==================== call_stack_flat
`config.mk`:
```
export PLATFORM = sky130hd
export DESIGN_NAME = call_stack_flat
export DESIGN_NICKNAME = d
export VERILOG_FILES = /design/src/rtl/call_stack_pkg.sv /design/src/rtl/call_stack_if.sv /design/src/rtl/call_stack_mem.sv /design/src/rtl/call_stack.sv /design/src/flat_wrapper.sv
export SDC_FILE = /design/constraint.sdc
export NUM_CORES = 1
export LEC_CHECK = 0
export CAP_MARGIN = 20
export CORE_MARGIN = 8
export CORE_UTILIZATION = 45
export DETAILED_ROUTE_END_ITERATION = 6
export SYNTH_ARGS = -nofsm -noshare
export SYNTH_HDL_FRONTEND = slang
export SYNTH_SLANG_ARGS = --single-unit
```
`constraint.sdc`:
```
create_clock -name clk -period 7.8 [get_ports clk]
set_input_delay 1.56 -clock clk [delete_from_list [all_inputs] [get_ports clk]]
set_output_delay 1.56 -clock clk [all_outputs]
set_load 0.005 [all_outputs]
```
`src/rtl/call_stack_pkg.sv`:
```
// Shared constants, width helpers and snapshot type for the call/return stack.
// Shared by call_stack, call_stack_mem and call_stack_if.
package call_stack_pkg;

    localparam int DEFAULT_WIDTH = 12;
    localparam int DEFAULT_DEPTH = 8;
    localparam int SNAP_FIELD_W  = 16;

    function automatic int ptr_w(input int depth);
        return (depth > 1) ? $clog2(depth) : 1;
    endfunction

    function automatic int cnt_w(input int depth);
        return $clog2(depth) + 1;
    endfunction

    // Fields are wide enough for any practical DEPTH; users size-cast in and out.
    typedef struct packed {
        logic [SNAP_FIELD_W-1:0] tp;
        logic [SNAP_FIELD_W-1:0] count;
    } snap_t;

endpackage

```
`src/rtl/call_stack_if.sv`:
```
// Control/data bundle between the hazard/ID logic (master) and call_stack (slave).
interface call_stack_if
    import call_stack_pkg::*;
#(
    parameter int WIDTH = DEFAULT_WIDTH,
    parameter int DEPTH = DEFAULT_DEPTH
) ();

    logic                      push;
    logic                      pop;
    logic [WIDTH-1:0]          write_data;
    logic                      ckpt;
    logic                      restore;
    logic                      clr_err;
    logic [WIDTH-1:0]          read_data;
    logic [cnt_w(DEPTH)-1:0]   count;
    logic                      empty;
    logic                      full;
    logic                      overflow;
    logic                      underflow;

    modport master (
        output push, pop, write_data, ckpt, restore, clr_err,
        input  read_data, count, empty, full, overflow, underflow
    );

    modport slave (
        input  push, pop, write_data, ckpt, restore, clr_err,
        output read_data, count, empty, full, overflow, underflow
    );

endinterface

```
`src/rtl/call_stack_mem.sv`:
```
// DEPTH x WIDTH entry array: one write port, one asynchronous read port,
// asynchronous active-low clear of every entry.
module call_stack_mem
    import call_stack_pkg::*;
#(
    parameter int WIDTH = DEFAULT_WIDTH,
    parameter int DEPTH = DEFAULT_DEPTH,
    localparam int PW   = ptr_w(DEPTH)
) (
    input  logic             clk,
    input  logic             rst,
    input  logic             we_i,
    input  logic [PW-1:0]    waddr_i,
    input  logic [WIDTH-1:0] wdata_i,
    input  logic [PW-1:0]    raddr_i,
    output logic [WIDTH-1:0] rdata_o
);

    logic [WIDTH-1:0] mem_q [DEPTH];

    always_ff @(posedge clk or negedge rst) begin
        if (!rst) begin
            for (int i = 0; i < DEPTH; i++) begin
                mem_q[i] <= '0;
            end
        end else if (we_i) begin
            mem_q[waddr_i] <= wdata_i;
        end
    end

    assign rdata_o = mem_q[raddr_i];

endmodule

```
`src/rtl/call_stack.sv`:
```
// Call/return stack with simultaneous push/pop, sticky errors and one checkpoint slot.
// Define CALL_STACK_WRAP_EN to make push-while-full overwrite the oldest entry.
module call_stack
    import call_stack_pkg::*;
#(
    parameter int WIDTH = DEFAULT_WIDTH,
    parameter int DEPTH = DEFAULT_DEPTH
) (
    input  logic         clk,
    input  logic         rst,
    call_stack_if.slave  bus
);

    localparam int PW = ptr_w(DEPTH);
    localparam int CW = cnt_w(DEPTH);

    logic [PW-1:0]    tp_q, tp_d;
    logic [CW-1:0]    cnt_q, cnt_d;
    snap_t            snap_q, snap_d;
    logic             ovf_q, ovf_d;
    logic             unf_q, unf_d;

    logic             mem_we;
    logic [PW-1:0]    mem_waddr;
    logic [PW-1:0]    top_idx;
    logic [WIDTH-1:0] mem_rdata;
    logic             is_empty;
    logic             is_full;
    logic             ovf_set;
    logic             unf_set;

    assign top_idx  = tp_q - PW'(1);
    assign is_empty = (cnt_q == '0);
    assign is_full  = (cnt_q == CW'(DEPTH));

    call_stack_mem #(
        .WIDTH (WIDTH),
        .DEPTH (DEPTH)
    ) u_mem (
        .clk     (clk),
        .rst     (rst),
        .we_i    (mem_we),
        .waddr_i (mem_waddr),
        .wdata_i (bus.write_data),
        .raddr_i (top_idx),
        .rdata_o (mem_rdata)
    );

    always_comb begin
        tp_d      = tp_q;
        cnt_d     = cnt_q;
        snap_d    = snap_q;
        mem_we    = 1'b0;
        mem_waddr = tp_q;
        ovf_set   = 1'b0;
        unf_set   = 1'b0;

        if (bus.restore) begin
            tp_d  = PW'(snap_q.tp);
            cnt_d = CW'(snap_q.count);
        end else begin
            if (bus.ckpt) begin
                snap_d.tp    = SNAP_FIELD_W'(tp_q);
                snap_d.count = SNAP_FIELD_W'(cnt_q);
            end

            if (bus.push && bus.pop && !is_empty) begin
                // Return immediately followed by call: replace the top in place.
                mem_we    = 1'b1;
                mem_waddr = top_idx;
            end else if (bus.push) begin
                if (!is_full) begin
                    mem_we = 1'b1;
                    tp_d   = tp_q + PW'(1);
                    cnt_d  = cnt_q + CW'(1);
                end else begin
                    ovf_set = 1'b1;
`ifdef CALL_STACK_WRAP_EN
                    mem_we = 1'b1;
                    tp_d   = tp_q + PW'(1);
`endif
                end
            end else if (bus.pop) begin
                if (is_empty) begin
                    unf_set = 1'b1;
                end else begin
                    tp_d  = top_idx;
                    cnt_d = cnt_q - CW'(1);
                end
            end
        end

        ovf_d = (ovf_q & ~bus.clr_err) | ovf_set;
        unf_d = (unf_q & ~bus.clr_err) | unf_set;
    end

    always_ff @(posedge clk or negedge rst) begin
        if (!rst) begin
            tp_q   <= '0;
            cnt_q  <= '0;
            snap_q <= '0;
            ovf_q  <= 1'b0;
            unf_q  <= 1'b0;
        end else begin
            tp_q   <= tp_d;
            cnt_q  <= cnt_d;
            snap_q <= snap_d;
            ovf_q  <= ovf_d;
            unf_q  <= unf_d;
        end
    end

    assign bus.read_data = is_empty ? '0 : mem_rdata;
    assign bus.count     = cnt_q;
    assign bus.empty     = is_empty;
    assign bus.full      = is_full;
    assign bus.overflow  = ovf_q;
    assign bus.underflow = unf_q;

endmodule

```
`src/flat_wrapper.sv`:
```
// flat-port wrapper written by rule: the top's interface ports become plain ports
module call_stack_flat import call_stack_pkg::*;
#(
    parameter int WIDTH = DEFAULT_WIDTH,
    parameter int DEPTH = DEFAULT_DEPTH
)
  (clk, rst, bus_push, bus_pop, bus_write_data, bus_ckpt, bus_restore, bus_clr_err, bus_read_data, bus_count, bus_empty, bus_full, bus_overflow, bus_underflow);
  call_stack_if #(.WIDTH(WIDTH), .DEPTH(DEPTH)) bus_i ();
  input  logic clk;
  input  logic rst;
  input wire logic [$bits(bus_i.push)-1:0] bus_push;
  input wire logic [$bits(bus_i.pop)-1:0] bus_pop;
  input wire logic [$bits(bus_i.write_data)-1:0] bus_write_data;
  input wire logic [$bits(bus_i.ckpt)-1:0] bus_ckpt;
  input wire logic [$bits(bus_i.restore)-1:0] bus_restore;
  input wire logic [$bits(bus_i.clr_err)-1:0] bus_clr_err;
  output wire logic [$bits(bus_i.read_data)-1:0] bus_read_data;
  output wire logic [$bits(bus_i.count)-1:0] bus_count;
  output wire logic [$bits(bus_i.empty)-1:0] bus_empty;
  output wire logic [$bits(bus_i.full)-1:0] bus_full;
  output wire logic [$bits(bus_i.overflow)-1:0] bus_overflow;
  output wire logic [$bits(bus_i.underflow)-1:0] bus_underflow;
  assign bus_i.push = bus_push;
  assign bus_i.pop = bus_pop;
  assign bus_i.write_data = bus_write_data;
  assign bus_i.ckpt = bus_ckpt;
  assign bus_i.restore = bus_restore;
  assign bus_i.clr_err = bus_clr_err;
  assign bus_read_data = bus_i.read_data;
  assign bus_count = bus_i.count;
  assign bus_empty = bus_i.empty;
  assign bus_full = bus_i.full;
  assign bus_overflow = bus_i.overflow;
  assign bus_underflow = bus_i.underflow;
  call_stack #(.WIDTH(WIDTH), .DEPTH(DEPTH)) u_core (.clk(clk), .rst(rst), .bus(bus_i));
endmodule
```
==================== gmii_tx_scheduler
[src/rtl/gmii_tx_pkg.sv]
// Shared definitions for the GMII transmit scheduler: FSM state encoding,
// the fixed framing bytes and the registered GMII output bundle.
package gmii_tx_pkg;

  // One-hot state encoding of the per-frame scheduler FSM.
  typedef enum logic [4:0] {
    ST_IDLE     = 5'b00001,
    ST_PREAMBLE = 5'b00010,
    ST_DATA     = 5'b00100,
    ST_PAD      = 5'b01000,
    ST_IPG      = 5'b10000
  } tx_state_e;

  localparam logic [7:0] PREAMBLE_BYTE = 8'h55;
  localparam logic [7:0] SFD_BYTE      = 8'hD5;
  localparam logic [7:0] PAD_BYTE      = 8'h00;

  // Everything driven towards TRANSMIT in one cycle.
  typedef struct packed {
    logic       en;
    logic       er;
    logic [7:0] txd;
  } gmii_out_t;

  // Bus value while no frame is on the wire.
  localparam gmii_out_t GMII_IDLE = '{en: 1'b0, er: 1'b0, txd: 8'h00};

endpackage : gmii_tx_pkg

[src/rtl/gmii_rr_arbiter.sv]
// Round-robin request picker: returns a one-hot grant for the first
// requester at or after ptr, wrapping around. Purely combinational; the
// pointer is owned and advanced by the parent.
module gmii_rr_arbiter #(
  parameter int N_REQ = 2,
  parameter int PTR_W = 1
) (
  input  logic [PTR_W-1:0] ptr,
  input  logic [N_REQ-1:0] req,
  output logic [N_REQ-1:0] grant
);

  // Walk the requesters in pointer order and keep the first one found.
  always_comb begin
    int  idx;
    logic found;
    grant = '0;
    found = 1'b0;
    idx   = 0;
    for (int k = 0; k < N_REQ; k++) begin
      idx = int'(ptr) + k;
      if (idx >= N_REQ) begin
        idx = idx - N_REQ;
      end
      if (!found && req[idx]) begin
        grant[idx] = 1'b1;
        found      = 1'b1;
      end
    end
  end

endmodule : gmii_rr_arbiter

[src/rtl/gmii_tx_scheduler.sv]
// Shares the GMII transmit input between N_REQ byte-stream sources.
// One frame at a time is granted round-robin; the scheduler prepends
// preamble+SFD, forwards the granted source's bytes, turns a dropped
// valid into an errored abort byte, and holds the inter-packet gap.
// Optional build macro: GMII_TX_PAD_EN zero-pads short frames up to
// MIN_FRAME_LEN data bytes; when undefined the PAD path is not built.
module gmii_tx_scheduler
  import gmii_tx_pkg::*;
#(
  parameter int N_REQ         = 2,
  parameter int PREAMBLE_LEN  = 7,
  parameter int IPG_CYCLES    = 12,
  parameter int MIN_FRAME_LEN = 60,
  parameter int CNT_W         = 8
) (
  input  logic                 GTX_CLK,
  input  logic                 mr_main_reset,
  input  logic [N_REQ-1:0]     req_valid,
  input  logic [8*N_REQ-1:0]   req_data,
  input  logic [N_REQ-1:0]     req_last,
  input  logic [N_REQ-1:0]     req_err,
  output logic [N_REQ-1:0]     req_ready,
  output logic [N_REQ-1:0]     grant,
  output logic [7:0]           TXD,
  output logic                 TX_EN,
  output logic                 TX_ER,
  output logic                 busy,
  output logic                 underrun,
  output logic                 frame_done
);

  localparam int PTR_W = (N_REQ > 1) ? $clog2(N_REQ) : 1;
  localparam logic [CNT_W-1:0] PRE_LAST = CNT_W'(PREAMBLE_LEN);
  localparam logic [CNT_W-1:0] IPG_LAST = CNT_W'(IPG_CYCLES - 1);
  localparam logic [CNT_W-1:0] CNT_MAX  = '1;

  // Counters must be able to hold every configured length.
  if ((MIN_FRAME_LEN >= (1 << CNT_W)) || (PREAMBLE_LEN >= (1 << CNT_W)) ||
      (IPG_CYCLES < 1) || (IPG_CYCLES > (1 << CNT_W))) begin : g_param_check
    $error("gmii_tx_scheduler: a length parameter does not fit CNT_W");
  end

  // Reset: asserts asynchronously, releases on a clock edge.
  logic [1:0] rst_sync_q, rst_sync_d;
  logic       rst_n;

  tx_state_e          state_q, state_d;
  logic [N_REQ-1:0]   grant_q, grant_d;
  logic [PTR_W-1:0]   ptr_q, ptr_d;
  logic [CNT_W-1:0]   cnt_q, cnt_d;
  logic [CNT_W-1:0]   byte_cnt_q, byte_cnt_d;
  gmii_out_t          tx_q, tx_d;
  logic               busy_q, busy_d;
  logic               underrun_q, underrun_d;
  logic               frame_done_q, frame_done_d;

  logic [N_REQ-1:0]   arb_grant;
  logic [PTR_W-1:0]   g_idx;
  logic               g_valid;
  logic               g_last;
  logic               g_err;
  logic [7:0]         g_data;
  logic [PTR_W-1:0]   ptr_next;
  logic [CNT_W-1:0]   byte_inc;

  // Two-stage release shift; cleared the moment mr_main_reset goes low.
  always_comb begin
    rst_sync_d = {rst_sync_q[0], 1'b1};
  end

  // Reset release synchroniser.
  always_ff @(posedge GTX_CLK or negedge mr_main_reset) begin
    if (!mr_main_reset) begin
      rst_sync_q <= '0;
    end else begin
      rst_sync_q <= rst_sync_d;
    end
  end

  assign rst_n = rst_sync_q[1];

  gmii_rr_arbiter #(
    .N_REQ (N_REQ),
    .PTR_W (PTR_W)
  ) u_arb (
    .ptr   (ptr_q),
    .req   (req_valid),
    .grant (arb_grant)
  );

  // Select the byte stream of the currently granted source.
  always_comb begin
    g_idx   = '0;
    g_valid = 1'b0;
    g_last  = 1'b0;
    g_err   = 1'b0;
    g_data  = 8'h00;
    for (int i = 0; i < N_REQ; i++) begin
      if (grant_q[i]) begin
        g_idx   = PTR_W'(i);
        g_valid = req_valid[i];
        g_last  = req_last[i];
        g_err   = req_err[i];
        g_data  = req_data[8*i +: 8];
      end
    end
  end

  assign ptr_next = (g_idx == PTR_W'(N_REQ - 1)) ? '0 : g_idx + 1'b1;
  assign byte_inc = (byte_cnt_q == CNT_MAX) ? byte_cnt_q : byte_cnt_q + 1'b1;

`ifdef GMII_TX_PAD_EN
  // True while the frame, including the byte sent this cycle, is short.
  logic [CNT_W:0] byte_plus1;
  logic           short_frame;
  assign byte_plus1  = {1'b0, byte_cnt_q} + (CNT_W+1)'(1);
  assign short_frame = byte_plus1 < (CNT_W+1)'(MIN_FRAME_LEN);
`endif

  // Next-state and next-output logic of the frame scheduler.
  always_comb begin
    state_d      = state_q;
    grant_d      = grant_q;
    ptr_d        = ptr_q;
    cnt_d        = cnt_q;
    byte_cnt_d   = byte_cnt_q;
    tx_d         = GMII_IDLE;
    underrun_d   = 1'b0;
    frame_done_d = 1'b0;
    unique case (state_q)
      ST_IDLE: begin
        cnt_d      = '0;
        byte_cnt_d = '0;
        if (|req_valid) begin
          grant_d = arb_grant;
          state_d = ST_PREAMBLE;
        end
      end
      ST_PREAMBLE: begin
        tx_d.en = 1'b1;
        if (cnt_q < PRE_LAST) begin
          tx_d.txd = PREAMBLE_BYTE;
          cnt_d    = cnt_q + 1'b1;
        end else begin
          tx_d.txd = SFD_BYTE;
          cnt_d    = '0;
          state_d  = ST_DATA;
        end
      end
      ST_DATA: begin
        tx_d.en = 1'b1;
        if (g_valid) begin
          tx_d.er    = g_err;
          tx_d.txd   = g_data;
          byte_cnt_d = byte_inc;
          if (g_last) begin
`ifdef GMII_TX_PAD_EN
            if (short_frame) begin
              state_d = ST_PAD;
            end else begin
              state_d      = ST_IPG;
              frame_done_d = 1'b1;
            end
`else
            state_d      = ST_IPG;
            frame_done_d = 1'b1;
`endif
          end
        end else begin
          // Source starved mid-frame: poison the frame and give up the bus.
          tx_d.er    = 1'b1;
          tx_d.txd   = 8'h00;
          underrun_d = 1'b1;
          state_d    = ST_IPG;
        end
      end
`ifdef GMII_TX_PAD_EN
      ST_PAD: begin
        tx_d.en    = 1'b1;
        tx_d.txd   = PAD_BYTE;
        byte_cnt_d = byte_inc;
        if (!short_frame) begin
          frame_done_d = 1'b1;
          state_d      = ST_IPG;
        end
      end
`endif
      ST_IPG: begin
        if (cnt_q == IPG_LAST) begin
          cnt_d   = '0;
          grant_d = '0;
          ptr_d   = ptr_next;
          state_d = ST_IDLE;
        end else begin
          cnt_d = cnt_q + 1'b1;
        end
      end
      default: begin
        grant_d = '0;
        state_d = ST_IDLE;
      end
    endcase
    busy_d = (state_d != ST_IDLE);
  end

  // State, counters and all registered outputs.
  always_ff @(posedge GTX_CLK or negedge rst_n) begin
    if (!rst_n) begin
      state_q      <= ST_IDLE;
      grant_q      <= '0;
      ptr_q        <= '0;
      cnt_q        <= '0;
      byte_cnt_q   <= '0;
      tx_q         <= GMII_IDLE;
      busy_q       <= 1'b0;
      underrun_q   <= 1'b0;
      frame_done_q <= 1'b0;
    end else begin
      state_q      <= state_d;
      grant_q      <= grant_d;
      ptr_q        <= ptr_d;
      cnt_q        <= cnt_d;
      byte_cnt_q   <= byte_cnt_d;
      tx_q         <= tx_d;
      busy_q       <= busy_d;
      underrun_q   <= underrun_d;
      frame_done_q <= frame_done_d;
    end
  end

  assign req_ready  = (state_q == ST_DATA) ? grant_q : '0;
  assign grant      = grant_q;
  assign TXD        = tx_q.txd;
  assign TX_EN      = tx_q.en;
  assign TX_ER      = tx_q.er;
  assign busy       = busy_q;
  assign underrun   = underrun_q;
  assign frame_done = frame_done_q;

endmodule : gmii_tx_scheduler
[config.mk]
export PLATFORM = sky130hd
export DESIGN_NAME = gmii_tx_scheduler
export DESIGN_NICKNAME = d
export VERILOG_FILES = /design/src/rtl/gmii_tx_pkg.sv /design/src/rtl/gmii_rr_arbiter.sv /design/src/rtl/gmii_tx_scheduler.sv
export SDC_FILE = /design/constraint.sdc
export NUM_CORES = 1
export LEC_CHECK = 0
export CAP_MARGIN = 40
export CORE_UTILIZATION = 40
export DETAILED_ROUTE_END_ITERATION = 10
export PLACE_DENSITY = 0.72
export SLEW_MARGIN = 20
export SYNTH_ARGS = -nofsm -noshare
export SYNTH_HDL_FRONTEND = slang
export SYNTH_SLANG_ARGS = --single-unit
[constraint.sdc]
create_clock -name GTX_CLK -period 1.4 [get_ports GTX_CLK]
set_clock_uncertainty 0.15 [all_clocks]
set_input_delay 0.35 -clock GTX_CLK [delete_from_list [all_inputs] [get_ports GTX_CLK]]
set_output_delay 0.35 -clock GTX_CLK [all_outputs]
set_load 0.005 [all_outputs]

==> layout pictures side by side <==
Cell density map.
picture 1
13 x 13 tiles, from white (low) to dark blue (high), 0 to 100% covered.
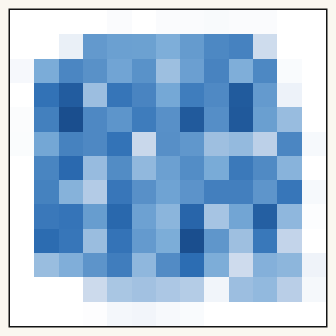
picture 2
6 x 6 tiles, from white (low) to dark blue (high), 0 to 100% covered.
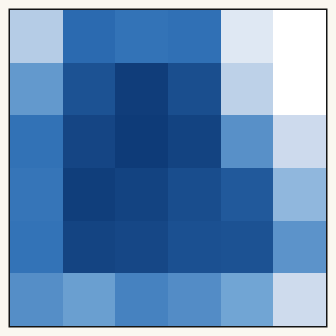
call_stack_flat is picture 1.
gmii_tx_scheduler is picture 2.
Of these, highest utilization: picture 2

Key to picture 2:
fullest tile = 96%
densest ninth of the die = middle
tiles over 75% full = 42%

**gmii_tx_scheduler: cell placement**

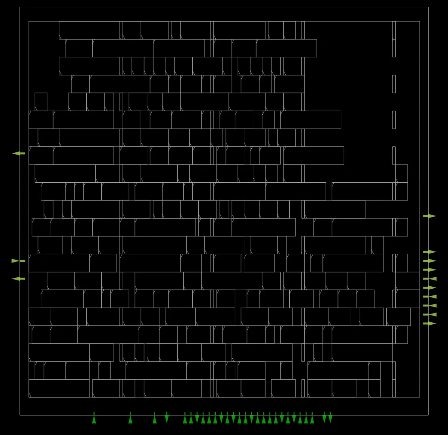
share of cell area taken by flip-flops and latches: 30.40%
TAP cells: 46
count of placed standard cells in the final layout, fillers left out: 288
share of the core filled with cells in the final layout: 75.53%
cell row count: 21

==> flow_metrics.rpt, gmii_tx_scheduler <==
==== FLOW RESULTS ====
----------------------------------------------------
[Final timing]
  Worst Slack Setup Final ........................ -0.6444 ns
  Number of setup violations in the final report ........................ 30
  Final Max-Slew Violation Tally ........................ 0

[Status]
  Result of the run ........................ complete, but fails checks
  Failing checks ........................ setup timing

[Cells and area]
  Count of flip-flops and latches ........................ 31
  Cell kind with the greatest summed area ........................ multi-input combinational cells
  Layout clock buffers ........................ 7
  Most common cell after layout, fill and taps aside ........................ sky130_fd_sc_hd__buf_4
  Clock network share of area ........................ 1.955%
  Finished Cell Area ........................ 2560 um^2

[Clocking]
  Sinks on the clock net ........................ 31
  H-tree Lvls ........................ 2
  Clk ins delay skew pair ........................ 0.34 ns
  Cells resized by post-CTS repair ........................ 112

[Logic synthesis]
  Yosys stat cell total ........................ 145
  Post-synth top flop ........................ sky130_fd_sc_hd__dfrtp_1
  Cell Type Count ........................ 39
  Area share of the largest cell type after synthesis ........................ 52.08%
  Post-synth design cell area ........................ 1441 um^2

[Setup path]
  Maximum fanout along the worst path ........................ 2

[Floorplanning]
  Die ar. ........................ 3848 um^2

[Global route]
  Maximum number of pins on one net before global-route repair ........................ 30

[Min path]
  Min-delay worst type ........................ input pin to async pin

----------------------------------------------------
## gmii_tx_scheduler: sequential cells by signal, summed over array words and instances (netlist names)
| name | cells |
|---|---|
| frame_done | 1 |
| state_q | 5 |
| underrun | 1 |
| cnt_q | 8 |
| TX_ER | 1 |
| busy | 1 |
| ptr_q | 1 |
| TXD | 8 |
| TX_EN | 1 |
| rst_sync_q | 2 |
| grant | 2 |
## gmii_tx_scheduler: kinds of logic after synthesis
| family | synth area share (%) |
|---|---|
| xor gates and xnor gates | 0.6077 |
| muxes | 0.6945 |
| other | 0.5210 |
| buffers and inverters | 3.472 |
| and+or+nand+nor | 19.27 |
| AOI/OAI and AO/OA | 20.66 |
| adders and majority gates | 0.8679 |
| DFF | 53.91 |
## gmii_tx_scheduler: metal layers
metal	GRT usage [%]	share of wire, %
met1	32.45	39
met2	41.64	52
met3	5.383	6.2
met4	14.29	2.9
met5	0	0
## gmii_tx_scheduler: where the power goes
group	internal (W)	switching [W]	total, W
Clock	0.000195	0.000301	0.000496
Sequential	0.000948	0.0000362	0.000984
Combinational	0.000335	0.000278	0.000613
**call_stack_flat: met3 routing**

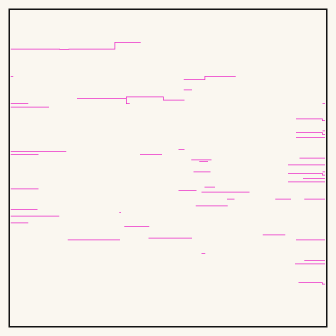
wire length on this layer = 515 um
share of all routed wire = 4.4%

**call_stack_flat: clock distribution**

Scale bar: 50 um.
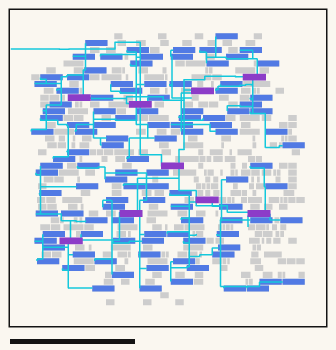
clock-net drivers -> purple  # count 9
clock wires -> cyan  # length 1,360 um
flip-flops -> blue  # count 112
routed clock nets = 10
flops lie = widely spread

==> flow_metrics.rpt, call_stack_flat <==
==== FLOW RESULTS ====
----------------------------------------------------
[Status]
  Result of the run ........................ finished clean

[Clocking]
  CTS tree ........................ built

[Final timing]
  Min Tclk post-route ........................ 5.167 ns
  Final setup TNS ........................ 0 ns

[Logic synthesis]
  Number of enable flip-flop cells ........................ 0
  Most used standard cell by instance count after synthesis ........................ sky130_fd_sc_hd__dfrtp_1
  Area share of the largest cell type after synthesis ........................ 51.39%
  Number of warnings printed during yosys synthesis ........................ 0

[Setup path]
  Endpoint arrival time on the critical path ........................ 3.61 ns
  Timing startpoint of the critical path ........................ u_core.tp_q[0]
  Data required time of the critical path ........................ 6.24 ns
  Critical Path Start Type ........................ flop

[Pwr]
  Sequential share of power ........................ 38.6%

[Floorplanning]
  Number of top-level pins ........................ 39
  Vertical die dimension ........................ 126.1 um

[Cells and area]
  Most common cell after layout, fill and taps aside ........................ sky130_fd_sc_hd__dfrtp_1
  NumNets Final ........................ 447

[Min path]
  Hold Startpoint ........................ u_core.snap_q[2]

[Place]
  Placement Cell Area ........................ 5963 um^2

----------------------------------------------------
==> call_stack_flat: registers in the layout, summed over array words and instances (netlist names) <==
signal / flops
u_core.bus.underflow: 1
u_core.u_mem.mem_q: 96
u_core.tp_q: 3
u_core.bus.count: 4
u_core.snap_q: 7
u_core.bus.overflow: 1
==> call_stack_flat: metal layers <==
layer | vias to the layer above | part of all wire [%]
met5 | - | 0
met3 | 10 | 4.4
li1 | 1508 | -
met4 | 0 | 0.93
met2 | 59 | 46
met1 | 1772 | 48
==> call_stack_flat: power by group through the flow <==
| stage | combinational, W | sequential (W) | clock (W) |
|---|---|---|---|
| global placement | 0.00119 | 0.00105 | 0 |
| finish | 0.00120 | 0.00104 | 0.000463 |
| detailed placement | 0.00121 | 0.00106 | 0 |
| global route | 0.00132 | 0.00109 | 0.000499 |
| floorplan | 0.000870 | 0.000942 | 0 |
| CTS | 0.00122 | 0.00105 | 0.000477 |
==> call_stack_flat: critical path: cells and delay by family (launching register included) <==
| kind | cells | cell delay (ns) |
|---|---|---|
| buf+inv | 3 | 1.13 |
| simple gates | 1 | 0.06 |
| fa+ha+maj | 1 | 0.58 |
| mux | 1 | 0.26 |
| flops | 1 | 1.00 |
| compound gates | 1 | 0.21 |

==================== mem_port_arbiter_flat
**mem_port_arbiter_flat: cell density map**

13 x 13 tiles, from white (low) to dark blue (high), 0 to 100% covered.
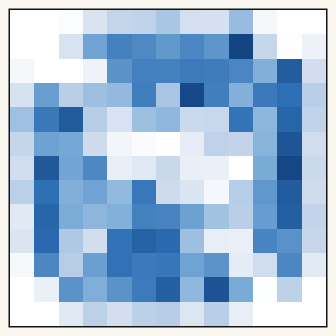

--- src/rtl/mem_port_arbiter_pkg.sv ---
// Shared definitions for the two-requester memory port arbiter.
package mem_arb_pkg;

    localparam int unsigned MEM_ARB_WIDTH = 64;

    typedef enum logic [1:0] {
        IDLE  = 2'b00,
        BUSY0 = 2'b01,
        BUSY1 = 2'b10
    } arb_state_t;

endpackage

--- src/rtl/mem_port_arbiter_if.sv ---
// Requester/downstream bus of the memory port arbiter; slave = arbiter side.
interface mem_port_arbiter_if
    import mem_arb_pkg::*;
#(
    parameter int unsigned WIDTH = MEM_ARB_WIDTH
);
    logic             req0_valid;
    logic             req1_valid;
    logic [WIDTH-1:0] req0_addr;
    logic [WIDTH-1:0] req1_addr;
    logic             req0_grant;
    logic             req1_grant;
    logic             req0_done;
    logic             req1_done;
    logic             mem_valid;
    logic [WIDTH-1:0] mem_addr;
    logic             mem_done;
    logic             mux_sel;

    modport slave (
        input  req0_valid, req1_valid, req0_addr, req1_addr, mem_done,
        output req0_grant, req1_grant, req0_done, req1_done,
               mem_valid, mem_addr, mux_sel
    );

    modport master (
        output req0_valid, req1_valid, req0_addr, req1_addr, mem_done,
        input  req0_grant, req1_grant, req0_done, req1_done,
               mem_valid, mem_addr, mux_sel
    );

endinterface

--- src/rtl/mem_port_arbiter_rr_pick.sv ---
// Two-way winner selection: round-robin by default, requester 1 always wins
// ties when MEM_ARB_FIXED_PRIO_EN is defined.
module rr_pick (
    input  logic valid0_i,
    input  logic valid1_i,
    input  logic last_grant_i,
    output logic winner_o,
    output logic any_o
);

    assign any_o = valid0_i | valid1_i;

`ifdef MEM_ARB_FIXED_PRIO_EN
    logic unused_last_grant;
    assign unused_last_grant = last_grant_i;
    assign winner_o          = valid1_i;
`else
    // On a tie, whoever was not served last wins.
    assign winner_o = (valid0_i & valid1_i) ? ~last_grant_i : valid1_i;
`endif

endmodule

--- src/rtl/mem_port_arbiter.sv ---
// Arbitrates two requesters onto one shared memory port with back-to-back
// hand-over; tie policy selected by MEM_ARB_FIXED_PRIO_EN (see rr_pick).
module mem_port_arbiter
    import mem_arb_pkg::*;
#(
    parameter int unsigned WIDTH = MEM_ARB_WIDTH
) (
    input  logic              clk,
    input  logic              reset,
    mem_port_arbiter_if.slave bus
);

    arb_state_t       state_q, state_d;
    logic             last_grant_q, last_grant_d;
    logic [WIDTH-1:0] mem_addr_q, mem_addr_d;
    logic             mux_sel_q, mux_sel_d;
    logic [1:0]       grant_q, grant_d;
    logic [1:0]       done_q, done_d;

    logic busy;
    logic cur_req;
    logic finishing;
    logic arb_last_grant;
    logic winner;
    logic any_req;

    assign busy      = (state_q != IDLE);
    assign cur_req   = (state_q == BUSY1);
    assign finishing = busy & bus.mem_done;

    // A finishing transaction updates last_grant before the hand-over is arbitrated.
    assign arb_last_grant = finishing ? cur_req : last_grant_q;

    rr_pick u_rr_pick (
        .valid0_i     (bus.req0_valid),
        .valid1_i     (bus.req1_valid),
        .last_grant_i (arb_last_grant),
        .winner_o     (winner),
        .any_o        (any_req)
    );

    always_comb begin
        state_d      = state_q;
        last_grant_d = last_grant_q;
        mem_addr_d   = mem_addr_q;
        mux_sel_d    = mux_sel_q;
        grant_d      = '0;
        done_d       = '0;

        if (!busy || finishing) begin
            if (finishing) begin
                done_d[cur_req] = 1'b1;
                last_grant_d    = cur_req;
                state_d         = IDLE;
            end
            if (any_req) begin
                state_d         = winner ? BUSY1 : BUSY0;
                mem_addr_d      = winner ? bus.req1_addr : bus.req0_addr;
                mux_sel_d       = winner;
                grant_d[winner] = 1'b1;
            end
        end
    end

    always_ff @(posedge clk) begin
        if (reset) begin
            state_q      <= IDLE;
            last_grant_q <= 1'b1;
            mem_addr_q   <= '0;
            mux_sel_q    <= 1'b0;
            grant_q      <= '0;
            done_q       <= '0;
        end else begin
            state_q      <= state_d;
            last_grant_q <= last_grant_d;
            mem_addr_q   <= mem_addr_d;
            mux_sel_q    <= mux_sel_d;
            grant_q      <= grant_d;
            done_q       <= done_d;
        end
    end

    assign bus.mem_valid  = busy;
    assign bus.mem_addr   = mem_addr_q;
    assign bus.mux_sel    = mux_sel_q;
    assign bus.req0_grant = grant_q[0];
    assign bus.req1_grant = grant_q[1];
    assign bus.req0_done  = done_q[0];
    assign bus.req1_done  = done_q[1];

endmodule

--- src/flat_wrapper.sv ---
// flat-port wrapper written by rule: the top's interface ports become plain ports
module mem_port_arbiter_flat import mem_arb_pkg::*;
#(
    parameter int unsigned WIDTH = MEM_ARB_WIDTH
)
  (clk, reset, bus_req0_valid, bus_req1_valid, bus_req0_addr, bus_req1_addr, bus_mem_done, bus_req0_grant, bus_req1_grant, bus_req0_done, bus_req1_done, bus_mem_valid, bus_mem_addr, bus_mux_sel);
  mem_port_arbiter_if #(.WIDTH(WIDTH)) bus_i ();
  input  logic clk;
  input  logic reset;
  input wire logic [$bits(bus_i.req0_valid)-1:0] bus_req0_valid;
  input wire logic [$bits(bus_i.req1_valid)-1:0] bus_req1_valid;
  input wire logic [$bits(bus_i.req0_addr)-1:0] bus_req0_addr;
  input wire logic [$bits(bus_i.req1_addr)-1:0] bus_req1_addr;
  input wire logic [$bits(bus_i.mem_done)-1:0] bus_mem_done;
  output wire logic [$bits(bus_i.req0_grant)-1:0] bus_req0_grant;
  output wire logic [$bits(bus_i.req1_grant)-1:0] bus_req1_grant;
  output wire logic [$bits(bus_i.req0_done)-1:0] bus_req0_done;
  output wire logic [$bits(bus_i.req1_done)-1:0] bus_req1_done;
  output wire logic [$bits(bus_i.mem_valid)-1:0] bus_mem_valid;
  output wire logic [$bits(bus_i.mem_addr)-1:0] bus_mem_addr;
  output wire logic [$bits(bus_i.mux_sel)-1:0] bus_mux_sel;
  assign bus_i.req0_valid = bus_req0_valid;
  assign bus_i.req1_valid = bus_req1_valid;
  assign bus_i.req0_addr = bus_req0_addr;
  assign bus_i.req1_addr = bus_req1_addr;
  assign bus_i.mem_done = bus_mem_done;
  assign bus_req0_grant = bus_i.req0_grant;
  assign bus_req1_grant = bus_i.req1_grant;
  assign bus_req0_done = bus_i.req0_done;
  assign bus_req1_done = bus_i.req1_done;
  assign bus_mem_valid = bus_i.mem_valid;
  assign bus_mem_addr = bus_i.mem_addr;
  assign bus_mux_sel = bus_i.mux_sel;
  mem_port_arbiter #(.WIDTH(WIDTH)) u_core (.clk(clk), .reset(reset), .bus(bus_i));
endmodule
--- config.mk ---
export PLATFORM = sky130hd
export DESIGN_NAME = mem_port_arbiter_flat
export DESIGN_NICKNAME = d
export VERILOG_FILES = /design/src/rtl/mem_port_arbiter_pkg.sv /design/src/rtl/mem_port_arbiter_if.sv /design/src/rtl/mem_port_arbiter_rr_pick.sv /design/src/rtl/mem_port_arbiter.sv /design/src/flat_wrapper.sv
export SDC_FILE = /design/constraint.sdc
export NUM_CORES = 1
export LEC_CHECK = 0
export ABC_AREA = 1
export CORE_MARGIN = 5
export CORE_UTILIZATION = 25
export DETAILED_ROUTE_END_ITERATION = 12
export PLACE_DENSITY = 0.63
export SYNTH_ARGS = -nofsm -noshare
export SYNTH_HDL_FRONTEND = slang
export SYNTH_SLANG_ARGS = --single-unit
--- constraint.sdc ---
create_clock -name clk -period 1.5 [get_ports clk]
set_clock_uncertainty 0.1 [all_clocks]
set_input_delay 0.15 -clock clk [delete_from_list [all_inputs] [get_ports clk]]
set_output_delay 0.15 -clock clk [all_outputs]
set_load 0.05 [all_outputs]
==================== tone_sequencer_flat
<file path="config.mk">
export PLATFORM = sky130hd
export DESIGN_NAME = tone_sequencer_flat
export DESIGN_NICKNAME = d
export VERILOG_FILES = /design/src/rtl/tone_if.sv /design/src/rtl/tone_sequencer.sv /design/src/flat_wrapper.sv
export SDC_FILE = /design/constraint.sdc
export NUM_CORES = 1
export LEC_CHECK = 0
export CAP_MARGIN = 25
export CORE_MARGIN = 2
export CORE_UTILIZATION = 30
export DETAILED_ROUTE_END_ITERATION = 12
export GPL_TIMING_DRIVEN = 0
export HOLD_SLACK_MARGIN = 0.06
export PLACE_DENSITY_LB_ADDON = 0.25
export SLEW_MARGIN = 20
export SYNTH_ARGS = -nofsm -noshare
export SYNTH_HDL_FRONTEND = slang
export SYNTH_SLANG_ARGS = --single-unit
</file>
<file path="constraint.sdc">
create_clock -name clk -period 3.47 [get_ports clk]
set_clock_uncertainty 0.05 [all_clocks]
set_input_delay 0.694 -clock clk [delete_from_list [all_inputs] [get_ports clk]]
set_output_delay 0.694 -clock clk [all_outputs]
set_load 0.1 [all_outputs]
</file>
<file path="src/rtl/tone_if.sv">
// tone_if: request/response bundle between the prompt controller and the
// tone_sequencer buzzer engine.
//   master: drives start, half_period, on_units, off_units, repeats, stop;
//           observes beep, busy, done.
//   slave : the sequencer side (mirror image of master).
interface tone_if #(
  parameter int HP_W  = 24,
  parameter int DUR_W = 16,
  parameter int REP_W = 8
);
  logic             start;
  logic [HP_W-1:0]  half_period;
  logic [DUR_W-1:0] on_units;
  logic [DUR_W-1:0] off_units;
  logic [REP_W-1:0] repeats;
  logic             stop;
  logic             beep;
  logic             busy;
  logic             done;

  modport master (
    output start, half_period, on_units, off_units, repeats, stop,
    input  beep, busy, done
  );

  modport slave (
    input  start, half_period, on_units, off_units, repeats, stop,
    output beep, busy, done
  );
endinterface

</file>
<file path="src/rtl/tone_sequencer.sv">
// tone_sequencer: beep-pattern generator for audible prompts.
// Emits `repeats` bursts of a square wave (half-period `half_period` clk
// cycles), each burst `on_units` time units long, separated by `off_units`
// silent units. One time unit is UNIT_CYCLES clk cycles.
// Ports:
//   clk  - system clock, rising edge
//   rst  - synchronous active-high reset
//   bus  - tone_if.slave: start/config/stop in, beep/busy/done out
//          (all outputs registered)
module tone_sequencer #(
  parameter int HP_W        = 24,
  parameter int DUR_W       = 16,
  parameter int REP_W       = 8,
  parameter int UNIT_CYCLES = 100000
) (
  input  logic   clk,
  input  logic   rst,
  tone_if.slave  bus
);

  localparam int PRE_W = (UNIT_CYCLES > 1) ? $clog2(UNIT_CYCLES) : 1;
  localparam logic [PRE_W-1:0] PRE_LAST = PRE_W'(UNIT_CYCLES - 1);

  typedef enum logic [1:0] {S_IDLE, S_ON, S_OFF} state_t;

  state_t            state_q, state_d;
  logic [HP_W-1:0]   hp_q, hp_d;
  logic [DUR_W-1:0]  on_q, on_d;
  logic [DUR_W-1:0]  off_q, off_d;
  logic [REP_W-1:0]  rep_q, rep_d;
  logic [PRE_W-1:0]  pre_q, pre_d;
  logic [DUR_W-1:0]  unit_q, unit_d;
  logic [HP_W-1:0]   tone_q, tone_d;
  logic              beep_q, beep_d;
  logic              busy_q, busy_d;
  logic              done_q, done_d;
  logic              unit_tick;
  logic              phase_last;

  always_ff @(posedge clk) begin
    if (rst) begin
      state_q <= S_IDLE;
      hp_q    <= '0;
      on_q    <= '0;
      off_q   <= '0;
      rep_q   <= '0;
      pre_q   <= '0;
      unit_q  <= '0;
      tone_q  <= '0;
      beep_q  <= 1'b0;
      busy_q  <= 1'b0;
      done_q  <= 1'b0;
    end else begin
      state_q <= state_d;
      hp_q    <= hp_d;
      on_q    <= on_d;
      off_q   <= off_d;
      rep_q   <= rep_d;
      pre_q   <= pre_d;
      unit_q  <= unit_d;
      tone_q  <= tone_d;
      beep_q  <= beep_d;
      busy_q  <= busy_d;
      done_q  <= done_d;
    end
  end

  always_comb begin
    state_d = state_q;
    hp_d    = hp_q;
    on_d    = on_q;
    off_d   = off_q;
    rep_d   = rep_q;
    pre_d   = pre_q;
    unit_d  = unit_q;
    tone_d  = tone_q;
    beep_d  = beep_q;
    busy_d  = busy_q;
    done_d  = 1'b0;

    // Last cycle of the current ON/OFF phase: final prescaler count of the
    // final unit of that phase.
    unit_tick  = (pre_q == PRE_LAST);
    phase_last = unit_tick &&
                 (unit_q == (((state_q == S_ON) ? on_q : off_q) - DUR_W'(1)));

    case (state_q)
      S_IDLE: begin
        beep_d = 1'b0;
        busy_d = 1'b0;
        if (bus.start && !bus.stop) begin
          hp_d  = bus.half_period;
          on_d  = bus.on_units;
          off_d = bus.off_units;
          if (bus.repeats == '0 || bus.on_units == '0 || bus.half_period == '0) begin
            // Nothing audible to play: acknowledge immediately.
            done_d = 1'b1;
          end else begin
            state_d = S_ON;
            rep_d   = bus.repeats;
            busy_d  = 1'b1;
            beep_d  = 1'b1;
            pre_d   = '0;
            unit_d  = '0;
            tone_d  = '0;
          end
        end
      end

      S_ON: begin
        pre_d  = unit_tick ? '0 : pre_q + PRE_W'(1);
        unit_d = unit_tick ? unit_q + DUR_W'(1) : unit_q;
        if (tone_q == hp_q - HP_W'(1)) begin
          tone_d = '0;
          beep_d = ~beep_q;
        end else begin
          tone_d = tone_q + HP_W'(1);
        end
        if (phase_last) begin
          rep_d  = rep_q - REP_W'(1);
          pre_d  = '0;
          unit_d = '0;
          tone_d = '0;
          if (rep_q == REP_W'(1)) begin
            state_d = S_IDLE;
            busy_d  = 1'b0;
            beep_d  = 1'b0;
            done_d  = 1'b1;
          end else if (off_q != '0) begin
            state_d = S_OFF;
            beep_d  = 1'b0;
          end else begin
            // Zero-length gap: next burst starts straight away, tone phase reset.
            beep_d = 1'b1;
          end
        end
      end

      S_OFF: begin
        pre_d  = unit_tick ? '0 : pre_q + PRE_W'(1);
        unit_d = unit_tick ? unit_q + DUR_W'(1) : unit_q;
        beep_d = 1'b0;
        if (phase_last) begin
          state_d = S_ON;
          pre_d   = '0;
          unit_d  = '0;
          tone_d  = '0;
          beep_d  = 1'b1;
        end
      end

      default: begin
        state_d = S_IDLE;
        beep_d  = 1'b0;
        busy_d  = 1'b0;
      end
    endcase

    // Abort overrides any start acceptance or completion in the same cycle.
    if (bus.stop) begin
      state_d = S_IDLE;
      rep_d   = '0;
      pre_d   = '0;
      unit_d  = '0;
      tone_d  = '0;
      beep_d  = 1'b0;
      busy_d  = 1'b0;
      done_d  = 1'b0;
    end
  end

  assign bus.beep = beep_q;
  assign bus.busy = busy_q;
  assign bus.done = done_q;

endmodule

</file>
<file path="src/flat_wrapper.sv">
// flat-port wrapper written by rule: the top's interface ports become plain ports
module tone_sequencer_flat 
#(
  parameter int HP_W        = 24,
  parameter int DUR_W       = 16,
  parameter int REP_W       = 8,
  parameter int UNIT_CYCLES = 100000
)
  (clk, rst, bus_start, bus_half_period, bus_on_units, bus_off_units, bus_repeats, bus_stop, bus_beep, bus_busy, bus_done);
  tone_if #(.HP_W(HP_W), .DUR_W(DUR_W), .REP_W(REP_W)) bus_i ();
  input  logic clk;
  input  logic rst;
  input wire logic [$bits(bus_i.start)-1:0] bus_start;
  input wire logic [$bits(bus_i.half_period)-1:0] bus_half_period;
  input wire logic [$bits(bus_i.on_units)-1:0] bus_on_units;
  input wire logic [$bits(bus_i.off_units)-1:0] bus_off_units;
  input wire logic [$bits(bus_i.repeats)-1:0] bus_repeats;
  input wire logic [$bits(bus_i.stop)-1:0] bus_stop;
  output wire logic [$bits(bus_i.beep)-1:0] bus_beep;
  output wire logic [$bits(bus_i.busy)-1:0] bus_busy;
  output wire logic [$bits(bus_i.done)-1:0] bus_done;
  assign bus_i.start = bus_start;
  assign bus_i.half_period = bus_half_period;
  assign bus_i.on_units = bus_on_units;
  assign bus_i.off_units = bus_off_units;
  assign bus_i.repeats = bus_repeats;
  assign bus_i.stop = bus_stop;
  assign bus_beep = bus_i.beep;
  assign bus_busy = bus_i.busy;
  assign bus_done = bus_i.done;
  tone_sequencer #(.HP_W(HP_W), .DUR_W(DUR_W), .REP_W(REP_W), .UNIT_CYCLES(UNIT_CYCLES)) u_core (.clk(clk), .rst(rst), .bus(bus_i));
endmodule
</file>
==================== ifft8_iter
<file path="config.mk">
export PLATFORM = sky130hd
export DESIGN_NAME = ifft8_iter
export DESIGN_NICKNAME = d
export VERILOG_FILES = /design/src/rtl/ifft8_iter.sv
export SDC_FILE = /design/constraint.sdc
export NUM_CORES = 2
export LEC_CHECK = 0
export CORE_ASPECT_RATIO = 1.25
export CORE_MARGIN = 2
export CORE_UTILIZATION = 45
export DETAILED_ROUTE_END_ITERATION = 8
export PLACE_DENSITY = 0.65
export SYNTH_ARGS = -nofsm -noshare
export SYNTH_HDL_FRONTEND = slang
export SYNTH_SLANG_ARGS = --single-unit
</file>
<file path="constraint.sdc">
create_clock -name clk -period 24.3 [get_ports clk]
set_input_delay 4.86 -clock clk [delete_from_list [all_inputs] [get_ports clk]]
set_output_delay 4.86 -clock clk [all_outputs]
set_load 0.01 [all_outputs]
</file>
<file path="src/rtl/ifft8_iter.sv">
// ifft8_iter: iterative 8-point radix-2 DIT inverse FFT.
// A single complex butterfly is time-multiplexed over 3 stages x 4 butterflies,
// so a transform takes 12 clock cycles from start to ready.
// Data format: signed fixed point, DW bits wide with FRAC fractional bits.
// Twiddles are the conjugated (inverse) roots of unity.
// Optional feature macro: IFFT8_NOSCALE_EN. When defined, the per-stage
// halving is removed and the block produces the unnormalised 8x IDFT.
module ifft8_iter #(
    parameter int DW   = 16,
    parameter int FRAC = 8
) (
    input  logic          clk,
    input  logic          rst,
    input  logic          write,
    input  logic          start,
    input  logic [DW-1:0] input0_real,
    input  logic [DW-1:0] input1_real,
    input  logic [DW-1:0] input2_real,
    input  logic [DW-1:0] input3_real,
    input  logic [DW-1:0] input4_real,
    input  logic [DW-1:0] input5_real,
    input  logic [DW-1:0] input6_real,
    input  logic [DW-1:0] input7_real,
    input  logic [DW-1:0] input0_imag,
    input  logic [DW-1:0] input1_imag,
    input  logic [DW-1:0] input2_imag,
    input  logic [DW-1:0] input3_imag,
    input  logic [DW-1:0] input4_imag,
    input  logic [DW-1:0] input5_imag,
    input  logic [DW-1:0] input6_imag,
    input  logic [DW-1:0] input7_imag,
    output logic [DW-1:0] output0_real,
    output logic [DW-1:0] output1_real,
    output logic [DW-1:0] output2_real,
    output logic [DW-1:0] output3_real,
    output logic [DW-1:0] output4_real,
    output logic [DW-1:0] output5_real,
    output logic [DW-1:0] output6_real,
    output logic [DW-1:0] output7_real,
    output logic [DW-1:0] output0_imag,
    output logic [DW-1:0] output1_imag,
    output logic [DW-1:0] output2_imag,
    output logic [DW-1:0] output3_imag,
    output logic [DW-1:0] output4_imag,
    output logic [DW-1:0] output5_imag,
    output logic [DW-1:0] output6_imag,
    output logic [DW-1:0] output7_imag,
    output logic          ready
);

    typedef enum logic [1:0] {IDLE, CALC, DONE} state_t;

    // Twiddle constants (conjugated roots of unity, Q8.8 at default width)
    localparam logic signed [DW-1:0] TW_P256 = DW'(256);
    localparam logic signed [DW-1:0] TW_P181 = DW'(181);
    localparam logic signed [DW-1:0] TW_N181 = DW'(-181);
    localparam logic signed [DW-1:0] TW_ZERO = '0;

    // Saturation limits expressed at the extended butterfly width
    localparam logic signed [DW+1:0] SAT_MAX = (DW+2)'((2 ** (DW-1)) - 1);
    localparam logic signed [DW+1:0] SAT_MIN = (DW+2)'(-(2 ** (DW-1)));

    state_t                state_reg;
    logic [1:0]            stage_reg;
    logic [1:0]            bfly_reg;
    logic                  ready_reg;
    logic signed [DW-1:0]  w_re_reg   [8];
    logic signed [DW-1:0]  w_im_reg   [8];
    logic signed [DW-1:0]  out_re_reg [8];
    logic signed [DW-1:0]  out_im_reg [8];

    logic signed [DW-1:0]  in_re   [8];
    logic signed [DW-1:0]  in_im   [8];
    logic signed [DW-1:0]  ld_re   [8];
    logic signed [DW-1:0]  ld_im   [8];
    logic signed [DW-1:0]  nxt_re  [8];
    logic signed [DW-1:0]  nxt_im  [8];

    logic [2:0]            idx_a;
    logic [2:0]            idx_b;
    logic [1:0]            tw_idx;
    logic signed [DW-1:0]  tw_re;
    logic signed [DW-1:0]  tw_im;
    logic signed [DW-1:0]  a_re;
    logic signed [DW-1:0]  a_im;
    logic signed [DW-1:0]  b_re;
    logic signed [DW-1:0]  b_im;
    logic signed [2*DW-1:0] p_rr;
    logic signed [2*DW-1:0] p_ii;
    logic signed [2*DW-1:0] p_ri;
    logic signed [2*DW-1:0] p_ir;
    logic signed [2*DW:0]   s_re;
    logic signed [2*DW:0]   s_im;
    logic signed [DW+1:0]  t_re;
    logic signed [DW+1:0]  t_im;
    logic signed [DW+1:0]  sum_re;
    logic signed [DW+1:0]  sum_im;
    logic signed [DW+1:0]  dif_re;
    logic signed [DW+1:0]  dif_im;
    logic signed [DW-1:0]  a_new_re;
    logic signed [DW-1:0]  a_new_im;
    logic signed [DW-1:0]  b_new_re;
    logic signed [DW-1:0]  b_new_im;

    function automatic logic signed [DW-1:0] sat(input logic signed [DW+1:0] v);
        if (v > SAT_MAX)
            return SAT_MAX[DW-1:0];
        else if (v < SAT_MIN)
            return SAT_MIN[DW-1:0];
        else
            return v[DW-1:0];
    endfunction

    assign in_re[0] = input0_real;
    assign in_re[1] = input1_real;
    assign in_re[2] = input2_real;
    assign in_re[3] = input3_real;
    assign in_re[4] = input4_real;
    assign in_re[5] = input5_real;
    assign in_re[6] = input6_real;
    assign in_re[7] = input7_real;
    assign in_im[0] = input0_imag;
    assign in_im[1] = input1_imag;
    assign in_im[2] = input2_imag;
    assign in_im[3] = input3_imag;
    assign in_im[4] = input4_imag;
    assign in_im[5] = input5_imag;
    assign in_im[6] = input6_imag;
    assign in_im[7] = input7_imag;

    // Bin K lands at working index bitrev3(K) so the DIT stages run in place
    generate
        for (genvar gi = 0; gi < 8; gi++) begin : g_load
            localparam int BR = ((gi & 1) << 2) | (gi & 2) | ((gi >> 2) & 1);
            assign ld_re[BR] = in_re[gi];
            assign ld_im[BR] = in_im[gi];
        end
    endgenerate

    // Butterfly operand addresses and twiddle selection for the current step
    always_comb begin
        idx_a  = 3'd0;
        tw_idx = 2'd0;
        case (stage_reg)
            2'd0: begin
                idx_a  = {bfly_reg, 1'b0};
                tw_idx = 2'd0;
            end
            2'd1: begin
                idx_a  = {bfly_reg[1], 1'b0, bfly_reg[0]};
                tw_idx = {bfly_reg[0], 1'b0};
            end
            default: begin
                idx_a  = {1'b0, bfly_reg};
                tw_idx = bfly_reg;
            end
        endcase
        idx_b = idx_a + (3'd1 << stage_reg);
    end

    // Conjugated twiddle lookup
    always_comb begin
        tw_re = TW_P256;
        tw_im = TW_ZERO;
        case (tw_idx)
            2'd0: begin tw_re = TW_P256; tw_im = TW_ZERO; end
            2'd1: begin tw_re = TW_P181; tw_im = TW_P181; end
            2'd2: begin tw_re = TW_ZERO; tw_im = TW_P256; end
            default: begin tw_re = TW_N181; tw_im = TW_P181; end
        endcase
    end

    assign a_re = w_re_reg[idx_a];
    assign a_im = w_im_reg[idx_a];
    assign b_re = w_re_reg[idx_b];
    assign b_im = w_im_reg[idx_b];

    // Complex product t = W*B, full-precision then shifted down by FRAC (floor)
    assign p_rr = (2*DW)'(tw_re) * (2*DW)'(b_re);
    assign p_ii = (2*DW)'(tw_im) * (2*DW)'(b_im);
    assign p_ri = (2*DW)'(tw_re) * (2*DW)'(b_im);
    assign p_ir = (2*DW)'(tw_im) * (2*DW)'(b_re);
    assign s_re = (2*DW+1)'(p_rr) - (2*DW+1)'(p_ii);
    assign s_im = (2*DW+1)'(p_ri) + (2*DW+1)'(p_ir);
    assign t_re = (DW+2)'(s_re >>> FRAC);
    assign t_im = (DW+2)'(s_im >>> FRAC);

    // Two extra bits of headroom hold A+t / A-t before scaling and saturation
`ifdef IFFT8_NOSCALE_EN
    assign sum_re = (DW+2)'(a_re) + t_re;
    assign sum_im = (DW+2)'(a_im) + t_im;
    assign dif_re = (DW+2)'(a_re) - t_re;
    assign dif_im = (DW+2)'(a_im) - t_im;
`else
    assign sum_re = ((DW+2)'(a_re) + t_re) >>> 1;
    assign sum_im = ((DW+2)'(a_im) + t_im) >>> 1;
    assign dif_re = ((DW+2)'(a_re) - t_re) >>> 1;
    assign dif_im = ((DW+2)'(a_im) - t_im) >>> 1;
`endif

    assign a_new_re = sat(sum_re);
    assign a_new_im = sat(sum_im);
    assign b_new_re = sat(dif_re);
    assign b_new_im = sat(dif_im);

    // Working array as it will look after this butterfly
    generate
        for (genvar gi = 0; gi < 8; gi++) begin : g_next
            assign nxt_re[gi] = (idx_a == 3'(gi)) ? a_new_re :
                                (idx_b == 3'(gi)) ? b_new_re : w_re_reg[gi];
            assign nxt_im[gi] = (idx_a == 3'(gi)) ? a_new_im :
                                (idx_b == 3'(gi)) ? b_new_im : w_im_reg[gi];
        end
    endgenerate

    // Control FSM, working array and registered output bank
    always_ff @(posedge clk) begin
        if (rst) begin
            state_reg <= IDLE;
            stage_reg <= 2'd0;
            bfly_reg  <= 2'd0;
            ready_reg <= 1'b0;
            for (int i = 0; i < 8; i++) begin
                w_re_reg[i]   <= '0;
                w_im_reg[i]   <= '0;
                out_re_reg[i] <= '0;
                out_im_reg[i] <= '0;
            end
        end else begin
            case (state_reg)
                IDLE, DONE: begin
                    if (write) begin
                        for (int i = 0; i < 8; i++) begin
                            w_re_reg[i] <= ld_re[i];
                            w_im_reg[i] <= ld_im[i];
                        end
                    end
                    if (start) begin
                        state_reg <= CALC;
                        stage_reg <= 2'd0;
                        bfly_reg  <= 2'd0;
                        ready_reg <= 1'b0;
                    end else if (write) begin
                        state_reg <= IDLE;
                        ready_reg <= 1'b0;
                    end
                end
                CALC: begin
                    for (int i = 0; i < 8; i++) begin
                        w_re_reg[i] <= nxt_re[i];
                        w_im_reg[i] <= nxt_im[i];
                    end
                    bfly_reg <= bfly_reg + 2'd1;
                    if (bfly_reg == 2'd3) begin
                        if (stage_reg == 2'd2) begin
                            stage_reg <= 2'd0;
                            state_reg <= DONE;
                            ready_reg <= 1'b1;
                            for (int i = 0; i < 8; i++) begin
                                out_re_reg[i] <= nxt_re[i];
                                out_im_reg[i] <= nxt_im[i];
                            end
                        end else begin
                            stage_reg <= stage_reg + 2'd1;
                        end
                    end
                end
                default: state_reg <= IDLE;
            endcase
        end
    end

    assign ready = ready_reg;

    assign output0_real = out_re_reg[0];
    assign output1_real = out_re_reg[1];
    assign output2_real = out_re_reg[2];
    assign output3_real = out_re_reg[3];
    assign output4_real = out_re_reg[4];
    assign output5_real = out_re_reg[5];
    assign output6_real = out_re_reg[6];
    assign output7_real = out_re_reg[7];
    assign output0_imag = out_im_reg[0];
    assign output1_imag = out_im_reg[1];
    assign output2_imag = out_im_reg[2];
    assign output3_imag = out_im_reg[3];
    assign output4_imag = out_im_reg[4];
    assign output5_imag = out_im_reg[5];
    assign output6_imag = out_im_reg[6];
    assign output7_imag = out_im_reg[7];

endmodule
</file>

==> screenshots <==
Met3 routing.
Plate I
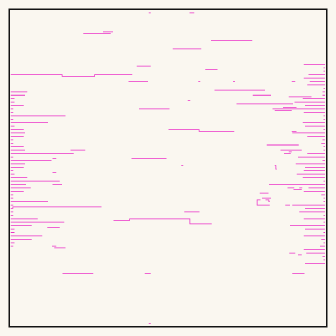
Plate II
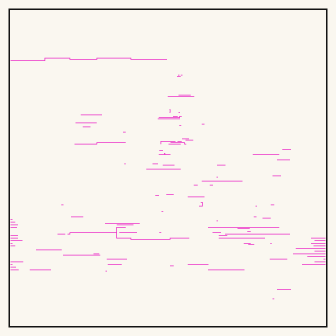
Plate III
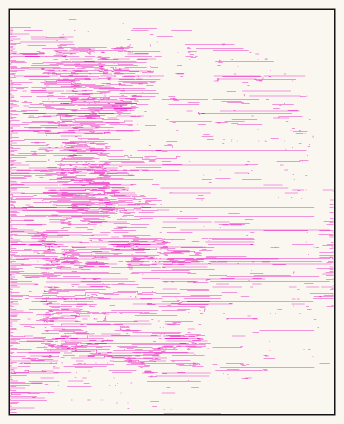
| from | picture |
|---|---|
| tone_sequencer_flat | Plate II |
| ifft8_iter | Plate III |
| mem_port_arbiter_flat | Plate I |

Key to Plate III:
nets with wire on the layer = 1,134
share of all routed wire = 12%
main direction = horizontal

**ifft8_iter: cell density map**

31 x 39 tiles, from white (low) to dark blue (high), 0 to 100% covered.
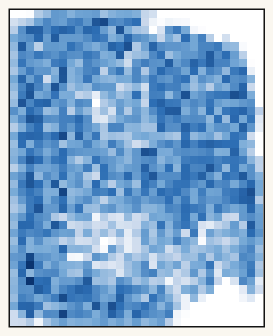
fullest tile = 99%
nearly empty tiles = 7.8%
tiles over 75% full = 11%
emptiest ninth of the die = bottom right
mean over tiles = 50%

==> flow_metrics.rpt, ifft8_iter <==
==== FLOW RESULTS ====
----------------------------------------------------
[Logic synthesis]
  Avg Cell Area, Syn ........................ 9.621 um^2
  Xor-xnor portion of the synthesized cell area ........................ 2.468%
  Yosys stat chip area ........................ 52,470 um^2
  Share of flip-flops with an asynchronous set or reset ........................ 0%
  Top logic cell family in the synthesized netlist ........................ adder cells

[Clocking]
  Hold Buf Count CTS ........................ 0
  Clk ins delay skew pair ........................ 0.68 ns

[Cells and area]
  NumNets Final ........................ 6,941
  Finished Cell Area ........................ 61,140 um^2
  Clock network share of area ........................ 3.225%
  Combinational share of cell area ........................ 53.53%
  NonClk Buf Share ........................ 9.336%

[Setup path]
  Data required time of the critical path ........................ 24.82 ns
  Critical Path Start Type ........................ flop
  Element type at the critical path end ........................ flop
  Maximum fanout along the worst path ........................ 46

[Final timing]
  Tightest Pin Transition ........................ 1.225 ns
  Final setup TNS ........................ 0 ns
  Min Tclk post-route ........................ 16.36 ns
  Maximum clock frequency ........................ 61.12 MHz

[Floorplanning]
  Core footprint ........................ 116,100 um^2
  Die ar. ........................ 119,400 um^2

[Global route]
  Total congestion overflow ........................ 0
  GRT Overall Usage ........................ 37.71%

[Status]
  Result of the run ........................ finished clean

[Detailed routing]
  Average wire length per cell after detail routing ........................ 30.45 um

----------------------------------------------------
## ifft8_iter: worst max-delay path, delay by kind of cell (launching register included)
family	cells	cell delay [ns]
AND/OR/NAND/NOR	6	1.77
adder cells (fa/ha/maj)	11	5.60
multiplexers	1	0.59
XOR/XNOR	1	0.94
AND-OR/OR-AND	15	5.10
buffers and inverters	4	1.14
flip-flops	1	0.99
## ifft8_iter: how the worst max path moves through the flow
stage	cells past startpoint	from	slack, ns	end
2_1_floorplan	49	bfly_reg[0]	11.55	w_re_reg[1][7]
3_3_place_gp	38	stage_reg[1]	8.52	w_re_reg[2][4]
3_5_place_dp	38	stage_reg[1]	8.36	w_re_reg[2][4]
4_1_cts	38	stage_reg[1]	8.31	w_re_reg[2][4]
5_1_grt	39	stage_reg[1]	7.52	w_re_reg[1][4]
6_report	38	stage_reg[1]	7.94	w_re_reg[2][4]
## ifft8_iter: metal layers
layer  vias to the layer above  GRT usage (%)  wire, um
li1                      19041              -         -
met1                     22325          48.49     83650
met2                      3207          58.46    101100
met3                       644          10.05     26580
met4                        14          19.49     14300
met5                         -              0        91
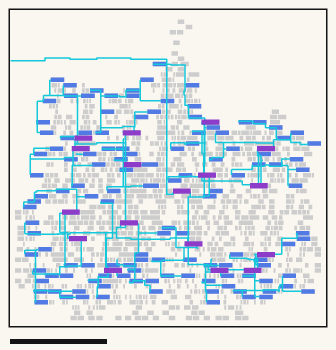
**Above:** tone_sequencer_flat (clock distribution).
Scale bar: 50 um.
flip-flops -> blue  # count 126
clock wires -> cyan  # length 1,920 um
clock-net drivers -> purple  # count 17
routed clock nets = 18

**tone_sequencer_flat: I/O pins on the die edge**

Pins as bars across the die edge, other pins in gray.
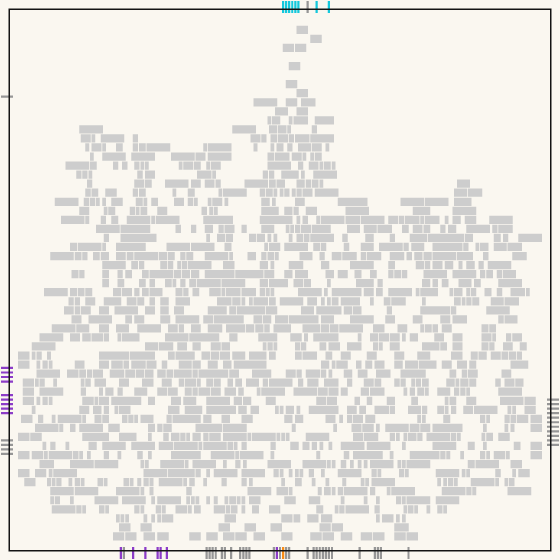
bus_off_units -> purple  # pins 16, direction input, edge 9 left, 7 bottom
rst -> orange  # pins 1, direction input, edge bottom
bus_repeats -> cyan  # pins 8, direction input, edge top
all pins by edge = 37 bottom, 14 left, 11 right, 9 top

==> flow_metrics.rpt, tone_sequencer_flat <==
==== FLOW RESULTS ====
----------------------------------------------------
[Status]
  Result of the run ........................ complete, but fails checks
  Failing checks ........................ setup timing

[Setup path]
  WP buf/inv ........................ 6
  Element type at the critical path end ........................ flop

[Detailed routing]
  Remaining number of nets flagged by the antenna check after routing ........................ 0
  Met2 Wirelength ........................ 11,920 um

[Cells and area]
  Most frequent cells in the layout ........................ 152 x sky130_fd_sc_hd__nand2_1, 124 x sky130_fd_sc_hd__dfxtp_1, 86 x sky130_fd_sc_hd__a21oi_1

[Final timing]
  Setup repair after global routing missed its margin ........................ true
  Worst Slack Setup Final ........................ -0.07504 ns
  Number of setup violations in the final report ........................ 24

[Floorplanning]
  Die ar. ........................ 26,370 um^2
  Die outline width ........................ 162.4 um

[Logic synthesis]
  Yosys stat chip area ........................ 7526 um^2
  Cell Type Count ........................ 74
  Total nets after synthesis ........................ 1,048
  Share of synthesized area spent on multiplexers ........................ 2.743%

[Place]
  Port-buffer cells ........................ 70

[Clocking]
  H-tree Lvls ........................ 4
  Hold Buf Count CTS ........................ 0

[Global route]
  Wire length of the first global-routing pass ........................ 39,140 um

----------------------------------------------------
-- tone_sequencer_flat: flip-flops by register name, summed over array words and instances, names as in the netlist --
name	flops
u_core.off_q	16
u_core.rep_q	8
u_core.on_q	16
u_core.bus.beep	1
u_core.bus.busy	1
u_core.bus.done	1
u_core.state_q	2
u_core.unit_q	16
u_core.tone_q	24
u_core.hp_q	24
u_core.pre_q	17
-- tone_sequencer_flat: final timing paths --
path                                         from           endpoint  slack, ns  depth (start not counted)
worst max-delay path            u_core.state_q[1]  u_core.tone_q[18]      -0.08                         17
worst min-delay path              u_core.on_q[15]    u_core.on_q[15]       0.42                          2
worst max register to register  u_core.state_q[1]  u_core.tone_q[18]      -0.08                         17
worst min register to register    u_core.on_q[15]    u_core.on_q[15]       0.42                          2
-- tone_sequencer_flat: worst register-to-register path: cells and delay by family (launching register included) --
family | cells | cell delay, ns
AOI/OAI and AO/OA | 3 | 0.65
adders and majority gates | 2 | 0.35
buffers and inverters | 6 | 0.73
DFF | 1 | 0.35
and+or+nand+nor | 5 | 1.08
muxes | 1 | 0.26
**mem_port_arbiter_flat: clock distribution**

Scale bar: 50 um.
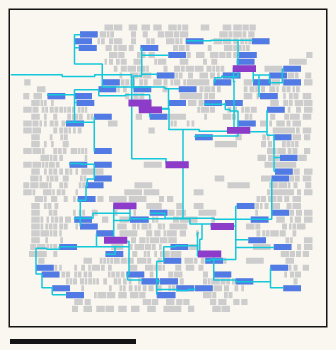
clock wires -> cyan  # length 1,080 um
flip-flops -> blue  # count 72
clock-net drivers -> purple  # count 9
routed clock nets = 10

**mem_port_arbiter_flat: cell placement**

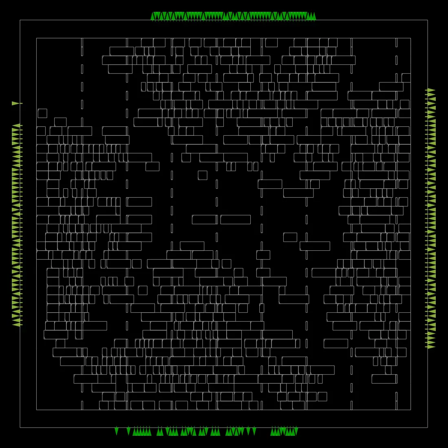
count of placed standard cells in the final layout, fillers left out: 866
fill cell count: 1,262
share of the core filled with cells in the final layout: 47.22%
share of cell area taken by flip-flops and latches: 23.28%

Notes on 'cell density map' of mem_port_arbiter_flat above:
fullest tile = 92%
nearly empty tiles = 12%
mean over tiles = 38%
tiles over 75% full = 10%

==> flow_metrics.rpt, mem_port_arbiter_flat <==
==== FLOW RESULTS ====
----------------------------------------------------
[Logic synthesis]
  Top cells by count, synth ........................ 155 x sky130_fd_sc_hd__nand3_1, 98 x sky130_fd_sc_hd__nand2_1, 72 x sky130_fd_sc_hd__dfxtp_1
  Share of synthesized area spent on multiplexers ........................ 0%
  Post-synth design cell area ........................ 3321 um^2
  Top logic cell family in the synthesized netlist ........................ simple AND/OR/NAND/NOR gates
  Post-synthesis register bit count ........................ 72

[Status]
  Result of the run ........................ complete, but fails checks
  Failing checks ........................ setup timing

[Setup path]
  Highest cell delay on the worst timing path ........................ 0.34 ns
  Element type at the critical path end ........................ flop

[Final timing]
  Number of setup violations in the final report ........................ 1
  Number of failing hold endpoints at the final stage ........................ 0
  Worst Slack Setup Final ........................ -0.002711 ns

[Floorplanning]
  Vertical die dimension ........................ 125.3 um
  Core footprint ........................ 13,140 um^2
  Number of top-level pins ........................ 203

[Clocking]
  Clock transition at the registers of the reported paths ........................ 0.06 ns
  Post CTS Setup Buffer Count ........................ 0

[Cells and area]
  Most frequent cells in the layout ........................ 153 x sky130_fd_sc_hd__nand3_1, 131 x sky130_fd_sc_hd__clkdlybuf4s50_1, 94 x sky130_fd_sc_hd__nand2_1

[Detailed routing]
  Met2 Wirelength ........................ 6687 um

[Global route]
  Number of antenna violations at the first check in global routing ........................ 0

----------------------------------------------------
[mem_port_arbiter_flat: critical path: cells and delay by family, from the launching register on]
family	cells	cell delay (ns)
buffers and inverters	3	0.39
and+or+nand+nor	6	0.59
DFF	1	0.34
[mem_port_arbiter_flat: final timing paths]
kind / start / end / cells after the start
worst max-delay path: u_core.state_q[0] / u_core.bus.mem_addr[21] / 9
worst min-delay path: bus_mem_done / u_core.state_q[0] / 2
worst max register to register: u_core.state_q[0] / u_core.bus.mem_addr[21] / 9
worst min register to register: u_core.bus.mem_addr[13] / u_core.bus.mem_addr[13] / 2
[mem_port_arbiter_flat: layout make-up]
type	instances	area (um^2)	area share (%)
well taps	176	220.2	3.550
flip-flops and latches	72	1444	23.28
clock inverters	4	20.02	0.3227
repair buffers	245	2546	41.04
inverters	51	191.4	3.086
clock buffers	12	246.5	3.973
multi-input cells	306	1535	24.75


==> notes/layouts.md <==
Pictures saved along the way, in no particular order.

Cell placement.
(a)
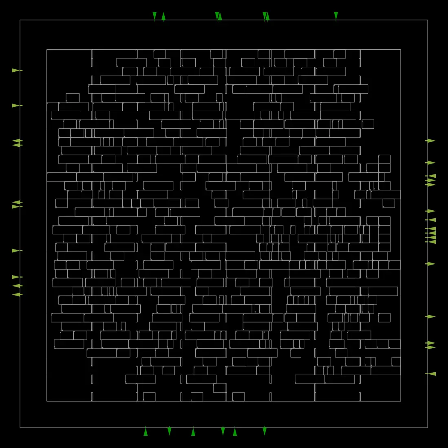
(b)
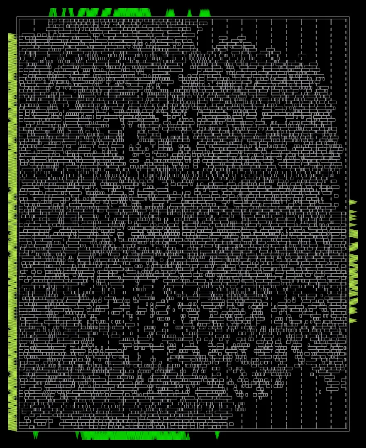
(c)
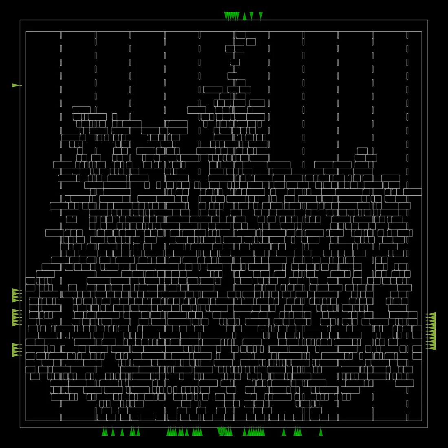
For tone_sequencer_flat, see (c).
For call_stack_flat, see (a).
For ifft8_iter, see (b).
Of these, lowest utilization: (c)


==> notes/layouts.md <==
Pictures saved along the way, in no particular order.

I/O pins on the die edge.
Pins as bars across the die edge, other pins in gray.
panel A
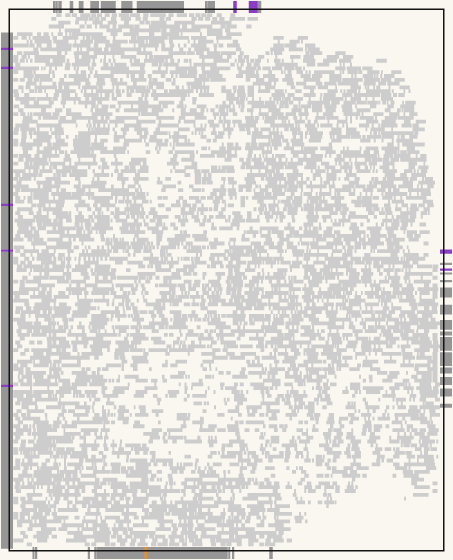
panel B
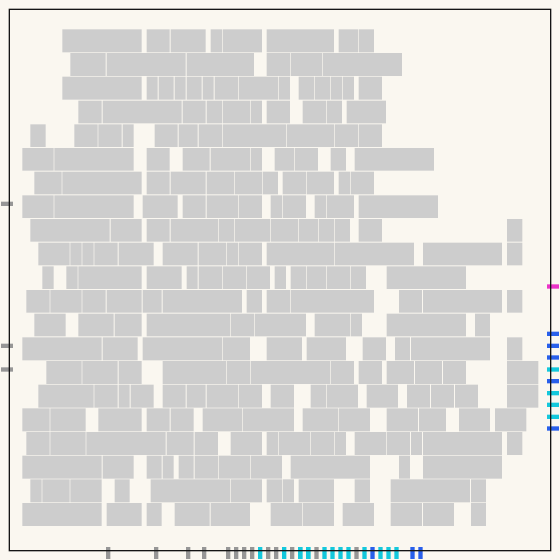
panel C
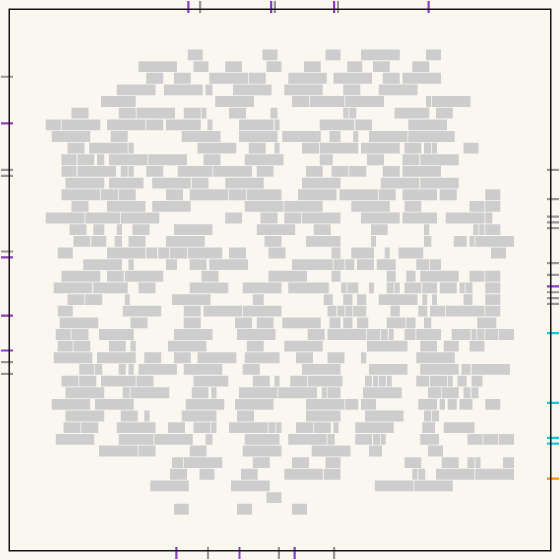
panel D
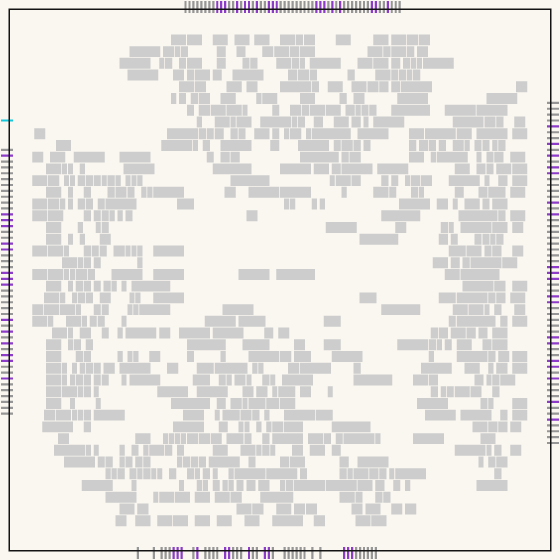
- panel B = gmii_tx_scheduler
- panel D = mem_port_arbiter_flat
- panel A = ifft8_iter
- panel C = call_stack_flat
The one with the most pins is panel A.

Power and IR drop assume default switching activity.
